==================== change_dispenser
`src/rtl/vend_pkg.sv`:
```
// Shared definitions for the vending front end and the change dispenser.
package vend_pkg;

   localparam logic [1:0] R0  = 2'b00;
   localparam logic [1:0] R5  = 2'b01;
   localparam logic [1:0] R10 = 2'b10;
   localparam logic [1:0] R15 = 2'b11;

   localparam logic [1:0] COIN_NONE = 2'b00;
   localparam logic [1:0] COIN_10   = 2'b01;
   localparam logic [1:0] COIN_20   = 2'b10;

   localparam int unsigned PRICE = 15;

   typedef enum logic [2:0] {
      StIdle,
      StVend,
      StCoinPulse,
      StCoinWait,
      StFinish,
      StFault
   } disp_state_e;

endpackage

```
`src/rtl/sync_edge.sv`:
```
// Two-flop synchronizer for an asynchronous sensor plus a one-cycle rising-edge pulse.
module sync_edge (
   input  logic clock,
   input  logic reset,
   input  logic din,
   output logic rise
);

   logic s1_q, s2_q, s3_q;

   always_ff @(posedge clock) begin
      if (reset) begin
         s1_q <= 1'b0;
         s2_q <= 1'b0;
         s3_q <= 1'b0;
      end else begin
         s1_q <= din;
         s2_q <= s1_q;
         s3_q <= s2_q;
      end
   end

   assign rise = s2_q & ~s3_q;

endmodule

```
`src/rtl/change_dispenser.sv`:
```
// Releases the product, then pays change one 5 tk coin at a time, each confirmed by the
// hopper exit sensor; a missing confirmation latches a fault until reset.
module change_dispenser #(
   parameter int unsigned PULSE_CYCLES   = 4,
   parameter int unsigned TIMEOUT_CYCLES = 100
) (
   input  logic       clock,
   input  logic       reset,
   input  logic       req,
   input  logic       buy,
   input  logic [1:0] chg,
   input  logic       coin_sense,
   output logic       vend,
   output logic       coin_out,
   output logic       busy,
   output logic       done,
   output logic       fault,
   output logic [1:0] coins_left
);
   import vend_pkg::*;

   localparam int unsigned CntMax = (PULSE_CYCLES > TIMEOUT_CYCLES) ? PULSE_CYCLES
                                                                      : TIMEOUT_CYCLES;
   localparam int unsigned CntW   = $clog2(CntMax + 1);
   localparam logic [CntW-1:0] PulseLast = CntW'(PULSE_CYCLES - 1);
   localparam logic [CntW-1:0] WaitLast  = CntW'(TIMEOUT_CYCLES - 1);

   disp_state_e     state_q, state_d;
   logic [CntW-1:0] cnt_q, cnt_d;
   logic [1:0]      coins_q, coins_d;
   logic            vend_q, coin_q, busy_q, done_q, fault_q;
   logic            sense_rise;

   sync_edge u_sense (
      .clock (clock),
      .reset (reset),
      .din   (coin_sense),
      .rise  (sense_rise)
   );

   always_comb begin
      state_d = state_q;
      cnt_d   = cnt_q;
      coins_d = coins_q;
      case (state_q)
         StIdle: begin
            cnt_d = '0;
            if (req) begin
               coins_d = chg;
               if (buy)            state_d = StVend;
               else if (chg != R0) state_d = StCoinPulse;
               else                state_d = StFinish;
            end
         end
         StVend: begin
            if (cnt_q == PulseLast) begin
               cnt_d   = '0;
               state_d = (coins_q != R0) ? StCoinPulse : StFinish;
            end else begin
               cnt_d = cnt_q + 1'b1;
            end
         end
         StCoinPulse: begin
            if (cnt_q == PulseLast) begin
               cnt_d   = '0;
               state_d = StCoinWait;
            end else begin
               cnt_d = cnt_q + 1'b1;
            end
         end
         StCoinWait: begin
            // A confirmation wins over a timeout landing in the same cycle.
            if (sense_rise) begin
               cnt_d = '0;
               if (coins_q != R0) coins_d = coins_q - 2'd1;
               state_d = (coins_q > 2'd1) ? StCoinPulse : StFinish;
            end else if (cnt_q == WaitLast) begin
               cnt_d   = '0;
               state_d = StFault;
            end else begin
               cnt_d = cnt_q + 1'b1;
            end
         end
         StFinish: state_d = StIdle;
         StFault:  state_d = StFault;
         default:  state_d = StIdle;
      endcase
   end

   // Outputs are registered from the next state so they track the state without decode glitches.
   always_ff @(posedge clock) begin
      if (reset) begin
         state_q <= StIdle;
         cnt_q   <= '0;
         coins_q <= '0;
         vend_q  <= 1'b0;
         coin_q  <= 1'b0;
         busy_q  <= 1'b0;
         done_q  <= 1'b0;
         fault_q <= 1'b0;
      end else begin
         state_q <= state_d;
         cnt_q   <= cnt_d;
         coins_q <= coins_d;
         vend_q  <= (state_d == StVend);
         coin_q  <= (state_d == StCoinPulse);
         busy_q  <= (state_d != StIdle);
         done_q  <= (state_d == StFinish);
         fault_q <= (state_d == StFault);
      end
   end

   assign vend       = vend_q;
   assign coin_out   = coin_q;
   assign busy       = busy_q;
   assign done       = done_q;
   assign fault      = fault_q;
   assign coins_left = coins_q;

endmodule

```
`config.mk`:
```
export PLATFORM = sky130hd
export DESIGN_NAME = change_dispenser
export DESIGN_NICKNAME = d
export VERILOG_FILES = /design/src/rtl/vend_pkg.sv /design/src/rtl/sync_edge.sv /design/src/rtl/change_dispenser.sv
export SDC_FILE = /design/constraint.sdc
export NUM_CORES = 1
export LEC_CHECK = 0
export CORE_MARGIN = 1
export CORE_UTILIZATION = 60
export CTS_BUF_LIST = sky130_fd_sc_hd__clkbuf_8 sky130_fd_sc_hd__clkbuf_16
export DETAILED_ROUTE_END_ITERATION = 10
export DONT_BUFFER_PORTS = 1
export GPL_TIMING_DRIVEN = 0
export HOLD_SLACK_MARGIN = 0.05
export PLACE_DENSITY_LB_ADDON = 0.15
export SYNTH_ARGS = -nofsm -noshare
export SYNTH_HDL_FRONTEND = slang
export SYNTH_SLANG_ARGS = --single-unit
```
`constraint.sdc`:
```
create_clock -name clock -period 2.1 [get_ports clock]
set_clock_uncertainty 0.05 [all_clocks]
set_input_delay 0.63 -clock clock [delete_from_list [all_inputs] [get_ports clock]]
set_output_delay 0.63 -clock clock [all_outputs]
set_load 0.01 [all_outputs]
```
==================== mem_arbiter
<file path="src/rtl/dlx_mem_pkg.sv">
// Shared definitions for the DLX memory arbiter: FSM state encoding and
// default widths and burst limit.
package dlx_mem_pkg;

  typedef enum logic [1:0] {
    IDLE = 2'd0,
    OWN0 = 2'd1,
    OWN1 = 2'd2
  } arb_state_t;

  localparam int ADDR_W_DEF    = 32;
  localparam int DATA_W_DEF    = 32;
  localparam int MAX_BURST_DEF = 4;
  localparam int BURST_CNT_W   = 4;

endpackage

</file>
<file path="src/rtl/mem_arbiter.sv">
// Two-port round-robin arbiter in front of a shared single-port RAM, with
// burst limiting so neither port can starve the other.
module mem_arbiter
  import dlx_mem_pkg::*;
#(
  parameter int ADDR_W    = ADDR_W_DEF,
  parameter int DATA_W    = DATA_W_DEF,
  parameter int MAX_BURST = MAX_BURST_DEF
) (
  input  logic              clock,
  input  logic              reset,
  input  logic              req0,
  input  logic              we0,
  input  logic [ADDR_W-1:0] addr0,
  input  logic [DATA_W-1:0] wdata0,
  input  logic              req1,
  input  logic              we1,
  input  logic [ADDR_W-1:0] addr1,
  input  logic [DATA_W-1:0] wdata1,
  output logic              gnt0,
  output logic              gnt1,
  output logic [DATA_W-1:0] rdata0,
  output logic [DATA_W-1:0] rdata1,
  output logic              rvalid0,
  output logic              rvalid1,
  output logic [ADDR_W-1:0] ram_addr,
  output logic              ram_we,
  output logic [DATA_W-1:0] ram_wdata,
  input  logic [DATA_W-1:0] ram_rdata
);

  localparam logic [BURST_CNT_W-1:0] BURST_LAST = BURST_CNT_W'(MAX_BURST - 1);

  arb_state_t             state_reg;
  logic                   rr_ptr_reg;
  logic [BURST_CNT_W-1:0] burst_cnt_reg;
  logic                   burst_done;

  assign burst_done = (burst_cnt_reg == BURST_LAST);

  // rr_ptr remembers the last owner; on a tie from IDLE the other port wins.
  always_ff @(posedge clock or posedge reset) begin
    if (reset) begin
      state_reg     <= IDLE;
      rr_ptr_reg    <= 1'b1;
      burst_cnt_reg <= '0;
    end else begin
      case (state_reg)
        IDLE: begin
          if (req0 && (!req1 || rr_ptr_reg)) begin
            state_reg     <= OWN0;
            rr_ptr_reg    <= 1'b0;
            burst_cnt_reg <= '0;
          end else if (req1) begin
            state_reg     <= OWN1;
            rr_ptr_reg    <= 1'b1;
            burst_cnt_reg <= '0;
          end
        end
        OWN0: begin
          if ((!req0 || burst_done) && req1) begin
            state_reg     <= OWN1;
            rr_ptr_reg    <= 1'b1;
            burst_cnt_reg <= '0;
          end else if (!req0) begin
            state_reg <= IDLE;
          end else if (!burst_done) begin
            burst_cnt_reg <= burst_cnt_reg + 1'b1;
          end
        end
        OWN1: begin
          if ((!req1 || burst_done) && req0) begin
            state_reg     <= OWN0;
            rr_ptr_reg    <= 1'b0;
            burst_cnt_reg <= '0;
          end else if (!req1) begin
            state_reg <= IDLE;
          end else if (!burst_done) begin
            burst_cnt_reg <= burst_cnt_reg + 1'b1;
          end
        end
        default: state_reg <= IDLE;
      endcase
    end
  end

  // Grants are gated by reset so the RAM sees no write once reset is raised.
  assign gnt0 = ~reset & (state_reg == OWN0) & req0;
  assign gnt1 = ~reset & (state_reg == OWN1) & req1;

  always_comb begin
    ram_addr  = '0;
    ram_we    = 1'b0;
    ram_wdata = '0;
    if (gnt0) begin
      ram_addr  = addr0;
      ram_we    = we0;
      ram_wdata = wdata0;
    end else if (gnt1) begin
      ram_addr  = addr1;
      ram_we    = we1;
      ram_wdata = wdata1;
    end
  end

  always_ff @(posedge clock or posedge reset) begin
    if (reset) begin
      rdata0  <= '0;
      rdata1  <= '0;
      rvalid0 <= 1'b0;
      rvalid1 <= 1'b0;
    end else begin
      rvalid0 <= gnt0 & ~we0;
      rvalid1 <= gnt1 & ~we1;
      if (gnt0 && !we0) rdata0 <= ram_rdata;
      if (gnt1 && !we1) rdata1 <= ram_rdata;
    end
  end

endmodule

</file>
<file path="config.mk">
export PLATFORM = sky130hd
export DESIGN_NAME = mem_arbiter
export DESIGN_NICKNAME = d
export VERILOG_FILES = /design/src/rtl/dlx_mem_pkg.sv /design/src/rtl/mem_arbiter.sv
export SDC_FILE = /design/constraint.sdc
export NUM_CORES = 1
export LEC_CHECK = 0
export ABC_AREA = 0
export ABC_CLOCK_PERIOD_IN_PS = 2170
export CAP_MARGIN = 20
export CELL_PAD_IN_SITES_DETAIL_PLACEMENT = 1
export CELL_PAD_IN_SITES_GLOBAL_PLACEMENT = 2
export CORE_UTILIZATION = 17
export CTS_CLUSTER_SIZE = 8
export DETAILED_ROUTE_END_ITERATION = 16
export PLACE_DENSITY_LB_ADDON = 0.3
export SLEW_MARGIN = 20
export SYNTH_ARGS = -nofsm -noshare
export SYNTH_HDL_FRONTEND = slang
export SYNTH_SLANG_ARGS = --single-unit
export TNS_END_PERCENT = 10
</file>
<file path="constraint.sdc">
create_clock -name clock -period 2.17 [get_ports clock]
set_input_delay 0.3255 -clock clock [delete_from_list [all_inputs] [get_ports clock]]
set_output_delay 0.3255 -clock clock [all_outputs]
set_load 0.005 [all_outputs]
</file>
==================== controller
File: config.mk
export PLATFORM = sky130hd
export DESIGN_NAME = controller
export DESIGN_NICKNAME = d
export VERILOG_FILES = /design/src/rtl/controller.sv
export SDC_FILE = /design/constraint.sdc
export NUM_CORES = 1
export LEC_CHECK = 0
export ABC_AREA = 1
export CAP_MARGIN = 20
export CORE_AREA = 2 2 39 41
export DETAILED_ROUTE_END_ITERATION = 10
export DIE_AREA = 0 0 41 43
export HOLD_SLACK_MARGIN = 0.02
export RECOVER_POWER = 25
export SYNTH_ARGS = -nofsm -noshare
export SYNTH_HDL_FRONTEND = slang
export SYNTH_SLANG_ARGS = --single-unit
File: constraint.sdc
create_clock -name clk -period 0.8 [get_ports clk]
set_input_delay 0.24 -clock clk [delete_from_list [all_inputs] [get_ports clk]]
set_output_delay 0.24 -clock clk [all_outputs]
set_load 0.02 [all_outputs]
File: src/rtl/controller.sv
// Registered instruction-control decoder: maps a 3-bit opcode to the datapath control word.
// One cycle of latency; stall holds the word, flush squashes it to NOP.
module controller (
  input  logic       clk,
  input  logic       reset,
  input  logic [2:0] opt,
  input  logic       opt_valid,
  input  logic       stall,
  input  logic       flush,
  output logic [1:0] aluCtl,
  output logic       aluSrc,
  output logic       regWr,
  output logic       memWr,
  output logic       br,
  output logic       ctl_valid
);

  typedef struct packed {
    logic [1:0] aluCtl;
    logic       aluSrc;
    logic       regWr;
    logic       memWr;
    logic       br;
    logic       valid;
  } ctlWord_t;

  localparam ctlWord_t NopWord = '0;

  localparam logic [1:0] AluAdd = 2'd0;
  localparam logic [1:0] AluSub = 2'd1;
  localparam logic [1:0] AluAnd = 2'd2;
  localparam logic [1:0] AluSlt = 2'd3;

  ctlWord_t decoded;
  ctlWord_t ctlReg;

  // An unknown opcode falls into the default and yields NOP, so X never leaks through decode.
  always_comb begin
    decoded = NopWord;
    case (opt)
      3'd0: decoded = '{aluCtl: AluAdd, aluSrc: 1'b0, regWr: 1'b1, memWr: 1'b0, br: 1'b0, valid: 1'b1};
      3'd1: decoded = '{aluCtl: AluSub, aluSrc: 1'b0, regWr: 1'b1, memWr: 1'b0, br: 1'b0, valid: 1'b1};
      3'd2: decoded = '{aluCtl: AluAnd, aluSrc: 1'b0, regWr: 1'b1, memWr: 1'b0, br: 1'b0, valid: 1'b1};
      3'd3: decoded = '{aluCtl: AluSlt, aluSrc: 1'b0, regWr: 1'b1, memWr: 1'b0, br: 1'b0, valid: 1'b1};
      3'd4: decoded = '{aluCtl: AluAdd, aluSrc: 1'b1, regWr: 1'b1, memWr: 1'b0, br: 1'b0, valid: 1'b1};
      3'd5: decoded = '{aluCtl: AluAdd, aluSrc: 1'b1, regWr: 1'b1, memWr: 1'b0, br: 1'b0, valid: 1'b1};
      3'd6: decoded = '{aluCtl: AluAdd, aluSrc: 1'b1, regWr: 1'b0, memWr: 1'b1, br: 1'b0, valid: 1'b1};
      3'd7: decoded = '{aluCtl: AluSub, aluSrc: 1'b0, regWr: 1'b0, memWr: 1'b0, br: 1'b1, valid: 1'b1};
      default: decoded = NopWord;
    endcase
  end

  // Flush beats stall; a stalled opcode is dropped and must be re-presented upstream.
  always_ff @(posedge clk or posedge reset) begin
    if (reset) begin
      ctlReg <= NopWord;
    end else if (flush) begin
      ctlReg <= NopWord;
    end else if (stall) begin
      ctlReg <= ctlReg;
    end else if (opt_valid) begin
      ctlReg <= decoded;
    end else begin
      ctlReg <= NopWord;
    end
  end

  assign aluCtl    = ctlReg.aluCtl;
  assign aluSrc    = ctlReg.aluSrc;
  assign regWr     = ctlReg.regWr;
  assign memWr     = ctlReg.memWr;
  assign br        = ctlReg.br;
  assign ctl_valid = ctlReg.valid;

endmodule

==================== b8_bitplane_feeder
`src/rtl/b8_bitplane_feeder.sv`:
```
// Bit-plane feeder for the 16-lane bit-serial inner-product stage.
// Holds activations and streams weight bit-planes MSB-first, one per cycle.
module b8_bitplane_feeder #(
    parameter int N     = 16,
    parameter int ABITS = 8,
    parameter int WBITS = 8,
    parameter int CW    = 4
) (
    input  logic               clk,
    input  logic               rst_n,
    input  logic               in_valid,
    output logic               in_ready,
    input  logic [N*ABITS-1:0] act_i,
    input  logic [N*WBITS-1:0] wgt_i,
    output logic [N*ABITS-1:0] act_o,
    output logic [N-1:0]       wbit_o,
    output logic               plane_valid,
    output logic               plane_first,
    output logic               plane_last,
    output logic [CW-1:0]      plane_idx,
    output logic               done
);

    typedef enum logic {
        IDLE  = 1'b0,
        SHIFT = 1'b1
    } state_t;

    localparam logic [CW-1:0] IDX_MSB = CW'(WBITS - 1);

    state_t             state_q, state_d;
    logic [N*ABITS-1:0] act_q, act_d;
    logic [N*WBITS-1:0] w_q, w_d;
    logic [CW-1:0]      idx_q, idx_d;
    logic               done_q, done_d;
    logic               last;
    logic               accept;

    // Next-state logic: accept a job, or advance one bit-plane per cycle.
    always_comb begin
        state_d  = state_q;
        act_d    = act_q;
        w_d      = w_q;
        idx_d    = idx_q;
        last     = (state_q == SHIFT) && (idx_q == '0);
        in_ready = (state_q == IDLE) || last;
        accept   = in_valid && in_ready;
        done_d   = last;
        if (accept) begin
            state_d = SHIFT;
            act_d   = act_i;
            w_d     = wgt_i;
            idx_d   = IDX_MSB;
        end else if (state_q == SHIFT) begin
            for (int k = 0; k < N; k++) begin
                w_d[k*WBITS +: WBITS] = w_q[k*WBITS +: WBITS] << 1;
            end
            if (last) begin
                state_d = IDLE;
            end else begin
                idx_d = idx_q - 1'b1;
            end
        end
    end

    // Plane outputs: the MSB of each lane's shift register is the live bit.
    always_comb begin
        wbit_o      = '0;
        plane_valid = (state_q == SHIFT);
        plane_first = (state_q == SHIFT) && (idx_q == IDX_MSB);
        plane_last  = last;
        plane_idx   = idx_q;
        act_o       = act_q;
        done        = done_q;
        if (state_q == SHIFT) begin
            for (int k = 0; k < N; k++) begin
                wbit_o[k] = w_q[k*WBITS + WBITS - 1];
            end
        end
    end

    // State and datapath registers; reset aborts any job in flight.
    always_ff @(posedge clk or negedge rst_n) begin
        if (!rst_n) begin
            state_q <= IDLE;
            act_q   <= '0;
            w_q     <= '0;
            idx_q   <= '0;
            done_q  <= 1'b0;
        end else begin
            state_q <= state_d;
            act_q   <= act_d;
            w_q     <= w_d;
            idx_q   <= idx_d;
            done_q  <= done_d;
        end
    end

endmodule
```
`config.mk`:
```
export PLATFORM = sky130hd
export DESIGN_NAME = b8_bitplane_feeder
export DESIGN_NICKNAME = d
export VERILOG_FILES = /design/src/rtl/b8_bitplane_feeder.sv
export SDC_FILE = /design/constraint.sdc
export NUM_CORES = 1
export LEC_CHECK = 0
export CAP_MARGIN = 10
export CORE_ASPECT_RATIO = 2
export CORE_MARGIN = 5
export CORE_UTILIZATION = 40
export DETAILED_ROUTE_END_ITERATION = 6
export GPL_TIMING_DRIVEN = 0
export PLACE_DENSITY = 0.83
export SYNTH_ARGS = -nofsm -noshare
export SYNTH_HDL_FRONTEND = slang
export SYNTH_SLANG_ARGS = --single-unit
```
`constraint.sdc`:
```
create_clock -name clk -period 1.6 [get_ports clk]
set_input_delay 0.16 -clock clk [delete_from_list [all_inputs] [get_ports clk]]
set_output_delay 0.16 -clock clk [all_outputs]
set_load 0.01 [all_outputs]
```
==================== dice_roller
==> src/rtl/dice_roller.sv <==
// dice_roller: clocked multi-die roller driving 3x3 LED pip grids, with LFSR-varied stepping.
// Optional registered `sum` output is enabled by defining DICE_ROLLER_SUM_EN.
module dice_roller #(
   parameter int unsigned NUM_DICE   = 2,
   parameter int unsigned MAX_FACE   = 6,
   parameter int unsigned TICK_DIV   = 1000000,
   parameter int unsigned ROLL_TICKS = 16,
   parameter logic [15:0] SEED       = 16'hACE1
) (
   input  logic                  clk,
   input  logic                  rst_n,
   input  logic                  roll,
   output logic                  busy,
   output logic                  done,
   output logic [NUM_DICE*3-1:0] value,
   output logic [NUM_DICE*9-1:0] out
`ifdef DICE_ROLLER_SUM_EN
   ,
   output logic [$clog2(NUM_DICE*MAX_FACE+1)-1:0] sum
`endif
);

   localparam int unsigned TickW  = (TICK_DIV > 1) ? $clog2(TICK_DIV) : 1;
   localparam int unsigned CoastW = $clog2(ROLL_TICKS + 1);
   localparam logic [TickW-1:0]  TickLast  = TickW'(TICK_DIV - 1);
   localparam logic [CoastW-1:0] CoastLoad = CoastW'(ROLL_TICKS);

   typedef enum logic [1:0] {StIdle, StRolling, StCoast} state_e;

   state_e                   state_q;
   logic [15:0]              lfsr_q;
   logic [TickW-1:0]         tick_cnt_q;
   logic [CoastW-1:0]        coast_cnt_q;
   logic [NUM_DICE-1:0][2:0] val_q;
   logic [NUM_DICE-1:0][2:0] val_step;
   logic [NUM_DICE-1:0][2:0] val_seed;
   logic                     busy_q;
   logic                     done_q;
   logic                     tick;
   logic                     settle;

   function automatic logic [2:0] advance(input logic [2:0] v, input logic extra);
      logic [3:0] s;
      s = {1'b0, v} + 4'd1 + {3'd0, extra};
      if (s > 4'(MAX_FACE)) s = s - 4'(MAX_FACE);
      return s[2:0];
   endfunction

   assign tick   = (tick_cnt_q == TickLast);
   assign settle = (state_q == StCoast) && tick && (coast_cnt_q == CoastW'(1));

   // val_step: every die advanced by one tick; val_seed: blank dice forced to face 1.
   always_comb begin
      val_step = '0;
      val_seed = '0;
      for (int i = 0; i < NUM_DICE; i++) begin
         val_step[i] = advance(val_q[i], lfsr_q[i]);
         val_seed[i] = (val_q[i] == 3'd0) ? 3'd1 : val_q[i];
      end
   end

   always_ff @(posedge clk or negedge rst_n) begin
      if (!rst_n) begin
         state_q     <= StIdle;
         lfsr_q      <= SEED;
         tick_cnt_q  <= '0;
         coast_cnt_q <= '0;
         val_q       <= '0;
         busy_q      <= 1'b0;
         done_q      <= 1'b0;
      end else begin
         lfsr_q <= {lfsr_q[14:0], lfsr_q[15] ^ lfsr_q[13] ^ lfsr_q[12] ^ lfsr_q[10]};
         done_q <= 1'b0;
         if (state_q != StIdle) tick_cnt_q <= tick ? '0 : tick_cnt_q + TickW'(1);
         unique case (state_q)
            StIdle: begin
               if (roll) begin
                  state_q    <= StRolling;
                  busy_q     <= 1'b1;
                  tick_cnt_q <= '0;
                  val_q      <= val_seed;
               end
            end
            StRolling: begin
               if (tick) val_q <= val_step;
               if (!roll) begin
                  state_q     <= StCoast;
                  coast_cnt_q <= CoastLoad;
               end
            end
            StCoast: begin
               // roll is deliberately ignored here so a coast always runs to completion
               if (tick) begin
                  val_q       <= val_step;
                  coast_cnt_q <= coast_cnt_q - CoastW'(1);
                  if (coast_cnt_q == CoastW'(1)) begin
                     state_q <= StIdle;
                     busy_q  <= 1'b0;
                     done_q  <= 1'b1;
                  end
               end
            end
            default: state_q <= StIdle;
         endcase
      end
   end

   // Pip layout: bit 8 top-left .. bit 0 bottom-right; centre pip shows odd faces.
   always_comb begin
      out = '0;
      for (int i = 0; i < NUM_DICE; i++) begin
         out[9*i +: 9] = {val_q[i] >= 3'd2, val_q[i] >= 3'd6, val_q[i] >= 3'd4,
                          1'b0, val_q[i][0], 1'b0,
                          val_q[i] >= 3'd4, val_q[i] >= 3'd6, val_q[i] >= 3'd2};
      end
   end

   assign value = val_q;
   assign busy  = busy_q;
   assign done  = done_q;

`ifdef DICE_ROLLER_SUM_EN
   localparam int unsigned SumW = $clog2(NUM_DICE*MAX_FACE+1);

   logic [SumW-1:0] sum_q;
   logic [SumW-1:0] sum_c;

   always_comb begin
      sum_c = '0;
      for (int i = 0; i < NUM_DICE; i++) sum_c = sum_c + SumW'(val_step[i]);
   end

   always_ff @(posedge clk or negedge rst_n) begin
      if (!rst_n) begin
         sum_q <= '0;
      end else if (settle) begin
         sum_q <= sum_c;
      end
   end

   assign sum = sum_q;
`endif

endmodule

==> config.mk <==
export PLATFORM = sky130hd
export DESIGN_NAME = dice_roller
export DESIGN_NICKNAME = d
export VERILOG_FILES = /design/src/rtl/dice_roller.sv
export SDC_FILE = /design/constraint.sdc
export NUM_CORES = 1
export LEC_CHECK = 0
export ABC_AREA = 1
export CELL_PAD_IN_SITES_DETAIL_PLACEMENT = 1
export CELL_PAD_IN_SITES_GLOBAL_PLACEMENT = 2
export CORE_ASPECT_RATIO = 1.25
export CORE_MARGIN = 2
export CORE_UTILIZATION = 34
export CTS_BUF_LIST = sky130_fd_sc_hd__clkbuf_16
export CTS_CLUSTER_DIAMETER = 80
export CTS_CLUSTER_SIZE = 14
export DETAILED_ROUTE_END_ITERATION = 10
export GPL_ROUTABILITY_DRIVEN = 0
export PLACE_DENSITY = 0.83
export SETUP_SLACK_MARGIN = 0.1
export SKIP_LAST_GASP = 1
export SLEW_MARGIN = 20
export SYNTH_ARGS = -nofsm -noshare
export SYNTH_HDL_FRONTEND = slang
export SYNTH_SLANG_ARGS = --single-unit
==> constraint.sdc <==
create_clock -name clk -period 1.9 [get_ports clk]
set_input_delay 0.38 -clock clk [delete_from_list [all_inputs] [get_ports clk]]
set_output_delay 0.38 -clock clk [all_outputs]
set_load 0.005 [all_outputs]

==> layout pictures side by side <==
M2 wires.
panel A
Drawn at 12 px/micron. Cells faint in the background.
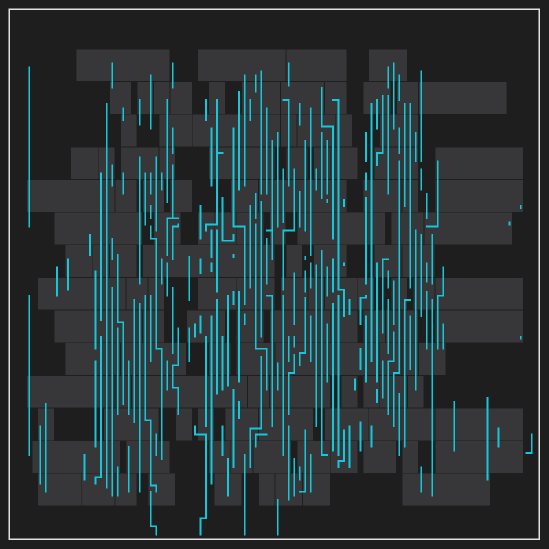
panel B
Drawn at 12 px/micron. Cells faint in the background.
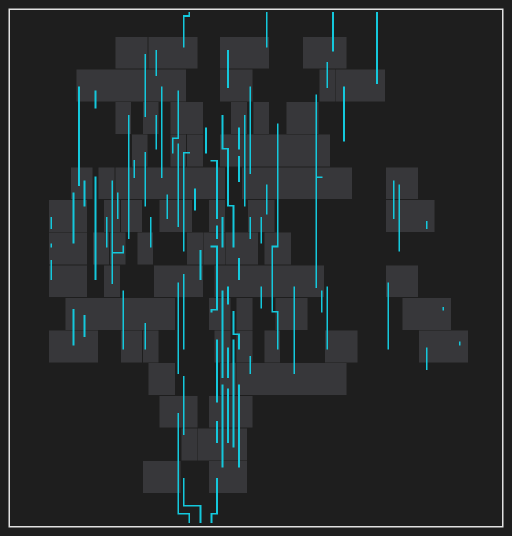
panel C
Drawn at 3 px/micron. Cells faint in the background.
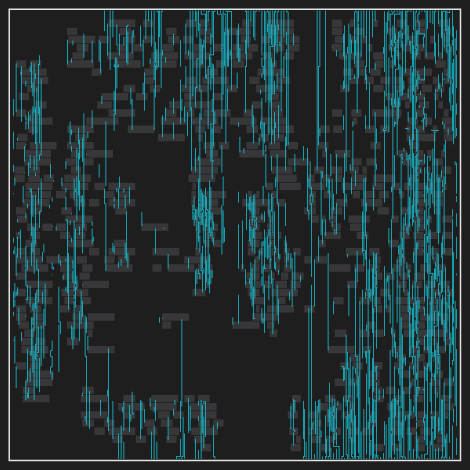
panel D
Drawn at 2 px/micron. Cells faint in the background.
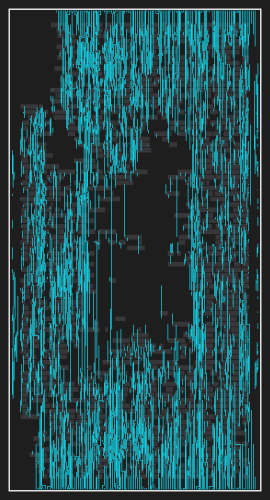
panel E
Drawn at 4 px/micron. Cells faint in the background.
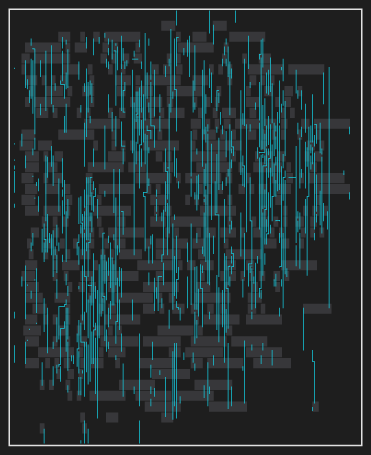
Of these, largest die: panel D
- panel B = controller
- panel D = b8_bitplane_feeder
- panel A = change_dispenser
- panel E = dice_roller
- panel C = mem_arbiter

Key to panel B:
wire length on this layer = 350 microns
main direction = vertical
longest straight run = 16.0 microns
share of all routed wire = 49%

==> controller/io_fan.png <==
Drawn at 8 px/micron.
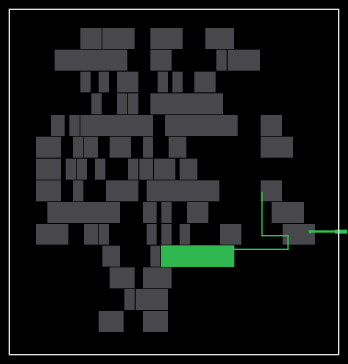
green -> ctl_valid  # bits 1, direction output, end cells 1, buffers 1, wire 20.5 microns
IO Port Bufs: 14
num ports: 15

==> controller/placement_by_type.png <==
Drawn at 8 px/micron. Fill, decap, tap and diode cells in gray.
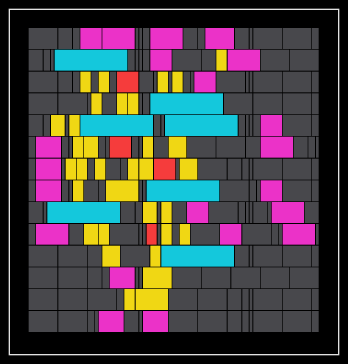
magenta -> other buffers and delay cells  # cells 21, share of their area 35%
cyan -> flops  # cells 7, share of their area 32%
red -> clock drivers and dummy loads  # cells 4, share of their area 4.7%
yellow -> combinational and other logic  # cells 33, share of their area 29%
core area: 1384 sq um
post-layout util: 0.4150
Core Rows: 14

==> impl_metrics.ini, controller <==
; generated from flow reports
[detailed_routing]
antenna_left = 0
route.met2.wl_microns = 349
drt-initial-drc-count = 7
wire_per_inst_microns = 8.728
finalWirelength_microns = 707

[logic_synthesis]
synthesis.nets = 48
synthAoiAreaFrac = 0.04706
avgSynthCellArea_sq_um = 7.976

[status]
outcome = finished with violations
failed_checks = setup timing

[power]
p_clk_frac = 0.384
pwr-share-seq = 0.447

[global_route]
grt.met2_usage = 0.1313
track_usage = 0.1004

[sta]
setup_slack_ps = -213.6
hold_viol_final = 0
setup_violations = 8

[final_layout]
seq_area_frac = 0.3050
drive_gt1_frac = 0.3846
logic_area_sq_um = 136.4

[floorplan]
tap_cells = 16
initCoreUtil = 0.2306

[critical_path]
slowest_stage = dfrtp_1
cp-start-kind = flop
crit_path_start = ctl_valid$_DFFE_PP0P_
r2r-start = ctl_valid$_DFFE_PP0P_

[placed_design]
dp.cells = 74
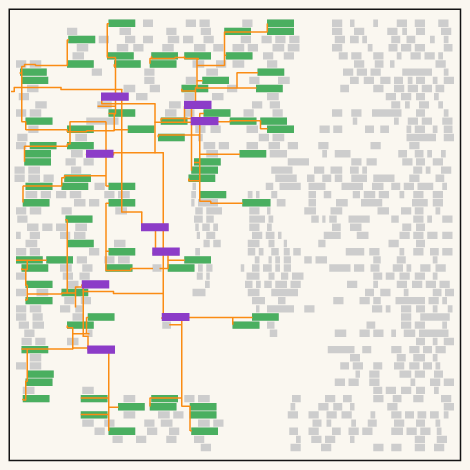
(mem_arbiter/clk_routes.png)
Drawn at 3 px/micron.
orange -> clock wires  # length 1120 microns
green -> flip-flops  # count 73
purple -> clock drivers  # count 9
routed clock nets = 10
Clock power frac: 0.207
P_clk: 0.00151 W
clock skew: 10.73 ps
Clock Latency Late Sink: 330 ps

==> mem_arbiter/placement_by_type.png <==
Drawn at 2 px/micron. Fill, decap, tap and diode cells in gray.
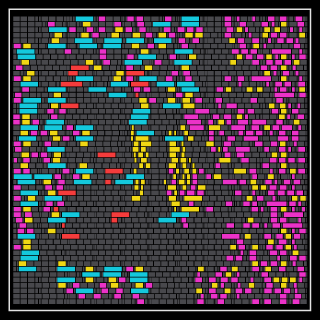
yellow -> combinational and other logic  # cells 192, share of their area 25%
red -> clock drivers and dummy loads  # cells 16, share of their area 4.1%
magenta -> other buffers and delay cells  # cells 351, share of their area 46%
cyan -> flops  # cells 73, share of their area 25%
Final Instance Area: 7707 sq um
Core Rows: 53
fraction of area in registers: 0.2372
core area: 21220 sq um
post-layout util: 0.3632

==> impl_metrics.ini, mem_arbiter <==
; generated from flow reports
[status]
outcome = finished with violations
failed_checks = setup timing

[final_layout]
final_common_cell = clkdlybuf4s50_1
layout.nets = 798
logic_area_sq_um = 1773
drive_gt1_frac = 0.2405
largest_cell_class = non-clock buffers
stdcell_count = 911

[placed_design]
place_area_sq_um = 7253
pre_cts_ws_ps = -423.2

[logic_synthesis]
synth.largest_area_cell = dfrtp_1
ff_type = dfrtp_1
top_cell_area_share = 0.4844
synthesis.nets = 460
postSynthCellCount = 289
yosys_warnings = 0
synthAoiAreaFrac = 0.2035
synthTopCellsByCount = 72 x dfrtp_1, 65 x a22o_1, 65 x mux2_1
edf_count = 0
avgSynthCellArea_sq_um = 12.87
ys.flops = 73
most_common_cell = dfrtp_1

[sta]
setup_slack_ps = -199.7
rsz0062_at_grt = true
setup_violations = 63

[min_path]
hold_path_end = rdata1[4]$_DFFE_PP0P_
min_from = rdata1[4]$_DFFE_PP0P_

[detailed_routing]
num_vias = 3913
drt-met1-wl_mm = 6.219

[critical_path]
path_cells = buf_6 -> inv_4 -> ha_4 -> nand2_4 -> nor3_4 -> buf_6 -> buf_12 -> buf_8 -> buf_16 -> a22o_1 -> buf_2
cp-start-kind = flop
worstPathArrival_ps = 2040
slowest_stage = dfrtp_1
cp.buffers_inverters = 7
crit_path_start = state_reg[0]$_DFFE_PP0P_
path_max_fanout = 7

[floorplan]
die_area_sq_um = 22480
die_x_microns = 149.9
initCoreUtil = 0.1753

[global_route]
use_met1 = 0.1539
grt_max_degree = 39

[clock_network]
cts_setup_buffers = 17
cts.repair.resized = 266
cts_sinks = 73

[power]
p_sw_frac = 0.2919
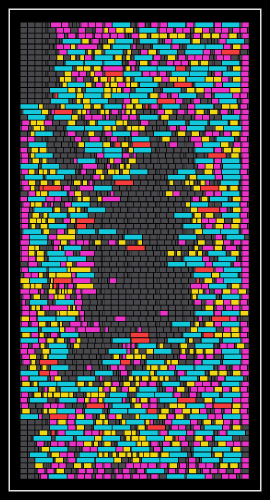
(b8_bitplane_feeder/placement_by_type.png)
Drawn at 2 px/micron. Fill, decap, tap and diode cells in gray.
red -> clock drivers and dummy loads  # cells 40, share of their area 4.6%
magenta -> other buffers and delay cells  # cells 493, share of their area 31%
cyan -> flops  # cells 262, share of their area 41%
yellow -> combinational and other logic  # cells 410, share of their area 24%
Final Instance Area: 16480 sq um
core area: 26170 sq um
post-layout util: 0.6298

==> impl_metrics.ini, b8_bitplane_feeder <==
; generated from flow reports
[sta]
finalCritPeriodShare = 1.155
setup_slack_ps = -248.5
slew_violations = 0
finalSetupTns_ps = -47650
worst-slew-pin-transition_ps = 566.0
setup_violations = 286

[floorplan]
ios = 412
initCoreUtil = 0.4044

[final_layout]
layout_top_cells = 386 x clkdlybuf4s50_1, 258 x dfrtp_1, 127 x mux2_2

[power]
powerDensity_nw_per_um2 = 1815
seq_power_w = 0.0112
clock_power_w = 0.00554
power_w = 0.02992

[logic_synthesis]
synth_area_sq_um = 10580
ys_seq_frac = 0.6195
top_cell_area_share = 0.6195
synth_xor_xnor_area_share = 0.0008276

[status]
failed_checks = setup timing
outcome = finished with violations

[detailed_routing]
drt-met1-wl_mm = 12.06

[critical_path]
cp-end-kind = output pin

[global_route]
grt_use_met3 = 0.04157
==> change_dispenser/clk_routes.png <==
Drawn at 12 px/micron.
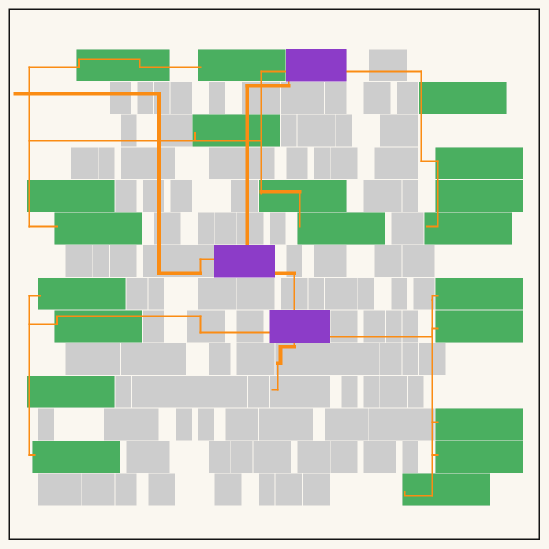
orange -> clock wires  # length 243 microns
purple -> clock drivers  # count 3
green -> flip-flops  # count 20
routed clock nets = 4
flops lie = widely spread
P_clk: 0.000294 W
Clock power frac: 0.359
Clock Latency Late Sink: 260 ps

==> impl_metrics.ini, change_dispenser <==
; generated from flow reports
[status]
outcome = finished with violations
failed_checks = DRC

[sta]
finalCritPeriodShare = 0.9351
timing.fmax_mhz = 509.3

[global_route]
use_met1 = 0.3384
grt.met2_usage = 0.4382
grt_pass1_vias = 860

[min_path]
hold_path_end = done$_SDFF_PP0_

[detailed_routing]
num_vias = 917
wire_per_inst_microns = 16.20
drc_errors = 2
route.met2.wl_mm = 1.088

[final_layout]
fill_cells = 128
largest_reg_flops = 7
fin_util = 0.7397

[power]
powerDensity_nw_per_um2 = 703.8

[critical_path]
cp-start-kind = flop
crit_path_start = cnt_q[1]$_SDFFE_PP0P_
cp_top_family = AND-OR/OR-AND gates

[logic_synthesis]
synth_xor_xnor_area_share = 0.008255
ff_type = dfxtp_1
top_cell_area_share = 0.3774
yosys_warnings = 0
ys_seq_frac = 0.3774

[clock_network]
cts_sinks = 20
clkSlewWorstSetupHoldPaths_ps = 70

[floorplan]
die_x_microns = 44.05
dieHeight_microns = 44.05

[job]
maxCapViolations = 0
==> dice_roller/clk_routes.png <==
Drawn at 4 px/micron.
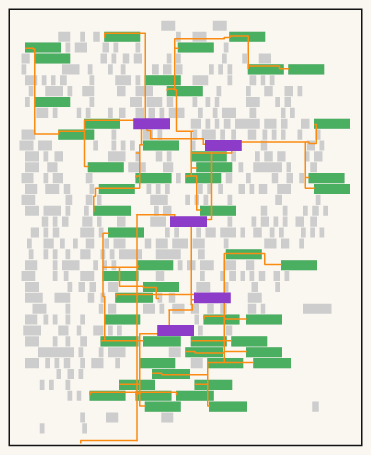
purple -> clock drivers  # count 5
green -> flip-flops  # count 51
orange -> clock wires  # length 726 microns
routed clock nets = 6
P_clk: 0.000867 W
Clock Latency Late Sink: 290 ps
Clock power frac: 0.193
clock skew: 2.813 ps

==> impl_metrics.ini, dice_roller <==
; generated from flow reports
[status]
outcome = complete, no violations

[clock_network]
cts_tree = yes
cts_sinks = 51
htreeDepth = 2
cts.repair.resized = 7
ctsHoldBuffers = 0

[sta]
hold_viol_final = 0
finalSetupTns_ps = 0

[critical_path]
cp-end-kind = flop
path_max_fanout = 3
slowest_stage = dfrtp_2
path_class = flop to flop
required_ps = 2080

[logic_synthesis]
area_leaders = dfrtp_1 36%, nand2_1 12%, dfstp_2 7.1%
postSynthCellCount = 362
synthTopCellsByCount = 93 x nand2_1, 43 x dfrtp_1, 37 x inv_1
ys_cells = 362
synthTopLogicFamily = simple AND/OR/NAND/NOR gates
synthMuxAreaShare = 0

[detailed_routing]
antenna_left = 0
wire_per_inst_microns = 13.81
route.met2.wl_mm = 3.600

[final_layout]
seq_area_frac = 0.3645
stdcell_area_sq_um = 3536
final.clkbuf_count = 5
stdcell_count = 513
area_growth_pct = 18.64
layout.nets = 405

[power]
powerDensity_nw_per_um2 = 1272
top_power_group = combinational logic
ir_worst_vdd_uv = 546.7

[floorplan]
die_area_sq_um = 9535
ios = 29

[placed_design]
place_area_sq_um = 3317

[global_route]
grt_pass1_wl_mm = 12.16

==================== vend_coin_sched
--- config.mk ---
export PLATFORM = sky130hd
export DESIGN_NAME = vend_coin_sched
export DESIGN_NICKNAME = d
export VERILOG_FILES = /design/src/rtl/vend_coin_sched.sv
export SDC_FILE = /design/constraint.sdc
export NUM_CORES = 1
export LEC_CHECK = 0
export CORE_ASPECT_RATIO = 1.2
export CORE_MARGIN = 3
export CORE_UTILIZATION = 50
export CTS_CLUSTER_DIAMETER = 150
export CTS_CLUSTER_SIZE = 8
export DETAILED_ROUTE_END_ITERATION = 10
export PLACE_DENSITY = 0.73
export SYNTH_ARGS = -nofsm -noshare
export SYNTH_HDL_FRONTEND = slang
export SYNTH_HIERARCHICAL = 1
export SYNTH_SLANG_ARGS = --single-unit
--- constraint.sdc ---
create_clock -name clk -period 4.2 [get_ports clk]
set_input_delay 0.84 -clock clk [delete_from_list [all_inputs] [get_ports clk]]
set_output_delay 0.84 -clock clk [all_outputs]
set_load 0.005 [all_outputs]
--- src/rtl/vend_coin_sched.sv ---
// Coin scheduler in front of vending_machine: two inlet FIFOs, round-robin arbitration,
// one coin per ISSUE cycle followed by a fixed idle gap, plus credit and vend bookkeeping.

module vend_coin_fifo #(
   parameter int DEPTH = 4
) (
   input  logic       clk,
   input  logic       rst,
   input  logic       push,
   input  logic [1:0] din,
   input  logic       pop,
   output logic [1:0] dout,
   output logic       empty,
   output logic       full
);
   localparam int AW = $clog2(DEPTH);
   localparam logic [AW:0] PTR_ONE = {{AW{1'b0}}, 1'b1};

   logic [1:0]  mem [DEPTH];
   logic [AW:0] wr_ptr;
   logic [AW:0] rd_ptr;

   // Pointers carry one extra lap bit so full and empty are distinguishable.
   assign empty = (wr_ptr == rd_ptr);
   assign full  = (wr_ptr[AW] != rd_ptr[AW]) && (wr_ptr[AW-1:0] == rd_ptr[AW-1:0]);
   assign dout  = mem[rd_ptr[AW-1:0]];

   always_ff @(posedge clk or negedge rst) begin
      if (!rst) begin
         wr_ptr <= '0;
         rd_ptr <= '0;
      end else begin
         if (push) wr_ptr <= wr_ptr + PTR_ONE;
         if (pop)  rd_ptr <= rd_ptr + PTR_ONE;
      end
   end

   always_ff @(posedge clk) begin
      if (push) mem[wr_ptr[AW-1:0]] <= din;
   end
endmodule

module vend_coin_sched #(
   parameter int FIFO_DEPTH = 4,
   parameter int GAP_CYC    = 1
) (
   input  logic       clk,
   input  logic       rst,
   input  logic [1:0] a_coin,
   input  logic       a_valid,
   output logic       a_ready,
   input  logic [1:0] b_coin,
   input  logic       b_valid,
   output logic       b_ready,
   input  logic       hold,
   output logic [1:0] coin_out,
   input  logic       product,
   input  logic       change,
   output logic [4:0] credit,
   output logic [7:0] vend_cnt,
   output logic       err
);
   localparam int GW = (GAP_CYC > 1) ? $clog2(GAP_CYC) : 1;
   localparam logic [GW-1:0] GAP_LOAD = GW'(GAP_CYC - 1);
   localparam logic [GW-1:0] GAP_ONE  = GW'(1);

   typedef enum logic [1:0] {IDLE, ISSUE, GAP} state_t;

   state_t        state;
   logic [GW-1:0] gap_cnt;
   logic          last_b;
   logic          a_full, a_empty, b_full, b_empty;
   logic [1:0]    a_head, b_head;
   logic          a_xfer, b_xfer, a_push, b_push, a_bad, b_bad;
   logic          grant, pick_b, a_pop, b_pop;
   logic [1:0]    grant_code;
   logic          unused_change;

   // change pulses carry no credit information; the input exists for symmetry with the machine.
   assign unused_change = change;

   function automatic logic [4:0] coin_value(input logic [1:0] code);
      case (code)
         2'b01:   return 5'd5;
         2'b10:   return 5'd10;
         default: return 5'd0;
      endcase
   endfunction

   function automatic logic [4:0] sat_add(input logic [4:0] acc, input logic [4:0] val);
      logic [5:0] sum;
      sum = {1'b0, acc} + {1'b0, val};
      return sum[5] ? 5'd31 : sum[4:0];
   endfunction

   assign a_ready = !a_full;
   assign b_ready = !b_full;
   assign a_xfer  = a_valid & a_ready;
   assign b_xfer  = b_valid & b_ready;
   assign a_push  = a_xfer & ((a_coin == 2'b01) | (a_coin == 2'b10));
   assign b_push  = b_xfer & ((b_coin == 2'b01) | (b_coin == 2'b10));
   assign a_bad   = a_xfer & (a_coin == 2'b11);
   assign b_bad   = b_xfer & (b_coin == 2'b11);

   // Round-robin: with both inlets waiting, the one not granted last goes next.
   assign grant      = (state == IDLE) & !hold & (!a_empty | !b_empty);
   assign pick_b     = !b_empty & (a_empty | !last_b);
   assign a_pop      = grant & !pick_b;
   assign b_pop      = grant & pick_b;
   assign grant_code = pick_b ? b_head : a_head;

   vend_coin_fifo #(.DEPTH(FIFO_DEPTH)) u_fifo_a (
      .clk(clk), .rst(rst), .push(a_push), .din(a_coin), .pop(a_pop),
      .dout(a_head), .empty(a_empty), .full(a_full)
   );

   vend_coin_fifo #(.DEPTH(FIFO_DEPTH)) u_fifo_b (
      .clk(clk), .rst(rst), .push(b_push), .din(b_coin), .pop(b_pop),
      .dout(b_head), .empty(b_empty), .full(b_full)
   );

   always_ff @(posedge clk or negedge rst) begin
      if (!rst) begin
         state    <= IDLE;
         coin_out <= 2'b00;
         gap_cnt  <= '0;
         last_b   <= 1'b1;
         credit   <= 5'd0;
         vend_cnt <= 8'd0;
         err      <= 1'b0;
      end else begin
         err <= a_bad | b_bad;
         if (product && (vend_cnt != 8'hFF)) vend_cnt <= vend_cnt + 8'd1;
         // A product pulse clears credit even if a coin is being added on the same edge.
         if (product)             credit <= 5'd0;
         else if (state == ISSUE) credit <= sat_add(credit, coin_value(coin_out));
         case (state)
            IDLE: begin
               if (grant) begin
                  coin_out <= grant_code;
                  last_b   <= pick_b;
                  state    <= ISSUE;
               end
            end
            ISSUE: begin
               coin_out <= 2'b00;
               gap_cnt  <= GAP_LOAD;
               state    <= GAP;
            end
            GAP: begin
               if (gap_cnt == '0) state <= IDLE;
               else               gap_cnt <= gap_cnt - GAP_ONE;
            end
            default: begin
               coin_out <= 2'b00;
               state    <= IDLE;
            end
         endcase
      end
   end
endmodule

==================== memory_access
**config.mk**
```make
export PLATFORM = sky130hd
export DESIGN_NAME = memory_access
export DESIGN_NICKNAME = d
export VERILOG_FILES = /design/src/rtl/mem_pkg.sv /design/src/rtl/memory_access_load_extend.sv /design/src/rtl/memory_access.sv
export SDC_FILE = /design/constraint.sdc
export NUM_CORES = 1
export LEC_CHECK = 0
export CORE_ASPECT_RATIO = 1.1
export CORE_MARGIN = 5
export CORE_UTILIZATION = 43
export DETAILED_ROUTE_END_ITERATION = 16
export PLACE_DENSITY_LB_ADDON = 0.3
export SLEW_MARGIN = 25
export SYNTH_ARGS = -nofsm -noshare
export SYNTH_HDL_FRONTEND = slang
export SYNTH_SLANG_ARGS = --single-unit
```
**constraint.sdc**
```tcl
create_clock -name clk -period 8 [get_ports clk]
set_clock_uncertainty 0.15 [all_clocks]
set_input_delay 1.6 -clock clk [delete_from_list [all_inputs] [get_ports clk]]
set_output_delay 1.6 -clock clk [all_outputs]
set_load 0.05 [all_outputs]
```
**src/rtl/mem_pkg.sv**
```systemverilog
// Shared types and helpers for the memory_access pipeline stage.
// Latency: n/a (declarations only).
// Backpressure: n/a.
package mem_pkg;

  localparam int BE_WIDTH = 4;

  localparam logic [2:0] F3_LB  = 3'b000;
  localparam logic [2:0] F3_LH  = 3'b001;
  localparam logic [2:0] F3_LW  = 3'b010;
  localparam logic [2:0] F3_LBU = 3'b100;
  localparam logic [2:0] F3_LHU = 3'b101;

  typedef enum logic [1:0] {
    IDLE = 2'd0,
    REQ  = 2'd1,
    RESP = 2'd2
  } mem_state_e;

  // funct3[1:0] gives the access size: 00 byte, 01 halfword, anything else word.
  function automatic logic [1:0] align_lo(input logic [1:0] a, input logic [2:0] funct3);
    case (funct3[1:0])
      2'b00:   return a;
      2'b01:   return {a[1], 1'b0};
      default: return 2'b00;
    endcase
  endfunction

  function automatic logic is_misaligned(input logic [1:0] a, input logic [2:0] funct3);
    case (funct3[1:0])
      2'b00:   return 1'b0;
      2'b01:   return a[0];
      default: return (a != 2'b00);
    endcase
  endfunction

endpackage

```
**src/rtl/memory_access_load_extend.sv**
```systemverilog
// Selects the addressed byte/halfword of a load word and sign/zero-extends it.
// Latency: combinational.
// Backpressure: none.
module load_extend
  import mem_pkg::*;
(
  input  logic [31:0] rdata,
  input  logic [1:0]  a,
  input  logic [2:0]  funct3,
  output logic [31:0] ext_data
);

  logic [7:0]  byte_v;
  logic [15:0] half_v;
  logic        sext;

  // lane select, then extension chosen by size and the unsigned bit
  always_comb begin
    case (a)
      2'd0:    byte_v = rdata[7:0];
      2'd1:    byte_v = rdata[15:8];
      2'd2:    byte_v = rdata[23:16];
      default: byte_v = rdata[31:24];
    endcase
    half_v = a[1] ? rdata[31:16] : rdata[15:0];
    sext   = ~funct3[2];
    case (funct3[1:0])
      2'b00:   ext_data = {{24{sext & byte_v[7]}}, byte_v};
      2'b01:   ext_data = {{16{sext & half_v[15]}}, half_v};
      default: ext_data = rdata;
    endcase
  end

endmodule

```
**src/rtl/memory_access.sv**
```systemverilog
// Memory pipeline stage: performs load/store over a req/gnt/rvalid port, fills MEM/WB.
// Latency: non-mem op 1 cycle; store 2 + gnt wait; load 2 + gnt wait + rvalid wait.
// Backpressure: ready_o only in IDLE; optional MEM_MISALIGN_TRAP_EN traps misaligned accesses.
module memory_access
  import mem_pkg::*;
#(
  parameter int DWIDTH = 32,
  parameter int AWIDTH = 32
) (
  input  logic              clk,
  input  logic              reset,
  input  logic              valid_i,
  output logic              ready_o,
  input  logic [AWIDTH-1:0] pc_i,
  input  logic [DWIDTH-1:0] alu_res_i,
  input  logic [DWIDTH-1:0] rs2_data_i,
  input  logic [2:0]        funct3_i,
  input  logic              memren_i,
  input  logic              memwren_i,
  input  logic              regwren_i,
  input  logic [4:0]        rd_i,
  input  logic              brtaken_i,
  output logic              dmem_req_o,
  output logic              dmem_we_o,
  output logic [AWIDTH-1:0] dmem_addr_o,
  output logic [DWIDTH-1:0] dmem_wdata_o,
  output logic [3:0]        dmem_be_o,
  input  logic              dmem_gnt_i,
  input  logic              dmem_rvalid_i,
  input  logic [DWIDTH-1:0] dmem_rdata_i,
  output logic              valid_o,
  output logic [AWIDTH-1:0] pc_o,
  output logic [DWIDTH-1:0] alu_res_o,
  output logic [DWIDTH-1:0] memory_data_o,
  output logic              brtaken_o,
  output logic              regwren_o,
  output logic [4:0]        rd_o,
  output logic              misalign_o
);

  mem_state_e state_q, state_d;

  logic [AWIDTH-1:0]   pc_q;
  logic [DWIDTH-1:0]   alu_q, rs2_q;
  logic [2:0]          f3_q;
  logic                store_q, regwren_q, brtaken_q;
  logic [4:0]          rd_q;
  logic                in_mem, in_trap;
  logic                accept, direct, complete_mem, load_done;
  logic [1:0]          a_lo;
  logic [BE_WIDTH-1:0] be_raw;
  logic [DWIDTH-1:0]   wdata_raw, ext_data;

  assign in_mem = memren_i | memwren_i;
`ifdef MEM_MISALIGN_TRAP_EN
  assign in_trap = in_mem & is_misaligned(alu_res_i[1:0], funct3_i);
`else
  assign in_trap = 1'b0;
`endif

  // Low address bits after forced alignment; a trapped access never reaches REQ.
  assign a_lo    = align_lo(alu_q[1:0], f3_q);
  assign ready_o = (state_q == IDLE) && !reset;

  load_extend u_load_extend (
    .rdata    (dmem_rdata_i),
    .a        (a_lo),
    .funct3   (f3_q),
    .ext_data (ext_data)
  );

  // state register
  always_ff @(posedge clk or posedge reset) begin
    if (reset) state_q <= IDLE;
    else       state_q <= state_d;
  end

  // next state and handshake decode; rvalid is only honoured once gnt has been seen
  always_comb begin
    state_d      = state_q;
    accept       = 1'b0;
    direct       = 1'b0;
    complete_mem = 1'b0;
    load_done    = 1'b0;
    dmem_req_o   = 1'b0;
    case (state_q)
      IDLE: begin
        if (valid_i) begin
          accept = 1'b1;
          if (in_mem && !in_trap) state_d = REQ;
          else                    direct  = 1'b1;
        end
      end
      REQ: begin
        dmem_req_o = 1'b1;
        if (dmem_gnt_i) begin
          if (store_q) begin
            complete_mem = 1'b1;
            state_d      = IDLE;
          end else if (dmem_rvalid_i) begin
            complete_mem = 1'b1;
            load_done    = 1'b1;
            state_d      = IDLE;
          end else begin
            state_d = RESP;
          end
        end
      end
      RESP: begin
        if (dmem_rvalid_i) begin
          complete_mem = 1'b1;
          load_done    = 1'b1;
          state_d      = IDLE;
        end
      end
      default: state_d = IDLE;
    endcase
  end

  // byte enables and lane-replicated store data from the latched access
  always_comb begin
    case (f3_q[1:0])
      2'b00: begin
        be_raw    = 4'b0001 << a_lo;
        wdata_raw = {4{rs2_q[7:0]}};
      end
      2'b01: begin
        be_raw    = 4'b0011 << a_lo;
        wdata_raw = {2{rs2_q[15:0]}};
      end
      default: begin
        be_raw    = 4'b1111;
        wdata_raw = rs2_q;
      end
    endcase
  end

  // port fields are only driven while a request is outstanding
  assign dmem_we_o    = dmem_req_o & store_q;
  assign dmem_addr_o  = dmem_req_o ? {alu_q[AWIDTH-1:2], 2'b00} : '0;
  assign dmem_be_o    = dmem_req_o ? be_raw : '0;
  assign dmem_wdata_o = dmem_req_o ? wdata_raw : '0;

  // capture the instruction from execute when it is accepted
  always_ff @(posedge clk or posedge reset) begin
    if (reset) begin
      pc_q      <= '0;
      alu_q     <= '0;
      rs2_q     <= '0;
      f3_q      <= '0;
      store_q   <= 1'b0;
      regwren_q <= 1'b0;
      brtaken_q <= 1'b0;
      rd_q      <= '0;
    end else if (accept) begin
      pc_q      <= pc_i;
      alu_q     <= alu_res_i;
      rs2_q     <= rs2_data_i;
      f3_q      <= funct3_i;
      store_q   <= memwren_i;
      regwren_q <= regwren_i;
      brtaken_q <= brtaken_i;
      rd_q      <= rd_i;
    end
  end

  // MEM/WB register: loads on completion, valid_o pulses for that one cycle
  always_ff @(posedge clk or posedge reset) begin
    if (reset) begin
      valid_o       <= 1'b0;
      pc_o          <= '0;
      alu_res_o     <= '0;
      memory_data_o <= '0;
      brtaken_o     <= 1'b0;
      regwren_o     <= 1'b0;
      rd_o          <= '0;
      misalign_o    <= 1'b0;
    end else begin
      valid_o <= 1'b0;
      if (direct) begin
        valid_o       <= 1'b1;
        pc_o          <= pc_i;
        alu_res_o     <= alu_res_i;
        memory_data_o <= '0;
        brtaken_o     <= brtaken_i;
        regwren_o     <= regwren_i & ~in_trap;
        rd_o          <= rd_i;
        misalign_o    <= in_trap;
      end else if (complete_mem) begin
        valid_o       <= 1'b1;
        pc_o          <= pc_q;
        alu_res_o     <= alu_q;
        memory_data_o <= load_done ? ext_data : '0;
        brtaken_o     <= brtaken_q;
        regwren_o     <= regwren_q;
        rd_o          <= rd_q;
        misalign_o    <= 1'b0;
      end
    end
  end

endmodule

```
==> memory_access/placement_by_type.png <==
Drawn at 2 px/micron. Fill, decap, tap and diode cells in gray.
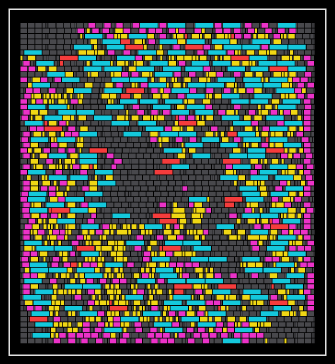
magenta -> other buffers and delay cells  # cells 328, share of their area 24%
cyan -> flops  # cells 213, share of their area 38%
yellow -> combinational and other logic  # cells 637, share of their area 32%
red -> clock drivers and dummy loads  # cells 44, share of their area 5.5%
post-layout util: 0.6029
Final Instance Area: 14240 sq um
fraction of area in registers: 0.3743
core area: 23620 sq um
Core Rows: 59

==> impl_metrics.ini, memory_access <==
; generated from flow reports
[min_path]
hp-class = flop to flop

[logic_synthesis]
avgSynthCellArea_sq_um = 11.18
postSynth.asyncResetShare = 1.000
ys_seq_frac = 0.5181
synthTopLogicFamily = multiplexers
yosys-stat-area_sq_um = 10290
synth.largest_area_cell = dfrtp_1

[detailed_routing]
drt-met1-wl_mm = 11.74
finalWirelength_mm = 28.44
drt-initial-drc-count = 352
wl_met3_mm = 2.232
highest_layer = met4

[sta]
setup_slack_ps = 2990
slew_violations = 0
setup_violations = 0

[power]
comb_power_share = 0.581
switching_power_w = 0.003446

[critical_path]
path_cells = buf_4 -> a21oi_1 -> nor2_1 -> clkdlybuf4s50_1
cp.buffers_inverters = 2
r2r-start = state_q[0]$_DFFE_PP0P_
required_ps = 6250
reg2reg_to = pc_q[11]$_DFFE_PP0P_
slowest_stage = clkdlybuf4s50_1

[job]
tool_warnings = 30

[clock_network]
cts_setup_buffers = 0
cts_sinks = 213
cts.repair.resized = 0

[final_layout]
final_common_cell = clkdlybuf4s50_1
buffers = 328
logic_area_sq_um = 4469

[floorplan]
tap_cells = 305

[placed_design]
dp.cells = 1483

[status]
outcome = complete, no violations

[global_route]
antenna_found_initial = 2
grt.met2_usage = 0.3389
==> vend_coin_sched/layer_met2.png <==
Drawn at 6 px/micron. Cells faint in the background.
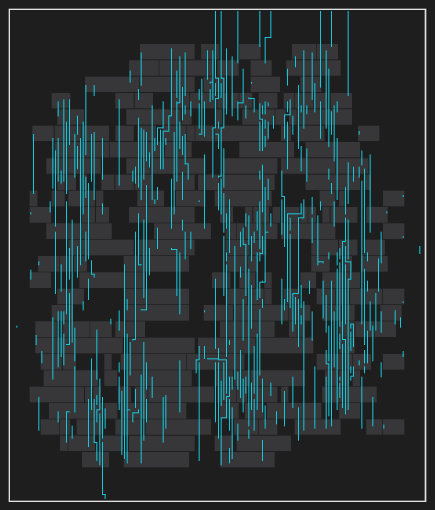
main direction = vertical
share of all routed wire = 53%
longest straight run = 32.3 microns
Routed WL: 4.120 mm
vias: 1537
M2 GR Usage: 0.2901

==> vend_coin_sched/clocks.png <==
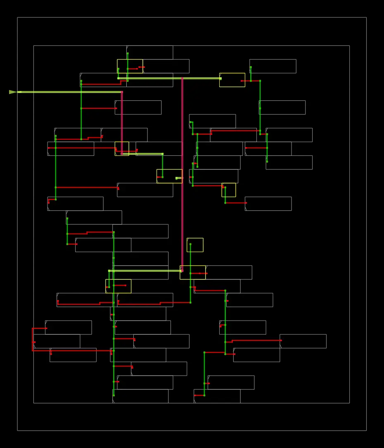
P_clk: 0.000273 W
number of buffers created by CTS: 5
Clock Latency Late Sink: 300 ps

==> impl_metrics.ini, vend_coin_sched <==
; generated from flow reports
[detailed_routing]
highest_layer = met4
route.met2.wl_mm = 2.177
wl_met3_microns = 189

[logic_synthesis]
ys.flops = 47
yosys_warnings = 6
ff_type = dfrtp_1
synthAoiAreaFrac = 0.1031
synthesis.nets = 215
synthTopLogicFamily = simple AND/OR/NAND/NOR gates
synth_cell_type_count = 43
ys_seq_frac = 0.5259
adder_share = 0.08373

[critical_path]
max_stage_delay_ps = 460

[final_layout]
comb_cells = 128
clockNetworkAreaShare = 0.03295
nonClkBufAreaFrac = 0.09884

[clock_network]
clock_path_buffers = 2
ctsHoldBuffers = 0
htreeDepth = 2

[floorplan]
ios = 29
core_area_sq_um = 4424
dieHeight_microns = 81.75
initCoreUtil = 0.5404
tap_cells = 56

[sta]
setup_slack_ps = 1616
holdWs_ps = 487.5
slew_violations = 0

[power]
p_leak_nw = 1.161
top_power_group = sequential cells
power.internal_w = 0.001169

[status]
outcome = complete, no violations

[placed_design]
io_buffers = 27
pre_cts_ws_ps = 1682

==================== uart_rx
==> uart_rx/clk_routes.png <==
Drawn at 6 px/micron.
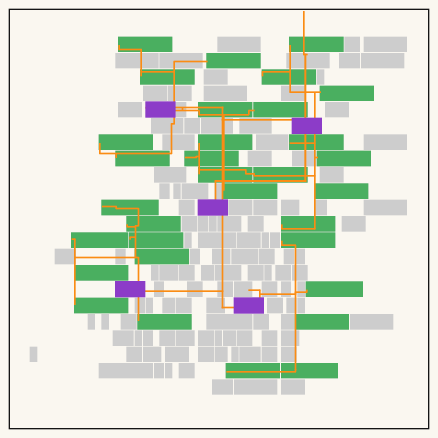

**src/rtl/uart_rx.sv**
```systemverilog
// uart_rx: oversampling UART receiver with a 2-flop input synchronizer,
// optional parity and one stop bit. Mid-bit sampling uses an external tick.
module uart_rx #(
  parameter int DATA_BITS    = 8,
  parameter int OVERSAMPLING = 16,
  parameter int PARITY_EN    = 0,
  parameter int PARITY_ODD   = 0
) (
  input  logic                 clk,
  input  logic                 rst_n,
  input  logic                 tick,
  input  logic                 rx,
  output logic [DATA_BITS-1:0] rx_data,
  output logic                 rx_valid,
  output logic                 parity_err,
  output logic                 frame_err,
  output logic                 busy
);

  localparam int CW = $clog2(OVERSAMPLING);
  localparam int BW = $clog2(DATA_BITS + 1);
  localparam logic [CW-1:0] CNT_LAST = CW'(OVERSAMPLING - 1);
  localparam logic [CW-1:0] CNT_HALF = CW'(OVERSAMPLING / 2 - 1);
  localparam logic [BW-1:0] BIT_LAST = BW'(DATA_BITS - 1);
  localparam logic          ODD      = (PARITY_ODD != 0);

  typedef enum logic [2:0] {
    IDLE,
    START,
    DATA,
    PARITY,
    STOP
  } state_t;

  state_t               r_state;
  state_t               w_state_nxt;
  logic                 r_rx_meta;
  logic                 r_rx_s;
  logic [CW-1:0]        r_tick_cnt;
  logic [BW-1:0]        r_bit_cnt;
  logic [DATA_BITS-1:0] r_shift;
  logic                 r_par_bit;
  logic                 r_armed;
  logic [DATA_BITS-1:0] r_rx_data;
  logic                 r_rx_valid;
  logic                 r_parity_err;
  logic                 r_frame_err;

  logic                 w_mid;
  logic                 w_cnt_clr;
  logic                 w_bit_clr;
  logic                 w_shift_en;
  logic                 w_par_en;
  logic                 w_accept;
  logic                 w_ferr;
  logic                 w_par_err;

  assign w_mid     = tick && (r_tick_cnt == CNT_LAST);
  assign w_par_err = (PARITY_EN != 0) ? ((^r_shift) ^ r_par_bit ^ ODD) : 1'b0;

  assign rx_data    = r_rx_data;
  assign rx_valid   = r_rx_valid;
  assign parity_err = r_parity_err;
  assign frame_err  = r_frame_err;
  assign busy       = (r_state != IDLE);

  // Two-flop synchronizer for the asynchronous serial line (idles high).
  always_ff @(posedge clk or negedge rst_n) begin
    if (!rst_n) begin
      r_rx_meta <= 1'b1;
      r_rx_s    <= 1'b1;
    end else begin
      r_rx_meta <= rx;
      r_rx_s    <= r_rx_meta;
    end
  end

  // FSM state register.
  always_ff @(posedge clk or negedge rst_n) begin
    if (!rst_n) r_state <= IDLE;
    else        r_state <= w_state_nxt;
  end

  // Next-state and per-cycle control strobes.
  always_comb begin
    w_state_nxt = r_state;
    w_cnt_clr   = 1'b0;
    w_bit_clr   = 1'b0;
    w_shift_en  = 1'b0;
    w_par_en    = 1'b0;
    w_accept    = 1'b0;
    w_ferr      = 1'b0;
    case (r_state)
      IDLE: begin
        w_cnt_clr = 1'b1;
        if (tick && !r_rx_s && r_armed) w_state_nxt = START;
      end
      START: begin
        if (tick && (r_tick_cnt == CNT_HALF)) begin
          if (r_rx_s) begin
            w_state_nxt = IDLE;
          end else begin
            w_cnt_clr   = 1'b1;
            w_bit_clr   = 1'b1;
            w_state_nxt = DATA;
          end
        end
      end
      DATA: begin
        if (w_mid) begin
          w_shift_en = 1'b1;
          if (r_bit_cnt == BIT_LAST) w_state_nxt = (PARITY_EN != 0) ? PARITY : STOP;
        end
      end
      PARITY: begin
        if (w_mid) begin
          w_par_en    = 1'b1;
          w_state_nxt = STOP;
        end
      end
      STOP: begin
        if (w_mid) begin
          if (r_rx_s) w_accept = 1'b1;
          else        w_ferr   = 1'b1;
          w_state_nxt = IDLE;
        end
      end
      default: w_state_nxt = IDLE;
    endcase
  end

  // Tick counter, bit counter and LSB-first shift register.
  always_ff @(posedge clk or negedge rst_n) begin
    if (!rst_n) begin
      r_tick_cnt <= '0;
      r_bit_cnt  <= '0;
      r_shift    <= '0;
      r_par_bit  <= 1'b0;
    end else begin
      if (w_cnt_clr)  r_tick_cnt <= '0;
      else if (tick)  r_tick_cnt <= (r_tick_cnt == CNT_LAST) ? '0 : r_tick_cnt + CW'(1);
      if (w_bit_clr)       r_bit_cnt <= '0;
      else if (w_shift_en) r_bit_cnt <= r_bit_cnt + BW'(1);
      if (w_shift_en) r_shift   <= {r_rx_s, r_shift[DATA_BITS-1:1]};
      if (w_par_en)   r_par_bit <= r_rx_s;
    end
  end

  // Frame results; a low stop bit disarms start detection until the line
  // has been seen high again, so a held break reports only one error.
  always_ff @(posedge clk or negedge rst_n) begin
    if (!rst_n) begin
      r_rx_data    <= '0;
      r_rx_valid   <= 1'b0;
      r_parity_err <= 1'b0;
      r_frame_err  <= 1'b0;
      r_armed      <= 1'b1;
    end else begin
      r_rx_valid  <= w_accept;
      r_frame_err <= w_ferr;
      if (w_accept) begin
        r_rx_data    <= r_shift;
        r_parity_err <= w_par_err;
      end
      if (w_ferr)      r_armed <= 1'b0;
      else if (r_rx_s) r_armed <= 1'b1;
    end
  end

endmodule

```
**config.mk**
```make
export PLATFORM = sky130hd
export DESIGN_NAME = uart_rx
export DESIGN_NICKNAME = d
export VERILOG_FILES = /design/src/rtl/uart_rx.sv
export SDC_FILE = /design/constraint.sdc
export NUM_CORES = 1
export LEC_CHECK = 0
export CAP_MARGIN = 5
export CORE_MARGIN = 3
export CORE_UTILIZATION = 35
export DETAILED_ROUTE_END_ITERATION = 8
export PLACE_DENSITY = 0.64
export SLEW_MARGIN = 25
export SYNTH_ARGS = -nofsm -noshare
export SYNTH_HDL_FRONTEND = slang
export SYNTH_SLANG_ARGS = --single-unit
export TNS_END_PERCENT = 10
```
**constraint.sdc**
```tcl
create_clock -name clk -period 1.5 [get_ports clk]
set_input_delay 0.15 -clock clk [delete_from_list [all_inputs] [get_ports clk]]
set_output_delay 0.15 -clock clk [all_outputs]
set_load 0.1 [all_outputs]
```
==================== mem_wb_skid_reg
--- src/rtl/mem_wb_skid_reg.sv ---
// MEM->WB pipeline register with valid/ready handshake, flush and optional 2-entry skid buffer.
// Define MEM_WB_STALL_CNT_EN to add the saturating stall_cnt output.
module mem_wb_skid_reg #(
    parameter int DATA_W = 32,
    parameter int DEST_W = 4,
    parameter int SKID   = 1
) (
    input  logic              clk,
    input  logic              rst,
    input  logic              flush,
    input  logic              in_valid,
    output logic              in_ready,
    input  logic              wb_en_in,
    input  logic              mem_r_en_in,
    input  logic [DEST_W-1:0] dest_in,
    input  logic [DATA_W-1:0] alu_res_in,
    input  logic [DATA_W-1:0] mem_data_in,
    output logic              out_valid,
    input  logic              out_ready,
    output logic              wb_en_out,
    output logic              mem_r_en_out,
    output logic [DEST_W-1:0] dest_out,
    output logic [DATA_W-1:0] alu_res_out,
    output logic [DATA_W-1:0] mem_data_out,
    output logic [DATA_W-1:0] wb_data_out
`ifdef MEM_WB_STALL_CNT_EN
    ,
    output logic [15:0]       stall_cnt
`endif
);

    typedef enum logic [1:0] {EMPTY, ONE, TWO} state_t;

    state_t state, next_state;

    logic              head_valid, skid_valid;
    logic              accept, drain;
    logic              load_head_in, load_head_skid, load_skid;

    logic              head_wb_en, head_mem_r_en;
    logic [DEST_W-1:0] head_dest;
    logic [DATA_W-1:0] head_alu, head_mem;
    logic              skid_wb_en, skid_mem_r_en;
    logic [DEST_W-1:0] skid_dest;
    logic [DATA_W-1:0] skid_alu, skid_mem;

    assign head_valid = (state != EMPTY);
    assign skid_valid = (state == TWO);

    // With the skid buffer, in_ready comes straight from the state register.
    assign in_ready = (SKID != 0) ? !skid_valid : (!head_valid || out_ready);
    assign accept   = in_valid && in_ready;
    assign drain    = head_valid && out_ready;

    always_ff @(posedge clk) begin
        if (rst) begin
            state <= EMPTY;
        end else begin
            state <= next_state;
        end
    end

    always_comb begin
        next_state     = state;
        load_head_in   = 1'b0;
        load_head_skid = 1'b0;
        load_skid      = 1'b0;
        case (state)
            EMPTY: begin
                if (accept) begin
                    next_state   = ONE;
                    load_head_in = 1'b1;
                end
            end
            ONE: begin
                if (accept && drain) begin
                    load_head_in = 1'b1;
                end else if (accept) begin
                    if (SKID != 0) begin
                        next_state = TWO;
                        load_skid  = 1'b1;
                    end
                end else if (drain) begin
                    next_state = EMPTY;
                end
            end
            TWO: begin
                if (drain) begin
                    next_state     = ONE;
                    load_head_skid = 1'b1;
                end
            end
            default: next_state = EMPTY;
        endcase
        // Flush discards everything, including a same-cycle accept; payload stays stale.
        if (flush) begin
            next_state     = EMPTY;
            load_head_in   = 1'b0;
            load_head_skid = 1'b0;
            load_skid      = 1'b0;
        end
    end

    always_ff @(posedge clk) begin
        if (rst) begin
            head_wb_en    <= 1'b0;
            head_mem_r_en <= 1'b0;
            head_dest     <= '0;
            head_alu      <= '0;
            head_mem      <= '0;
            skid_wb_en    <= 1'b0;
            skid_mem_r_en <= 1'b0;
            skid_dest     <= '0;
            skid_alu      <= '0;
            skid_mem      <= '0;
        end else begin
            if (load_head_in) begin
                head_wb_en    <= wb_en_in;
                head_mem_r_en <= mem_r_en_in;
                head_dest     <= dest_in;
                head_alu      <= alu_res_in;
                head_mem      <= mem_data_in;
            end else if (load_head_skid) begin
                head_wb_en    <= skid_wb_en;
                head_mem_r_en <= skid_mem_r_en;
                head_dest     <= skid_dest;
                head_alu      <= skid_alu;
                head_mem      <= skid_mem;
            end
            if (load_skid) begin
                skid_wb_en    <= wb_en_in;
                skid_mem_r_en <= mem_r_en_in;
                skid_dest     <= dest_in;
                skid_alu      <= alu_res_in;
                skid_mem      <= mem_data_in;
            end
        end
    end

    assign out_valid    = head_valid;
    assign wb_en_out    = head_wb_en && head_valid;
    assign mem_r_en_out = head_mem_r_en;
    assign dest_out     = head_dest;
    assign alu_res_out  = head_alu;
    assign mem_data_out = head_mem;
    assign wb_data_out  = head_mem_r_en ? head_mem : head_alu;

`ifdef MEM_WB_STALL_CNT_EN
    // Counts cycles where WB holds off a valid entry; only reset clears it.
    always_ff @(posedge clk) begin
        if (rst) begin
            stall_cnt <= '0;
        end else if (head_valid && !out_ready && (stall_cnt != 16'hFFFF)) begin
            stall_cnt <= stall_cnt + 16'd1;
        end
    end
`endif

endmodule
--- config.mk ---
export PLATFORM = sky130hd
export DESIGN_NAME = mem_wb_skid_reg
export DESIGN_NICKNAME = d
export VERILOG_FILES = /design/src/rtl/mem_wb_skid_reg.sv
export SDC_FILE = /design/constraint.sdc
export NUM_CORES = 1
export LEC_CHECK = 0
export ABC_CLOCK_PERIOD_IN_PS = 1820
export CORE_MARGIN = 8
export CORE_UTILIZATION = 35
export DETAILED_ROUTE_END_ITERATION = 8
export PLACE_DENSITY = 0.58
export RECOVER_POWER = 25
export SKIP_LAST_GASP = 1
export SLEW_MARGIN = 20
export SYNTH_ARGS = -nofsm -noshare
export SYNTH_HDL_FRONTEND = slang
export SYNTH_SLANG_ARGS = --single-unit
export TNS_END_PERCENT = 30
--- constraint.sdc ---
create_clock -name clk -period 1.82 [get_ports clk]
set_input_delay 0.364 -clock clk [delete_from_list [all_inputs] [get_ports clk]]
set_output_delay 0.364 -clock clk [all_outputs]
set_load 0.02 [all_outputs]
==================== wb_arb_mux
## src/rtl/mips_mux_pkg.sv

```systemverilog
`default_nettype none
// ============================================================================
// Module   : mips_mux_pkg
// Purpose  : Arbitration mode constants and select-width helper shared by
//            the result-selector blocks.
// Revision : 1.0
// ============================================================================
package mips_mux_pkg;

    localparam int ARB_FIXED = 0;
    localparam int ARB_RR    = 1;

    // An index bus is never narrower than one bit, even for a single channel.
    function automatic int sel_width(input int n);
        return (n <= 1) ? 1 : $clog2(n);
    endfunction

endpackage
`default_nettype wire

```

## src/rtl/rr_arbiter.sv

```systemverilog
`default_nettype none
// ============================================================================
// Module   : rr_arbiter
// Purpose  : Combinational fixed-priority / rotating-priority arbiter that
//            returns a one-hot grant and the matching encoded index.
// Revision : 1.0
// ============================================================================
module rr_arbiter #(
    parameter int NUM_IN = 4,
    parameter int SEL_W  = 2
) (
    input  logic [NUM_IN-1:0] req,
    input  logic [SEL_W-1:0]  ptr,
    input  logic              mode,
    output logic [NUM_IN-1:0] grant,
    output logic [SEL_W-1:0]  idx
);

    logic             w_found;
    logic [SEL_W-1:0] w_ch;

    // Search starts at ptr in rotating mode, at channel 0 otherwise.
    always_comb begin
        grant   = '0;
        idx     = '0;
        w_found = 1'b0;
        w_ch    = '0;
        for (int k = 0; k < NUM_IN; k++) begin
            if (mode) begin
                w_ch = SEL_W'((int'(ptr) + k) % NUM_IN);
            end else begin
                w_ch = SEL_W'(k);
            end
            if (!w_found && req[w_ch]) begin
                grant[w_ch] = 1'b1;
                idx         = w_ch;
                w_found     = 1'b1;
            end
        end
    end

endmodule
`default_nettype wire

```

## src/rtl/wb_arb_mux.sv

```systemverilog
`default_nettype none
// ============================================================================
// Module   : wb_arb_mux
// Purpose  : N-input registered result selector with valid/ready handshakes,
//            arbitrated or force-selected, feeding the register-file write port.
// Revision : 1.0
// ============================================================================
module wb_arb_mux
    import mips_mux_pkg::*;
#(
    parameter int  WIDTH  = 32,
    parameter int  NUM_IN = 4,
    parameter int  MODE   = ARB_RR,
    localparam int SEL_W  = sel_width(NUM_IN)
) (
    input  logic                    clk,
    input  logic                    rst_n,
    input  logic [NUM_IN-1:0]       in_valid,
    input  logic [NUM_IN*WIDTH-1:0] in_data,
    output logic [NUM_IN-1:0]       in_ready,
    input  logic                    force_en,
    input  logic [SEL_W-1:0]        force_sel,
    output logic                    out_valid,
    output logic [WIDTH-1:0]        out_data,
    output logic [SEL_W-1:0]        out_sel,
    input  logic                    out_ready
);

    localparam bit c_rr_mode = (MODE == ARB_RR);

    logic [NUM_IN-1:0] w_force_req;
    logic [NUM_IN-1:0] w_req;
    logic [NUM_IN-1:0] w_grant;
    logic [SEL_W-1:0]  w_idx;
    logic [SEL_W-1:0]  w_ptr_next;
    logic              w_load;
    logic              w_xfer;
    logic [WIDTH-1:0]  w_sel_data;

    logic              r_out_valid;
    logic [WIDTH-1:0]  r_out_data;
    logic [SEL_W-1:0]  r_out_sel;
    logic [SEL_W-1:0]  r_ptr;

    // An out-of-range force_sel matches no channel, so nothing is requested.
    generate
        for (genvar i = 0; i < NUM_IN; i++) begin : g_force
            assign w_force_req[i] = in_valid[i] && (force_sel == SEL_W'(i));
        end
    endgenerate

    assign w_req = force_en ? w_force_req : in_valid;

    rr_arbiter #(
        .NUM_IN (NUM_IN),
        .SEL_W  (SEL_W)
    ) u_arb (
        .req   (w_req),
        .ptr   (r_ptr),
        .mode  (c_rr_mode),
        .grant (w_grant),
        .idx   (w_idx)
    );

    assign w_load   = !r_out_valid || out_ready;
    assign in_ready = w_grant & {NUM_IN{w_load && rst_n}};
    assign w_xfer   = |in_ready;

    // Grant is one-hot, so an OR of masked channels is a plain mux.
    always_comb begin
        w_sel_data = '0;
        for (int i = 0; i < NUM_IN; i++) begin
            if (w_grant[i]) begin
                w_sel_data = w_sel_data | in_data[i*WIDTH +: WIDTH];
            end
        end
    end

    assign w_ptr_next = (w_idx == SEL_W'(NUM_IN - 1)) ? '0 : w_idx + SEL_W'(1);

    always_ff @(posedge clk or negedge rst_n) begin
        if (!rst_n) begin
            r_out_valid <= 1'b0;
            r_out_data  <= '0;
            r_out_sel   <= '0;
            r_ptr       <= '0;
        end else begin
            if (w_xfer) begin
                r_out_valid <= 1'b1;
                r_out_data  <= w_sel_data;
                r_out_sel   <= w_idx;
            end else if (out_ready) begin
                r_out_valid <= 1'b0;
            end
            if (w_xfer && !force_en && c_rr_mode) begin
                r_ptr <= w_ptr_next;
            end
        end
    end

    assign out_valid = r_out_valid;
    assign out_data  = r_out_data;
    assign out_sel   = r_out_sel;

endmodule
`default_nettype wire

```

## config.mk

```make
export PLATFORM = sky130hd
export DESIGN_NAME = wb_arb_mux
export DESIGN_NICKNAME = d
export VERILOG_FILES = /design/src/rtl/mips_mux_pkg.sv /design/src/rtl/rr_arbiter.sv /design/src/rtl/wb_arb_mux.sv
export SDC_FILE = /design/constraint.sdc
export NUM_CORES = 1
export LEC_CHECK = 0
export ABC_AREA = 1
export ABC_CLOCK_PERIOD_IN_PS = 5900
export CAP_MARGIN = 20
export CORE_AREA = 2 2 88 90
export CTS_CLUSTER_DIAMETER = 120
export DETAILED_ROUTE_END_ITERATION = 12
export DIE_AREA = 0 0 90 92
export GPL_TIMING_DRIVEN = 0
export PLACE_DENSITY = 0.84
export SLEW_MARGIN = 20
export SYNTH_ARGS = -nofsm -noshare
export SYNTH_HDL_FRONTEND = slang
export SYNTH_HIERARCHICAL = 1
export SYNTH_SLANG_ARGS = --single-unit
```

## constraint.sdc

```tcl
create_clock -name clk -period 5.9 [get_ports clk]
set_clock_uncertainty 0.15 [all_clocks]
set_input_delay 1.18 -clock clk [delete_from_list [all_inputs] [get_ports clk]]
set_output_delay 1.18 -clock clk [all_outputs]
set_load 0.02 [all_outputs]
```

==================== pc_sequencer
File: config.mk
export PLATFORM = sky130hd
export DESIGN_NAME = pc_sequencer
export DESIGN_NICKNAME = d
export VERILOG_FILES = /design/src/rtl/pc_seq_pkg.sv /design/src/rtl/pc_redirect_sel.sv /design/src/rtl/pc_sequencer.sv
export SDC_FILE = /design/constraint.sdc
export NUM_CORES = 1
export LEC_CHECK = 0
export CORE_ASPECT_RATIO = 1.5
export CORE_MARGIN = 4
export CORE_UTILIZATION = 46
export CTS_CLUSTER_SIZE = 28
export DETAILED_ROUTE_END_ITERATION = 6
export PLACE_DENSITY_LB_ADDON = 0.25
export SYNTH_ARGS = -nofsm -noshare
export SYNTH_HDL_FRONTEND = slang
export SYNTH_SLANG_ARGS = --single-unit
export TNS_END_PERCENT = 30
File: constraint.sdc
create_clock -name clk -period 5.55 [get_ports clk]
set_input_delay 0.8325 -clock clk [delete_from_list [all_inputs] [get_ports clk]]
set_output_delay 0.8325 -clock clk [all_outputs]
set_load 0.005 [all_outputs]
File: src/rtl/pc_seq_pkg.sv
// rtl/pc_seq_pkg.sv - shared types and constants for the next-PC sequencer
package pc_seq_pkg;

    typedef enum logic [1:0] {
        ST_RUN    = 2'd0,
        ST_HOLD   = 2'd1,
        ST_SHADOW = 2'd2
    } pc_seq_state_t;

    localparam int          PC_INC             = 4;
    localparam logic [31:0] EXC_VECTOR_DEFAULT = 32'h8000_0180;
    localparam int          SHADOW_CNT_W       = 3;

endpackage

File: src/rtl/pc_redirect_sel.sv
// rtl/pc_redirect_sel.sv - redirect request and priority target select (jr > jump > branch), word aligned
module pc_redirect_sel
    import pc_seq_pkg::*;
#(
    parameter int N_BITS = 32
) (
    input  logic              branch_taken_i,
    input  logic [N_BITS-1:0] branch_target_i,
    input  logic              jump_i,
    input  logic [N_BITS-1:0] jump_target_i,
    input  logic              jr_i,
    input  logic [N_BITS-1:0] jr_target_i,
    output logic              req_o,
    output logic [N_BITS-1:0] target_o
);

    logic [N_BITS-1:0] raw_target;

    assign req_o = jr_i | jump_i | branch_taken_i;

    always_comb begin
        raw_target = branch_target_i;
        if (jr_i) begin
            raw_target = jr_target_i;
        end else if (jump_i) begin
            raw_target = jump_target_i;
        end
        target_o = raw_target & ~N_BITS'(3);
    end

endmodule

File: src/rtl/pc_sequencer.sv
// rtl/pc_sequencer.sv - next-PC sequencer with stall deferral and shadow window; optional PC_SEQ_EXC_EN
module pc_sequencer
    import pc_seq_pkg::*;
#(
    parameter int                N_BITS        = 32,
    parameter int                SHADOW_CYCLES = 1,
    parameter logic [N_BITS-1:0] EXC_VECTOR    = N_BITS'(EXC_VECTOR_DEFAULT)
) (
    input  logic              clk,
    input  logic              reset,
    input  logic [N_BITS-1:0] pc_value_i,
    input  logic              stall_i,
    input  logic              branch_taken_i,
    input  logic [N_BITS-1:0] branch_target_i,
    input  logic              jump_i,
    input  logic [N_BITS-1:0] jump_target_i,
    input  logic              jr_i,
    input  logic [N_BITS-1:0] jr_target_i,
`ifdef PC_SEQ_EXC_EN
    input  logic              exception_i,
    output logic [N_BITS-1:0] epc_o,
`endif
    output logic [N_BITS-1:0] new_pc_o,
    output logic              flush_o,
    output logic              busy_o
);

    localparam logic [SHADOW_CNT_W-1:0] SHADOW_LOAD = SHADOW_CNT_W'(SHADOW_CYCLES);

    pc_seq_state_t           state;
    logic [N_BITS-1:0]       pend_target;
    logic [SHADOW_CNT_W-1:0] shadow_cnt;
    logic                    req;
    logic [N_BITS-1:0]       sel_target;
    logic [N_BITS-1:0]       pc_inc;
    logic                    exc;

`ifdef PC_SEQ_EXC_EN
    assign exc = exception_i;
`else
    assign exc = 1'b0;
`endif

    assign pc_inc = pc_value_i + N_BITS'(PC_INC);

    pc_redirect_sel #(.N_BITS(N_BITS)) u_sel (
        .branch_taken_i  (branch_taken_i),
        .branch_target_i (branch_target_i),
        .jump_i          (jump_i),
        .jump_target_i   (jump_target_i),
        .jr_i            (jr_i),
        .jr_target_i     (jr_target_i),
        .req_o           (req),
        .target_o        (sel_target)
    );

    // Only RUN reacts to a fresh request; HOLD replays the captured one, SHADOW ignores all.
    always_comb begin
        new_pc_o = stall_i ? pc_value_i : pc_inc;
        flush_o  = 1'b0;
        case (state)
            ST_RUN: begin
                if (!stall_i && req) begin
                    new_pc_o = sel_target;
                    flush_o  = 1'b1;
                end
            end
            ST_HOLD: begin
                if (!stall_i) begin
                    new_pc_o = pend_target;
                    flush_o  = 1'b1;
                end
            end
            default: ;
        endcase
        if (exc) begin
            new_pc_o = EXC_VECTOR;
            flush_o  = 1'b1;
        end
    end

    always_ff @(posedge clk or negedge reset) begin
        if (!reset) begin
            state       <= ST_RUN;
            pend_target <= '0;
            shadow_cnt  <= '0;
            busy_o      <= 1'b0;
        end else if (exc) begin
            state       <= ST_SHADOW;
            pend_target <= '0;
            shadow_cnt  <= SHADOW_LOAD;
            busy_o      <= 1'b1;
        end else begin
            case (state)
                ST_RUN: begin
                    if (req && !stall_i) begin
                        state      <= ST_SHADOW;
                        shadow_cnt <= SHADOW_LOAD;
                        busy_o     <= 1'b1;
                    end else if (req) begin
                        state       <= ST_HOLD;
                        pend_target <= sel_target;
                        busy_o      <= 1'b1;
                    end
                end
                ST_HOLD: begin
                    if (!stall_i) begin
                        state      <= ST_SHADOW;
                        shadow_cnt <= SHADOW_LOAD;
                        busy_o     <= 1'b1;
                    end
                end
                ST_SHADOW: begin
                    if (!stall_i) begin
                        if (shadow_cnt <= SHADOW_CNT_W'(1)) begin
                            state      <= ST_RUN;
                            shadow_cnt <= '0;
                            busy_o     <= 1'b0;
                        end else begin
                            shadow_cnt <= shadow_cnt - SHADOW_CNT_W'(1);
                        end
                    end
                end
                default: begin
                    state  <= ST_RUN;
                    busy_o <= 1'b0;
                end
            endcase
        end
    end

`ifdef PC_SEQ_EXC_EN
    always_ff @(posedge clk or negedge reset) begin
        if (!reset) begin
            epc_o <= '0;
        end else if (exception_i) begin
            epc_o <= pc_value_i;
        end
    end
`endif

    redirect_onehot: assert property (@(posedge clk) disable iff (!reset)
        $onehot0({jr_i, jump_i, branch_taken_i}));

endmodule

==================== app_byte_unpacker
**src/rtl/app_byte_unpacker.sv**
```systemverilog
// Reads 32-bit words from the input BRAM and writes them LSB-first as bytes to the output BRAM, followed by an additive checksum byte.
// Latency: RD_LATENCY+5 cycles per word, plus 2 cycles (checksum write, done); done arrives N*(RD_LATENCY+5)+2 cycles after start.
// Backpressure: none; both BRAMs accept one access per cycle, and start is ignored while busy.
module app_byte_unpacker #(
    parameter int RD_LATENCY = 2
) (
    input  logic        appclk,
    input  logic        rstb,
    input  logic        start,
    input  logic [10:0] word_count,
    input  logic [9:0]  rd_base,
    input  logic [11:0] wr_base,
    input  logic [31:0] wr_do,
    output logic [9:0]  wr_rdaddr,
    output logic        wr_rden,
    output logic [7:0]  rd_di,
    output logic [11:0] rd_wraddr,
    output logic        rd_wren,
    output logic        rd_we,
    output logic        busy,
    output logic        done,
    output logic [7:0]  checksum
);

    typedef enum logic [2:0] {
        S_IDLE,
        S_FETCH,
        S_WAIT,
        S_UNPACK,
        S_CSUM,
        S_DONE
    } state_t;

    localparam logic [2:0]  WAIT_LAST = 3'(RD_LATENCY - 1);
    localparam logic [10:0] MAX_WORDS = 11'd1024;

    state_t      state;
    state_t      state_nxt;
    logic [9:0]  rd_addr;
    logic [11:0] wr_addr;
    logic [10:0] words_left;
    logic [2:0]  wait_cnt;
    logic [1:0]  byte_idx;
    logic [31:0] word_q;
    logic [7:0]  csum;
    logic [7:0]  cur_byte;
    logic [10:0] count_clamped;
    logic        last_byte;

    assign count_clamped = (word_count > MAX_WORDS) ? MAX_WORDS : word_count;
    assign last_byte     = (byte_idx == 2'd3);

    always_comb begin
        cur_byte = word_q[7:0];
        case (byte_idx)
            2'd0: cur_byte = word_q[7:0];
            2'd1: cur_byte = word_q[15:8];
            2'd2: cur_byte = word_q[23:16];
            2'd3: cur_byte = word_q[31:24];
            default: cur_byte = word_q[7:0];
        endcase
    end

    always_ff @(posedge appclk or negedge rstb) begin
        if (!rstb) begin
            state <= S_IDLE;
        end else begin
            state <= state_nxt;
        end
    end

    always_comb begin
        state_nxt = state;
        case (state)
            S_IDLE: begin
                if (start) begin
                    state_nxt = (count_clamped == 11'd0) ? S_DONE : S_FETCH;
                end
            end
            S_FETCH: state_nxt = S_WAIT;
            S_WAIT: begin
                if (wait_cnt == WAIT_LAST) begin
                    state_nxt = S_UNPACK;
                end
            end
            S_UNPACK: begin
                if (last_byte) begin
                    state_nxt = (words_left == 11'd1) ? S_CSUM : S_FETCH;
                end
            end
            S_CSUM:  state_nxt = S_DONE;
            S_DONE:  state_nxt = S_IDLE;
            default: state_nxt = S_IDLE;
        endcase
    end

    // Address counters wrap naturally at their widths (1024 words in, 4096 bytes out).
    always_ff @(posedge appclk or negedge rstb) begin
        if (!rstb) begin
            rd_addr    <= '0;
            wr_addr    <= '0;
            words_left <= '0;
            wait_cnt   <= '0;
            byte_idx   <= '0;
            word_q     <= '0;
            csum       <= '0;
        end else begin
            case (state)
                S_IDLE: begin
                    if (start) begin
                        rd_addr    <= rd_base;
                        wr_addr    <= wr_base;
                        words_left <= count_clamped;
                        csum       <= '0;
                    end
                end
                S_FETCH: begin
                    wait_cnt <= '0;
                end
                S_WAIT: begin
                    wait_cnt <= wait_cnt + 3'd1;
                    if (wait_cnt == WAIT_LAST) begin
                        word_q   <= wr_do;
                        byte_idx <= '0;
                    end
                end
                S_UNPACK: begin
                    wr_addr  <= wr_addr + 12'd1;
                    csum     <= csum + cur_byte;
                    byte_idx <= byte_idx + 2'd1;
                    if (last_byte) begin
                        rd_addr    <= rd_addr + 10'd1;
                        words_left <= words_left - 11'd1;
                    end
                end
                default: begin
                end
            endcase
        end
    end

    // Outputs decode straight from registered state, so reset clears them without waiting for a clock.
    always_comb begin
        wr_rden   = (state == S_FETCH);
        wr_rdaddr = rd_addr;
        rd_wren   = (state == S_UNPACK) || (state == S_CSUM);
        rd_we     = rd_wren;
        rd_wraddr = wr_addr;
        busy      = (state != S_IDLE);
        done      = (state == S_DONE);
        checksum  = csum;
        rd_di     = 8'h00;
        if (state == S_UNPACK) begin
            rd_di = cur_byte;
        end else if (state == S_CSUM) begin
            rd_di = csum;
        end
    end

endmodule

```
**config.mk**
```make
export PLATFORM = sky130hd
export DESIGN_NAME = app_byte_unpacker
export DESIGN_NICKNAME = d
export VERILOG_FILES = /design/src/rtl/app_byte_unpacker.sv
export SDC_FILE = /design/constraint.sdc
export NUM_CORES = 1
export LEC_CHECK = 0
export ABC_CLOCK_PERIOD_IN_PS = 5400
export CELL_PAD_IN_SITES_DETAIL_PLACEMENT = 1
export CELL_PAD_IN_SITES_GLOBAL_PLACEMENT = 1
export CORE_MARGIN = 8
export CORE_UTILIZATION = 41
export DETAILED_ROUTE_END_ITERATION = 7
export PLACE_DENSITY_LB_ADDON = 0.1
export SLEW_MARGIN = 15
export SYNTH_ARGS = -nofsm -noshare
export SYNTH_HDL_FRONTEND = slang
export SYNTH_SLANG_ARGS = --single-unit
export TNS_END_PERCENT = 20
```
**constraint.sdc**
```tcl
create_clock -name appclk -period 5.4 [get_ports appclk]
set_input_delay 1.08 -clock appclk [delete_from_list [all_inputs] [get_ports appclk]]
set_output_delay 1.08 -clock appclk [all_outputs]
set_load 0.05 [all_outputs]
```

==> screenshots <==
The clock network.
image #1
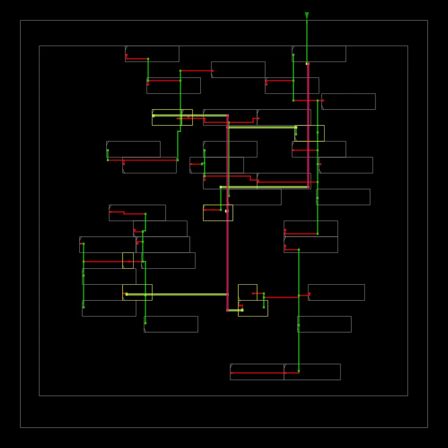
image #2
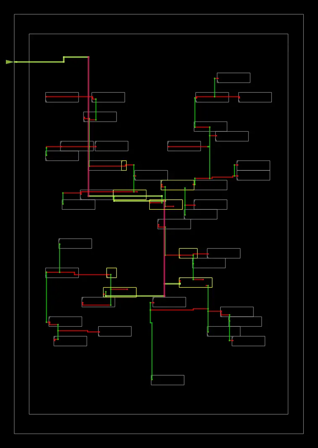
image #3
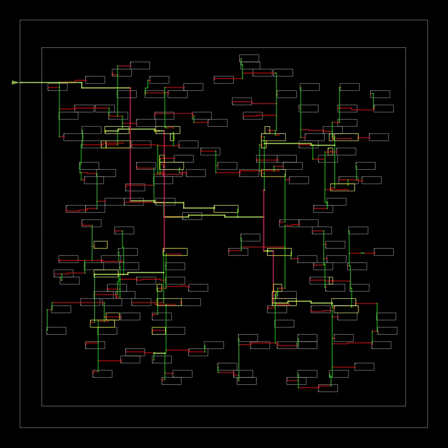
image #4
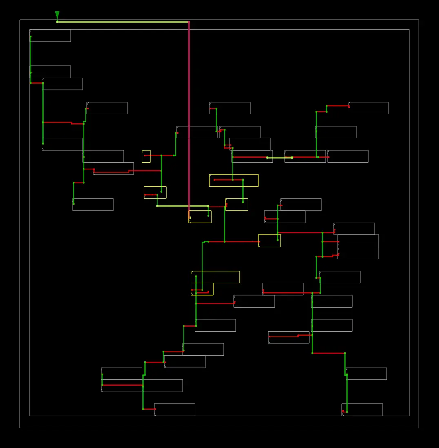
image #5
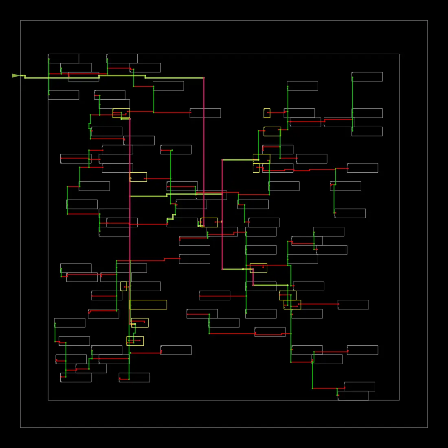
- image #5 = app_byte_unpacker
- image #1 = uart_rx
- image #4 = wb_arb_mux
- image #2 = pc_sequencer
- image #3 = mem_wb_skid_reg
- most clock buffers: image #3
- most sequential cells: image #3

==> app_byte_unpacker/io_fan.png <==
Drawn at 3 px/micron.
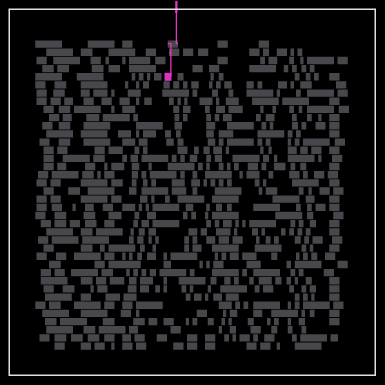
magenta -> rd_we  # bits 1, direction output, end cells 1, buffers 1, wire 23.8 microns
num ports: 111
IO Port Bufs: 110

==> impl_metrics.ini, app_byte_unpacker <==
; generated from flow reports
[status]
outcome = complete, no violations

[placed_design]
hpwl_mm = 10.46

[floorplan]
rows = 38

[detailed_routing]
highest_layer = met4
route.met2.wl_mm = 7.191
wl_met3_microns = 795

[final_layout]
buffers = 113
register_area_sq_um = 2027
fin_util = 0.5466
seq_area_frac = 0.3421

[critical_path]
slowest_stage = clkdlybuf4s50_1
path_max_fanout = 15
path_cells = nor3b_2 -> a22o_1 -> clkdlybuf4s50_1

[global_route]
grt_pass1_vias = 4644
top_usage_layer = met2
track_usage = 0.2002

[logic_synthesis]
adder_share = 0.05096
edf_count = 0
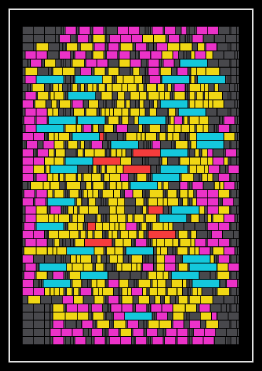
(pc_sequencer/placement_by_type.png)
Drawn at 3 px/micron. Fill, decap, tap and diode cells in gray.
cyan -> flops  # cells 36, share of their area 17%
red -> clock drivers and dummy loads  # cells 8, share of their area 2.9%
yellow -> combinational and other logic  # cells 360, share of their area 49%
magenta -> other buffers and delay cells  # cells 167, share of their area 31%
post-layout util: 0.7026
fraction of area in registers: 0.1674
Final Instance Area: 5383 sq um
core area: 7661 sq um

==> pc_sequencer/clk_routes.png <==
Drawn at 4 px/micron.
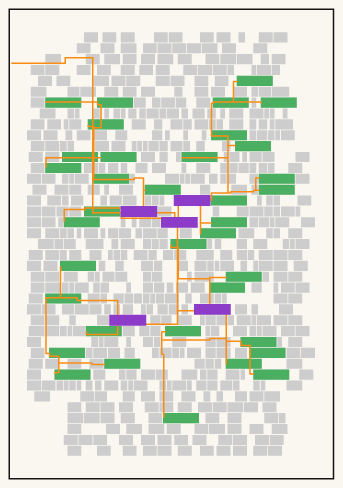
green -> flip-flops  # count 36
purple -> clock drivers  # count 5
orange -> clock wires  # length 531 microns
routed clock nets = 6
Clock power frac: 0.169
Clock Latency Late Sink: 280 ps
P_clk: 0.000287 W

==> impl_metrics.ini, pc_sequencer <==
; generated from flow reports
[logic_synthesis]
synth_cell_type_count = 50
synth_area_sq_um = 3643

[status]
outcome = complete, no violations

[detailed_routing]
first_pass_iters = 5
drt-met1-wl_mm = 4.543
wl_met3_microns = 702

[final_layout]
drive_gt1_frac = 0.08757
regMostFlops = pend_target
buffers = 167

[sta]
worst-slew-pin-transition_ps = 906.1
period_minus_slack_ps = 4615

[power]
top_power_group = combinational logic
p_comb_w = 0.000937
pwr-share-seq = 0.277

[critical_path]
cp-start-kind = primary input
cp-end-kind = output pin

[global_route]
grt.met2_usage = 0.4801

[clock_network]
cts_sinks = 36
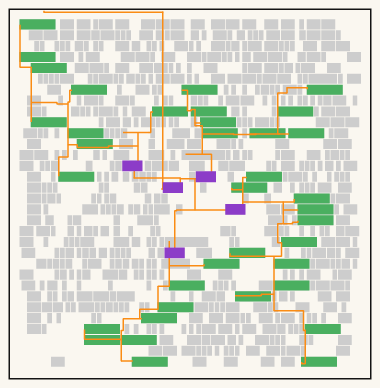
(wb_arb_mux/clk_routes.png)
Drawn at 4 px/micron.
orange -> clock wires  # length 488 microns
purple -> clock drivers  # count 5
green -> flip-flops  # count 37
routed clock nets = 6
Clock power frac: 0.119
Clock Latency Late Sink: 280 ps

==> impl_metrics.ini, wb_arb_mux <==
; generated from flow reports
[power]
top_power_group = combinational logic
ir_worst_vdd_uv = 268.9
p_sw_frac = 0.4722

[global_route]
gr-total-overflow = 0
grt.met2_usage = 0.4737
grt_pass1_wl_mm = 17.11
use_met1 = 0.3016

[floorplan]
initCoreUtil = 0.3807
core_area_sq_um = 7447

[logic_synthesis]
adder_share = 0.004413
edf_count = 0
synthTopCellsByCount = 274 x nand2_1, 37 x dfrtp_1, 32 x nand4_1

[sta]
holdWs_ps = 325.4
slew_violations = 0

[detailed_routing]
drt-initial-drc-count = 136
finalWirelength_mm = 10.51
num_vias = 3645

[critical_path]
crit_path_start = force_sel[1]
reg2reg_slack_ps = 3310
reg2reg_depth = 17
cp-start-kind = primary input
cp_top_family = buffers and inverters
critPathCapture = in_ready[3]

[min_path]
hold_path_end = out_data[21]$_DFFE_PN0P_

[final_layout]
stdcell_count = 747
seq_area_frac = 0.1894
largest_cell_class = non-clock buffers

[job]
maxCapViolations = 0

[status]
outcome = complete, no violations

[clock_network]
htreeDepth = 2
ctsHoldBuffers = 0
==> mem_wb_skid_reg/placement_by_type.png <==
Drawn at 2 px/micron. Fill, decap, tap and diode cells in gray.
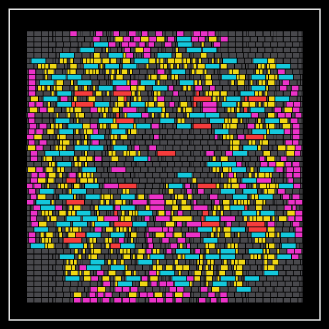
magenta -> other buffers and delay cells  # cells 231, share of their area 26%
cyan -> flops  # cells 142, share of their area 31%
yellow -> combinational and other logic  # cells 541, share of their area 37%
red -> clock drivers and dummy loads  # cells 31, share of their area 5.7%
Final Instance Area: 9438 sq um
Core Rows: 50
post-layout util: 0.5029

==> impl_metrics.ini, mem_wb_skid_reg <==
; generated from flow reports
[final_layout]
final_common_cell = clkdlybuf4s50_1
seq_area_frac = 0.3013
stdcell_count = 1179
buffers = 231
flop-count = 142

[floorplan]
dieHeight_microns = 154.6
die_x_microns = 154.6
die_area_sq_um = 23910

[logic_synthesis]
synth_cell_type_count = 30
ys_cells = 775
ys_seq_frac = 0.4226
yosys-stat-area_sq_um = 6726
area_leaders = dfxtp_1 42%, nor3_2 10%, a311oi_1 9.1%
synthTopCellsByCount = 142 x dfxtp_1, 141 x nand2_1, 71 x a21oi_1

[critical_path]
path_class = flop to output pin
path_cells = buf_12 -> mux2_2 -> dlygate4sd2_1
slowest_stage = dfxtp_2
cp-start-kind = flop
cp-end-kind = output pin
required_ps = 1460

[power]
seq_power_w = 0.00334
switching_power_w = 0.002107
p_clk_frac = 0.398
p_sw_frac = 0.2695

[job]
maxCapViolations = 0
tool_warnings = 28

[sta]
rsz0062_at_grt = true
setup_slack_ps = -184.3
setup_violations = 45

[min_path]
min_path_cells = 2

[global_route]
gr-total-overflow = 0
antenna_found_initial = 0
use_met1 = 0.2257

[clock_network]
clk_latency_ps = 410

[status]
failed_checks = setup timing
outcome = finished with violations

[detailed_routing]
wire_per_inst_microns = 18.32

[placed_design]
place_area_sq_um = 9055
pre_cts_ws_ps = -189.9
==> uart_rx/io_fan.png <==
Drawn at 6 px/micron.
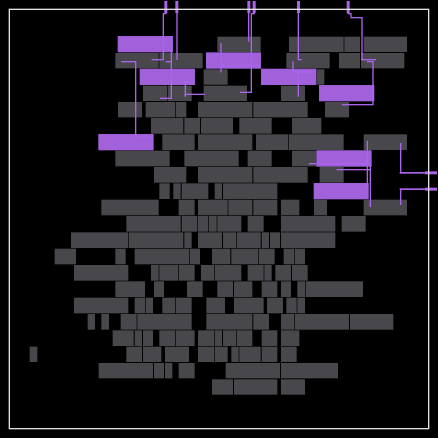
purple -> rx_data  # bits 8, direction output, end cells 8, buffers 8, wire 176 microns
num ports: 16
IO Port Bufs: 14

About uart_rx/clk_routes.png:
orange -> clock wires  # length 388 microns
purple -> clock drivers  # count 5
green -> flip-flops  # count 32
routed clock nets = 6
Clock Latency Late Sink: 280 ps
P_clk: 0.000643 W
Clock power frac: 0.269

==> impl_metrics.ini, uart_rx <==
; generated from flow reports
[sta]
skew_ps = 7.276
holdWs_ps = 256.2
slew_violations = 0
setup_violations = 8
setup_slack_ps = -24.69

[logic_synthesis]
synth_cell_type_count = 34
yosys_warnings = 0
yosys-stat-area_sq_um = 1418
ys_seq_frac = 0.5675
postSynth.asyncResetShare = 1.000

[final_layout]
layout.nets = 159
largest_cell_class = sequential cells
num_antenna_cells = 0

[power]
power.internal_w = 0.001598
p_leak_nw = 0.9515

[global_route]
grt_max_degree = 33

[critical_path]
path_class = flop to flop

[placed_design]
hpwl_mm = 1.871

[status]
failed_checks = setup timing
outcome = finished with violations

==================== f2_inst_queue
<file path="src/rtl/f2_inst_queue.sv">
// Instruction queue between F2 fetch and D1 decode: expands fetch packets into
// per-instruction entries in a circular FIFO and presents the head to decode.
module f2_inst_queue #(
  parameter int unsigned XLEN    = 32,
  parameter int unsigned CL_SIZE = 128,
  parameter int unsigned DEPTH   = 8
) (
  input  logic                       clk,
  input  logic                       rst,
  input  logic                       flush,
  input  logic                       pkt_valid,
  input  logic [CL_SIZE-1:0]         pkt_line,
  input  logic [XLEN-1:0]            pkt_pc,
  input  logic                       pkt_exc,
  output logic                       stall_out,
  input  logic                       deq_ready,
  output logic                       inst_valid,
  output logic [XLEN-1:0]            inst_out,
  output logic [XLEN-1:0]            inst_pc,
  output logic                       inst_exc,
  output logic [$clog2(DEPTH):0]     count
);

  localparam int unsigned PW = $clog2(DEPTH);
  localparam int unsigned CW = PW + 1;
  localparam logic [CW-1:0] StallThr = CW'(DEPTH - 4);

  logic [XLEN-1:0] inst_q [DEPTH];
  logic [XLEN-1:0] pc_q   [DEPTH];
  logic            exc_q  [DEPTH];

  logic [PW-1:0] rptr_q, rptr_d;
  logic [PW-1:0] wptr_q, wptr_d;
  logic [CW-1:0] count_q, count_d;

  logic          exc_pkt;
  logic [1:0]    start;
  logic [2:0]    n_wr;
  logic          accept;
  logic          deq;

  logic            wr_en   [4];
  logic [PW-1:0]   wr_idx  [4];
  logic [XLEN-1:0] wr_inst [4];
  logic [XLEN-1:0] wr_pc   [4];

  always_comb begin
    exc_pkt   = pkt_exc | (pkt_pc[1:0] != 2'b00);
    start     = pkt_pc[3:2];
    n_wr      = exc_pkt ? 3'd1 : (3'd4 - {1'b0, start});
    stall_out = count_q > StallThr;
    accept    = pkt_valid & ~stall_out & ~flush;
    deq       = (count_q != '0) & deq_ready & ~flush;
  end

  // Lane i carries packet word (start + i); lanes beyond n_wr are inert.
  always_comb begin
    for (int i = 0; i < 4; i++) begin
      logic [1:0] w;
      w          = start + 2'(i);
      wr_en[i]   = accept && (3'(i) < n_wr);
      wr_idx[i]  = wptr_q + PW'(i);
      wr_inst[i] = exc_pkt ? '0 : pkt_line[32*int'(w) +: XLEN];
      wr_pc[i]   = exc_pkt ? pkt_pc : {pkt_pc[XLEN-1:4], w, 2'b00};
    end
  end

  always_comb begin
    rptr_d  = rptr_q;
    wptr_d  = wptr_q;
    count_d = count_q;
    if (flush) begin
      rptr_d  = '0;
      wptr_d  = '0;
      count_d = '0;
    end else begin
      if (accept) wptr_d = wptr_q + PW'(n_wr);
      if (deq)    rptr_d = rptr_q + PW'(1);
      count_d = count_q + (accept ? CW'(n_wr) : CW'(0)) - (deq ? CW'(1) : CW'(0));
    end
  end

  always_ff @(posedge clk) begin
    if (rst) begin
      rptr_q  <= '0;
      wptr_q  <= '0;
      count_q <= '0;
    end else begin
      rptr_q  <= rptr_d;
      wptr_q  <= wptr_d;
      count_q <= count_d;
    end
  end

  // Storage needs no reset: entries are only read while count marks them valid.
  always_ff @(posedge clk) begin
    for (int i = 0; i < 4; i++) begin
      if (wr_en[i]) begin
        inst_q[wr_idx[i]] <= wr_inst[i];
        pc_q[wr_idx[i]]   <= wr_pc[i];
        exc_q[wr_idx[i]]  <= exc_pkt;
      end
    end
  end

  always_ff @(posedge clk) begin
    if (!rst) begin
      assert (count_d <= CW'(DEPTH));
    end
  end

  always_comb begin
    inst_valid = count_q != '0;
    count      = count_q;
    inst_out   = inst_valid ? inst_q[rptr_q] : '0;
    inst_pc    = inst_valid ? pc_q[rptr_q]   : '0;
    inst_exc   = inst_valid ? exc_q[rptr_q]  : 1'b0;
  end

endmodule

</file>
<file path="config.mk">
export PLATFORM = sky130hd
export DESIGN_NAME = f2_inst_queue
export DESIGN_NICKNAME = d
export VERILOG_FILES = /design/src/rtl/f2_inst_queue.sv
export SDC_FILE = /design/constraint.sdc
export NUM_CORES = 1
export LEC_CHECK = 0
export CORE_UTILIZATION = 39
export DETAILED_ROUTE_END_ITERATION = 8
export GPL_TIMING_DRIVEN = 0
export PLACE_DENSITY = 0.62
export REMOVE_ABC_BUFFERS = 1
export SYNTH_ARGS = -nofsm -noshare
export SYNTH_HDL_FRONTEND = slang
export SYNTH_SLANG_ARGS = --single-unit
</file>
<file path="constraint.sdc">
create_clock -name clk -period 9.6 [get_ports clk]
set_input_delay 2.4 -clock clk [delete_from_list [all_inputs] [get_ports clk]]
set_output_delay 2.4 -clock clk [all_outputs]
set_load 0.05 [all_outputs]
</file>
==================== quad_ts_byte_fifo
==> config.mk <==
export PLATFORM = sky130hd
export DESIGN_NAME = quad_ts_byte_fifo
export DESIGN_NICKNAME = d
export VERILOG_FILES = /design/src/rtl/quad_ts_byte_fifo.sv
export SDC_FILE = /design/constraint.sdc
export NUM_CORES = 1
export LEC_CHECK = 0
export CORE_ASPECT_RATIO = 0.9
export CORE_MARGIN = 2
export CORE_UTILIZATION = 35
export CTS_CLUSTER_DIAMETER = 60
export DETAILED_ROUTE_END_ITERATION = 10
export PLACE_DENSITY = 0.55
export SKIP_CTS_REPAIR_TIMING = 1
export SLEW_MARGIN = 15
export SYNTH_ARGS = -nofsm -noshare
export SYNTH_HDL_FRONTEND = slang
export SYNTH_SLANG_ARGS = --single-unit
export TNS_END_PERCENT = 1
==> constraint.sdc <==
create_clock -name clk -period 8.1 [get_ports clk]
set_input_delay 2.43 -clock clk [delete_from_list [all_inputs] [get_ports clk]]
set_output_delay 2.43 -clock clk [all_outputs]
set_load 0.01 [all_outputs]
==> src/rtl/quad_ts_byte_fifo.sv <==
// rtl/quad_ts_byte_fifo.sv - four independent 16-deep TS byte FIFOs with registered pop outputs
// Optional FIFO_OVERWRITE_EN: a write to a full channel discards the oldest byte instead of being dropped.
module quad_ts_byte_fifo #(
  parameter int DATA_WIDTH = 8,
  parameter int ADDR_WIDTH = 4
) (
  input  logic                  clk,
  input  logic                  rst_n,
  input  logic [DATA_WIDTH-1:0] wdata1,
  input  logic [DATA_WIDTH-1:0] wdata2,
  input  logic [DATA_WIDTH-1:0] wdata3,
  input  logic [DATA_WIDTH-1:0] wdata4,
  input  logic                  valid1,
  input  logic                  valid2,
  input  logic                  valid3,
  input  logic                  valid4,
  input  logic                  ready1,
  input  logic                  ready2,
  input  logic                  ready3,
  input  logic                  ready4,
  output logic [DATA_WIDTH-1:0] rdata1,
  output logic [DATA_WIDTH-1:0] rdata2,
  output logic [DATA_WIDTH-1:0] rdata3,
  output logic [DATA_WIDTH-1:0] rdata4,
  output logic                  valid_out1,
  output logic                  valid_out2,
  output logic                  valid_out3,
  output logic                  valid_out4,
  output logic                  full1,
  output logic                  full2,
  output logic                  full3,
  output logic                  full4,
  output logic                  empty1,
  output logic                  empty2,
  output logic                  empty3,
  output logic                  empty4
);

  localparam int DEPTH_I = 1 << ADDR_WIDTH;
  localparam logic [ADDR_WIDTH:0] DEPTH = {1'b1, {ADDR_WIDTH{1'b0}}};

  logic [DATA_WIDTH-1:0] wdata_a [4];
  logic [3:0]            valid_a;
  logic [3:0]            ready_a;

  assign wdata_a[0] = wdata1;
  assign wdata_a[1] = wdata2;
  assign wdata_a[2] = wdata3;
  assign wdata_a[3] = wdata4;
  assign valid_a    = {valid4, valid3, valid2, valid1};
  assign ready_a    = {ready4, ready3, ready2, ready1};

  for (genvar g = 0; g < 4; g++) begin : g_ch
    logic [DATA_WIDTH-1:0] mem [DEPTH_I];
    logic [ADDR_WIDTH-1:0] wptr;
    logic [ADDR_WIDTH-1:0] rptr;
    logic [ADDR_WIDTH:0]   count;
    logic [ADDR_WIDTH:0]   count_nxt;
    logic [DATA_WIDTH-1:0] rdata_r;
    logic                  vout_r;
    logic                  full_r;
    logic                  empty_r;
    logic                  pop;
    logic                  push;
    logic                  drop_oldest;

    always_comb begin
      pop         = ready_a[g] && (count != '0);
      push        = valid_a[g] && ((count != DEPTH) || pop);
      drop_oldest = 1'b0;
`ifdef FIFO_OVERWRITE_EN
      // Full with no pop: retire the oldest entry so the new byte still lands.
      drop_oldest = valid_a[g] && !pop && (count == DEPTH);
      push        = push || drop_oldest;
`endif
      count_nxt = count;
      if (push && !pop && !drop_oldest) begin
        count_nxt = count + 1'b1;
      end else if (pop && !push) begin
        count_nxt = count - 1'b1;
      end
    end

    // Storage is deliberately left out of reset.
    always_ff @(posedge clk) begin
      if (push) begin
        mem[wptr] <= wdata_a[g];
      end
    end

    always_ff @(posedge clk or negedge rst_n) begin
      if (!rst_n) begin
        wptr    <= '0;
        rptr    <= '0;
        count   <= '0;
        rdata_r <= '0;
        vout_r  <= 1'b0;
        full_r  <= 1'b0;
        empty_r <= 1'b1;
      end else begin
        vout_r <= pop;
        if (pop) begin
          rdata_r <= mem[rptr];
        end
        if (pop || drop_oldest) begin
          rptr <= rptr + 1'b1;
        end
        if (push) begin
          wptr <= wptr + 1'b1;
        end
        count   <= count_nxt;
        full_r  <= (count_nxt == DEPTH);
        empty_r <= (count_nxt == '0);
      end
    end
  end

  assign rdata1     = g_ch[0].rdata_r;
  assign rdata2     = g_ch[1].rdata_r;
  assign rdata3     = g_ch[2].rdata_r;
  assign rdata4     = g_ch[3].rdata_r;
  assign valid_out1 = g_ch[0].vout_r;
  assign valid_out2 = g_ch[1].vout_r;
  assign valid_out3 = g_ch[2].vout_r;
  assign valid_out4 = g_ch[3].vout_r;
  assign full1      = g_ch[0].full_r;
  assign full2      = g_ch[1].full_r;
  assign full3      = g_ch[2].full_r;
  assign full4      = g_ch[3].full_r;
  assign empty1     = g_ch[0].empty_r;
  assign empty2     = g_ch[1].empty_r;
  assign empty3     = g_ch[2].empty_r;
  assign empty4     = g_ch[3].empty_r;

endmodule

==> f2_inst_queue/placement_by_type.png <==
Drawn at 1 px/micron. Fill, decap, tap and diode cells in gray.
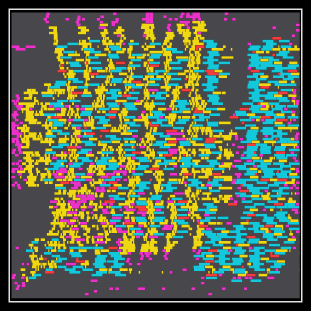
magenta -> other buffers and delay cells  # cells 365, share of their area 12%
red -> clock drivers and dummy loads  # cells 104, share of their area 4.9%
cyan -> flops  # cells 533, share of their area 42%
yellow -> combinational and other logic  # cells 1788, share of their area 41%
Core Rows: 105
post-layout util: 0.4755

==> impl_metrics.ini, f2_inst_queue <==
; generated from flow reports
[logic_synthesis]
yosys_warnings = 0
synthMuxAreaShare = 0.2078
adder_share = 0.005841
synthTopLogicFamily = multiplexers
synth_area_sq_um = 32560

[global_route]
grt_use_met3 = 0.06780
grt_max_degree = 90
grt_pass1_vias = 26604

[sta]
finalCritPeriodShare = 0.7684
period_minus_slack_ps = 7376

[detailed_routing]
wl_met3_mm = 15.66
drt-met1-wl_mm = 44.19
drc_errors = 20

[job]
maxCapViolations = 1

[floorplan]
die_x_microns = 290.9
initCoreUtil = 0.3952

[power]
p_sw_frac = 0.2699

[status]
outcome = finished with violations
failed_checks = DRC, capacitance limit

[critical_path]
path_max_fanout = 58
r2r-start = wptr_q[0]$_SDFFE_PP0P_

[final_layout]
drive_gt1_frac = 0.2007

[placed_design]
place_area_sq_um = 37320
==> quad_ts_byte_fifo/placement_by_type.png <==
Drawn at 1.5 px/micron. Fill, decap, tap and diode cells in gray.
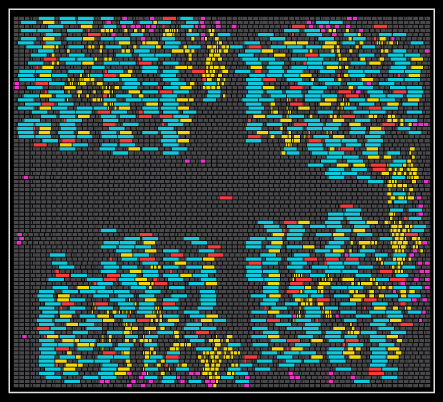
yellow -> combinational and other logic  # cells 621, share of their area 23%
magenta -> other buffers and delay cells  # cells 94, share of their area 3.4%
red -> clock drivers and dummy loads  # cells 120, share of their area 7.9%
cyan -> flops  # cells 608, share of their area 65%
Core Rows: 91
fraction of area in registers: 0.6279
post-layout util: 0.4120

==> impl_metrics.ini, quad_ts_byte_fifo <==
; generated from flow reports
[status]
outcome = complete, no violations

[logic_synthesis]
synthMuxAreaShare = 0.1376
ys.flops = 608
yosys_warnings = 0
synth_xor_xnor_area_share = 0.01077
synthesis.nets = 1379

[clock_network]
clkSlewWorstSetupHoldPaths_ps = 60
cts_tree = yes
cts_sinks = 608

[global_route]
top_usage_layer = met2

[min_path]
min_path_cells = 1
min_from = rdata2[5]$_DFFE_PN0N_

[critical_path]
cp-end-kind = flop
path_cells = clkdlybuf4s50_1 -> nand2b_1 -> o21a_1 -> nand2_1 -> nor3_1
cp_top_family = simple AND/OR/NAND/NOR gates

[detailed_routing]
drc_errors = 0

[placed_design]
hpwl_mm = 32.75

[power]
p_comb_w = 0.00253


## Gallery

Placement by cell class.
(a)
Drawn at 3 px/micron. Fill, decap, tap and diode cells in gray.
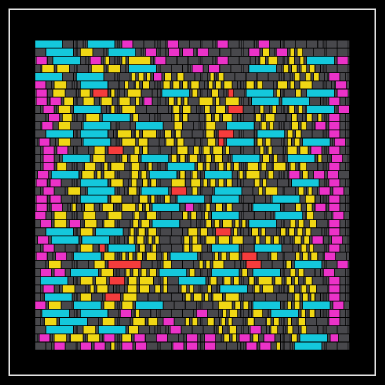
(b)
Drawn at 4 px/micron. Fill, decap, tap and diode cells in gray.
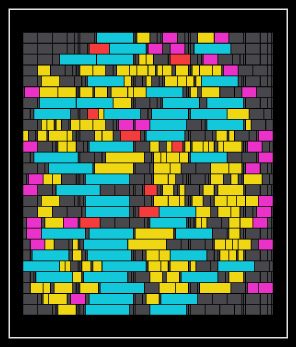
(c)
Drawn at 4 px/micron. Fill, decap, tap and diode cells in gray.
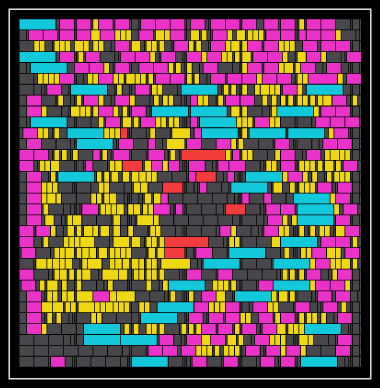
(d)
Drawn at 6 px/micron. Fill, decap, tap and diode cells in gray.
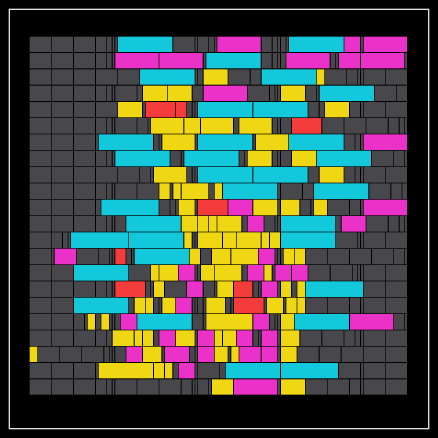
(e)
Drawn at 8 px/micron. Fill, decap, tap and diode cells in gray.
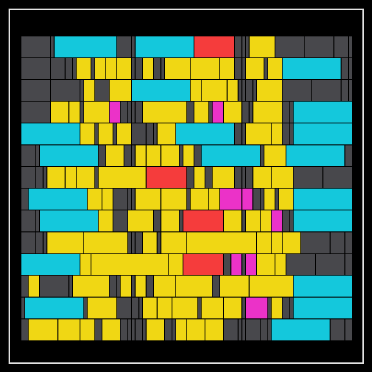
(f)
Drawn at 3 px/micron. Fill, decap, tap and diode cells in gray.
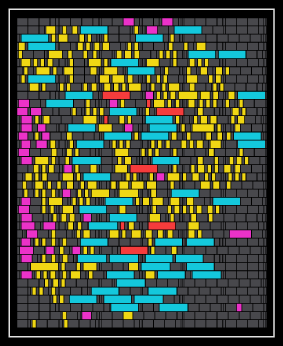
For wb_arb_mux, see (c).
For vend_coin_sched, see (b).
For uart_rx, see (d).
For dice_roller, see (f).
For app_byte_unpacker, see (a).
For change_dispenser, see (e).
The one with the most sequential cells is (a).
The one with the fewest cells is (e).

Key to (f):
magenta -> other buffers and delay cells  # cells 37, share of their area 10%
yellow -> combinational and other logic  # cells 297, share of their area 48%
cyan -> flops  # cells 51, share of their area 38%
red -> clock drivers and dummy loads  # cells 8, share of their area 4.0%


==> notes/layouts.md <==
Pictures saved along the way, in no particular order.

Clock wires, drivers and flops.
shot_01.png
Drawn at 1.5 px/micron.
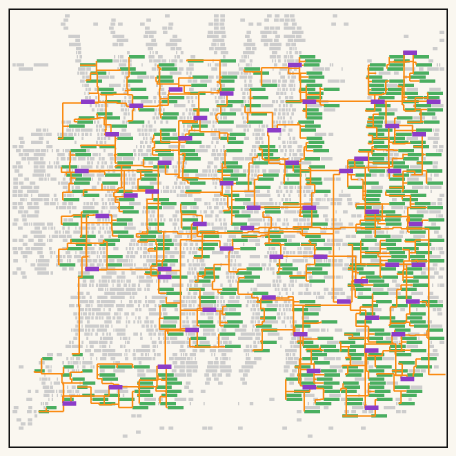
shot_02.png
Drawn at 2 px/micron.
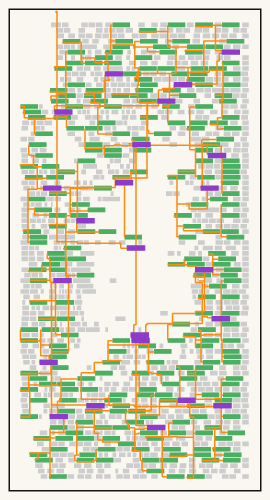
shot_03.png
Drawn at 3 px/micron.
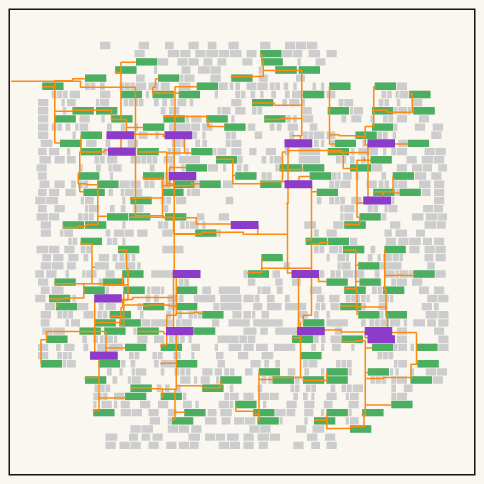
shot_04.png
Drawn at 4 px/micron.
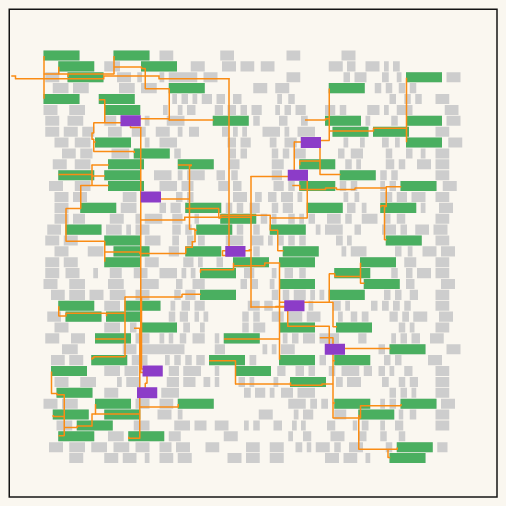
shot_05.png
Drawn at 6 px/micron.
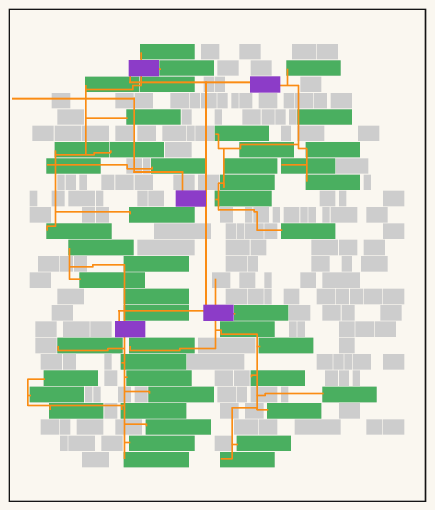
shot_06.png
Drawn at 1.5 px/micron.
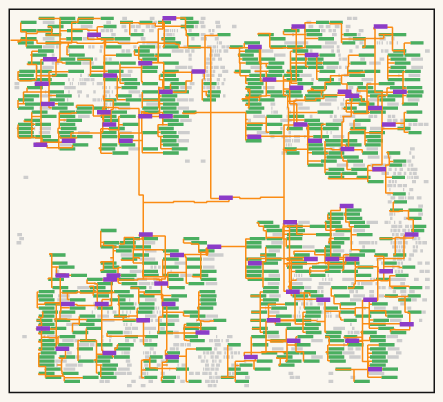
For app_byte_unpacker, see shot_04.png.
For mem_wb_skid_reg, see shot_03.png.
For quad_ts_byte_fifo, see shot_06.png.
For vend_coin_sched, see shot_05.png.
For b8_bitplane_feeder, see shot_02.png.
For f2_inst_queue, see shot_01.png.
Of these, smallest die: shot_05.png

Key to shot_06.png:
purple -> clock drivers  # count 66
orange -> clock wires  # length 7270 microns
green -> flip-flops  # count 608
routed clock nets = 67
flops lie = widely spread

Power figures rest on the tool's default switching activity, not on a simulated workload.
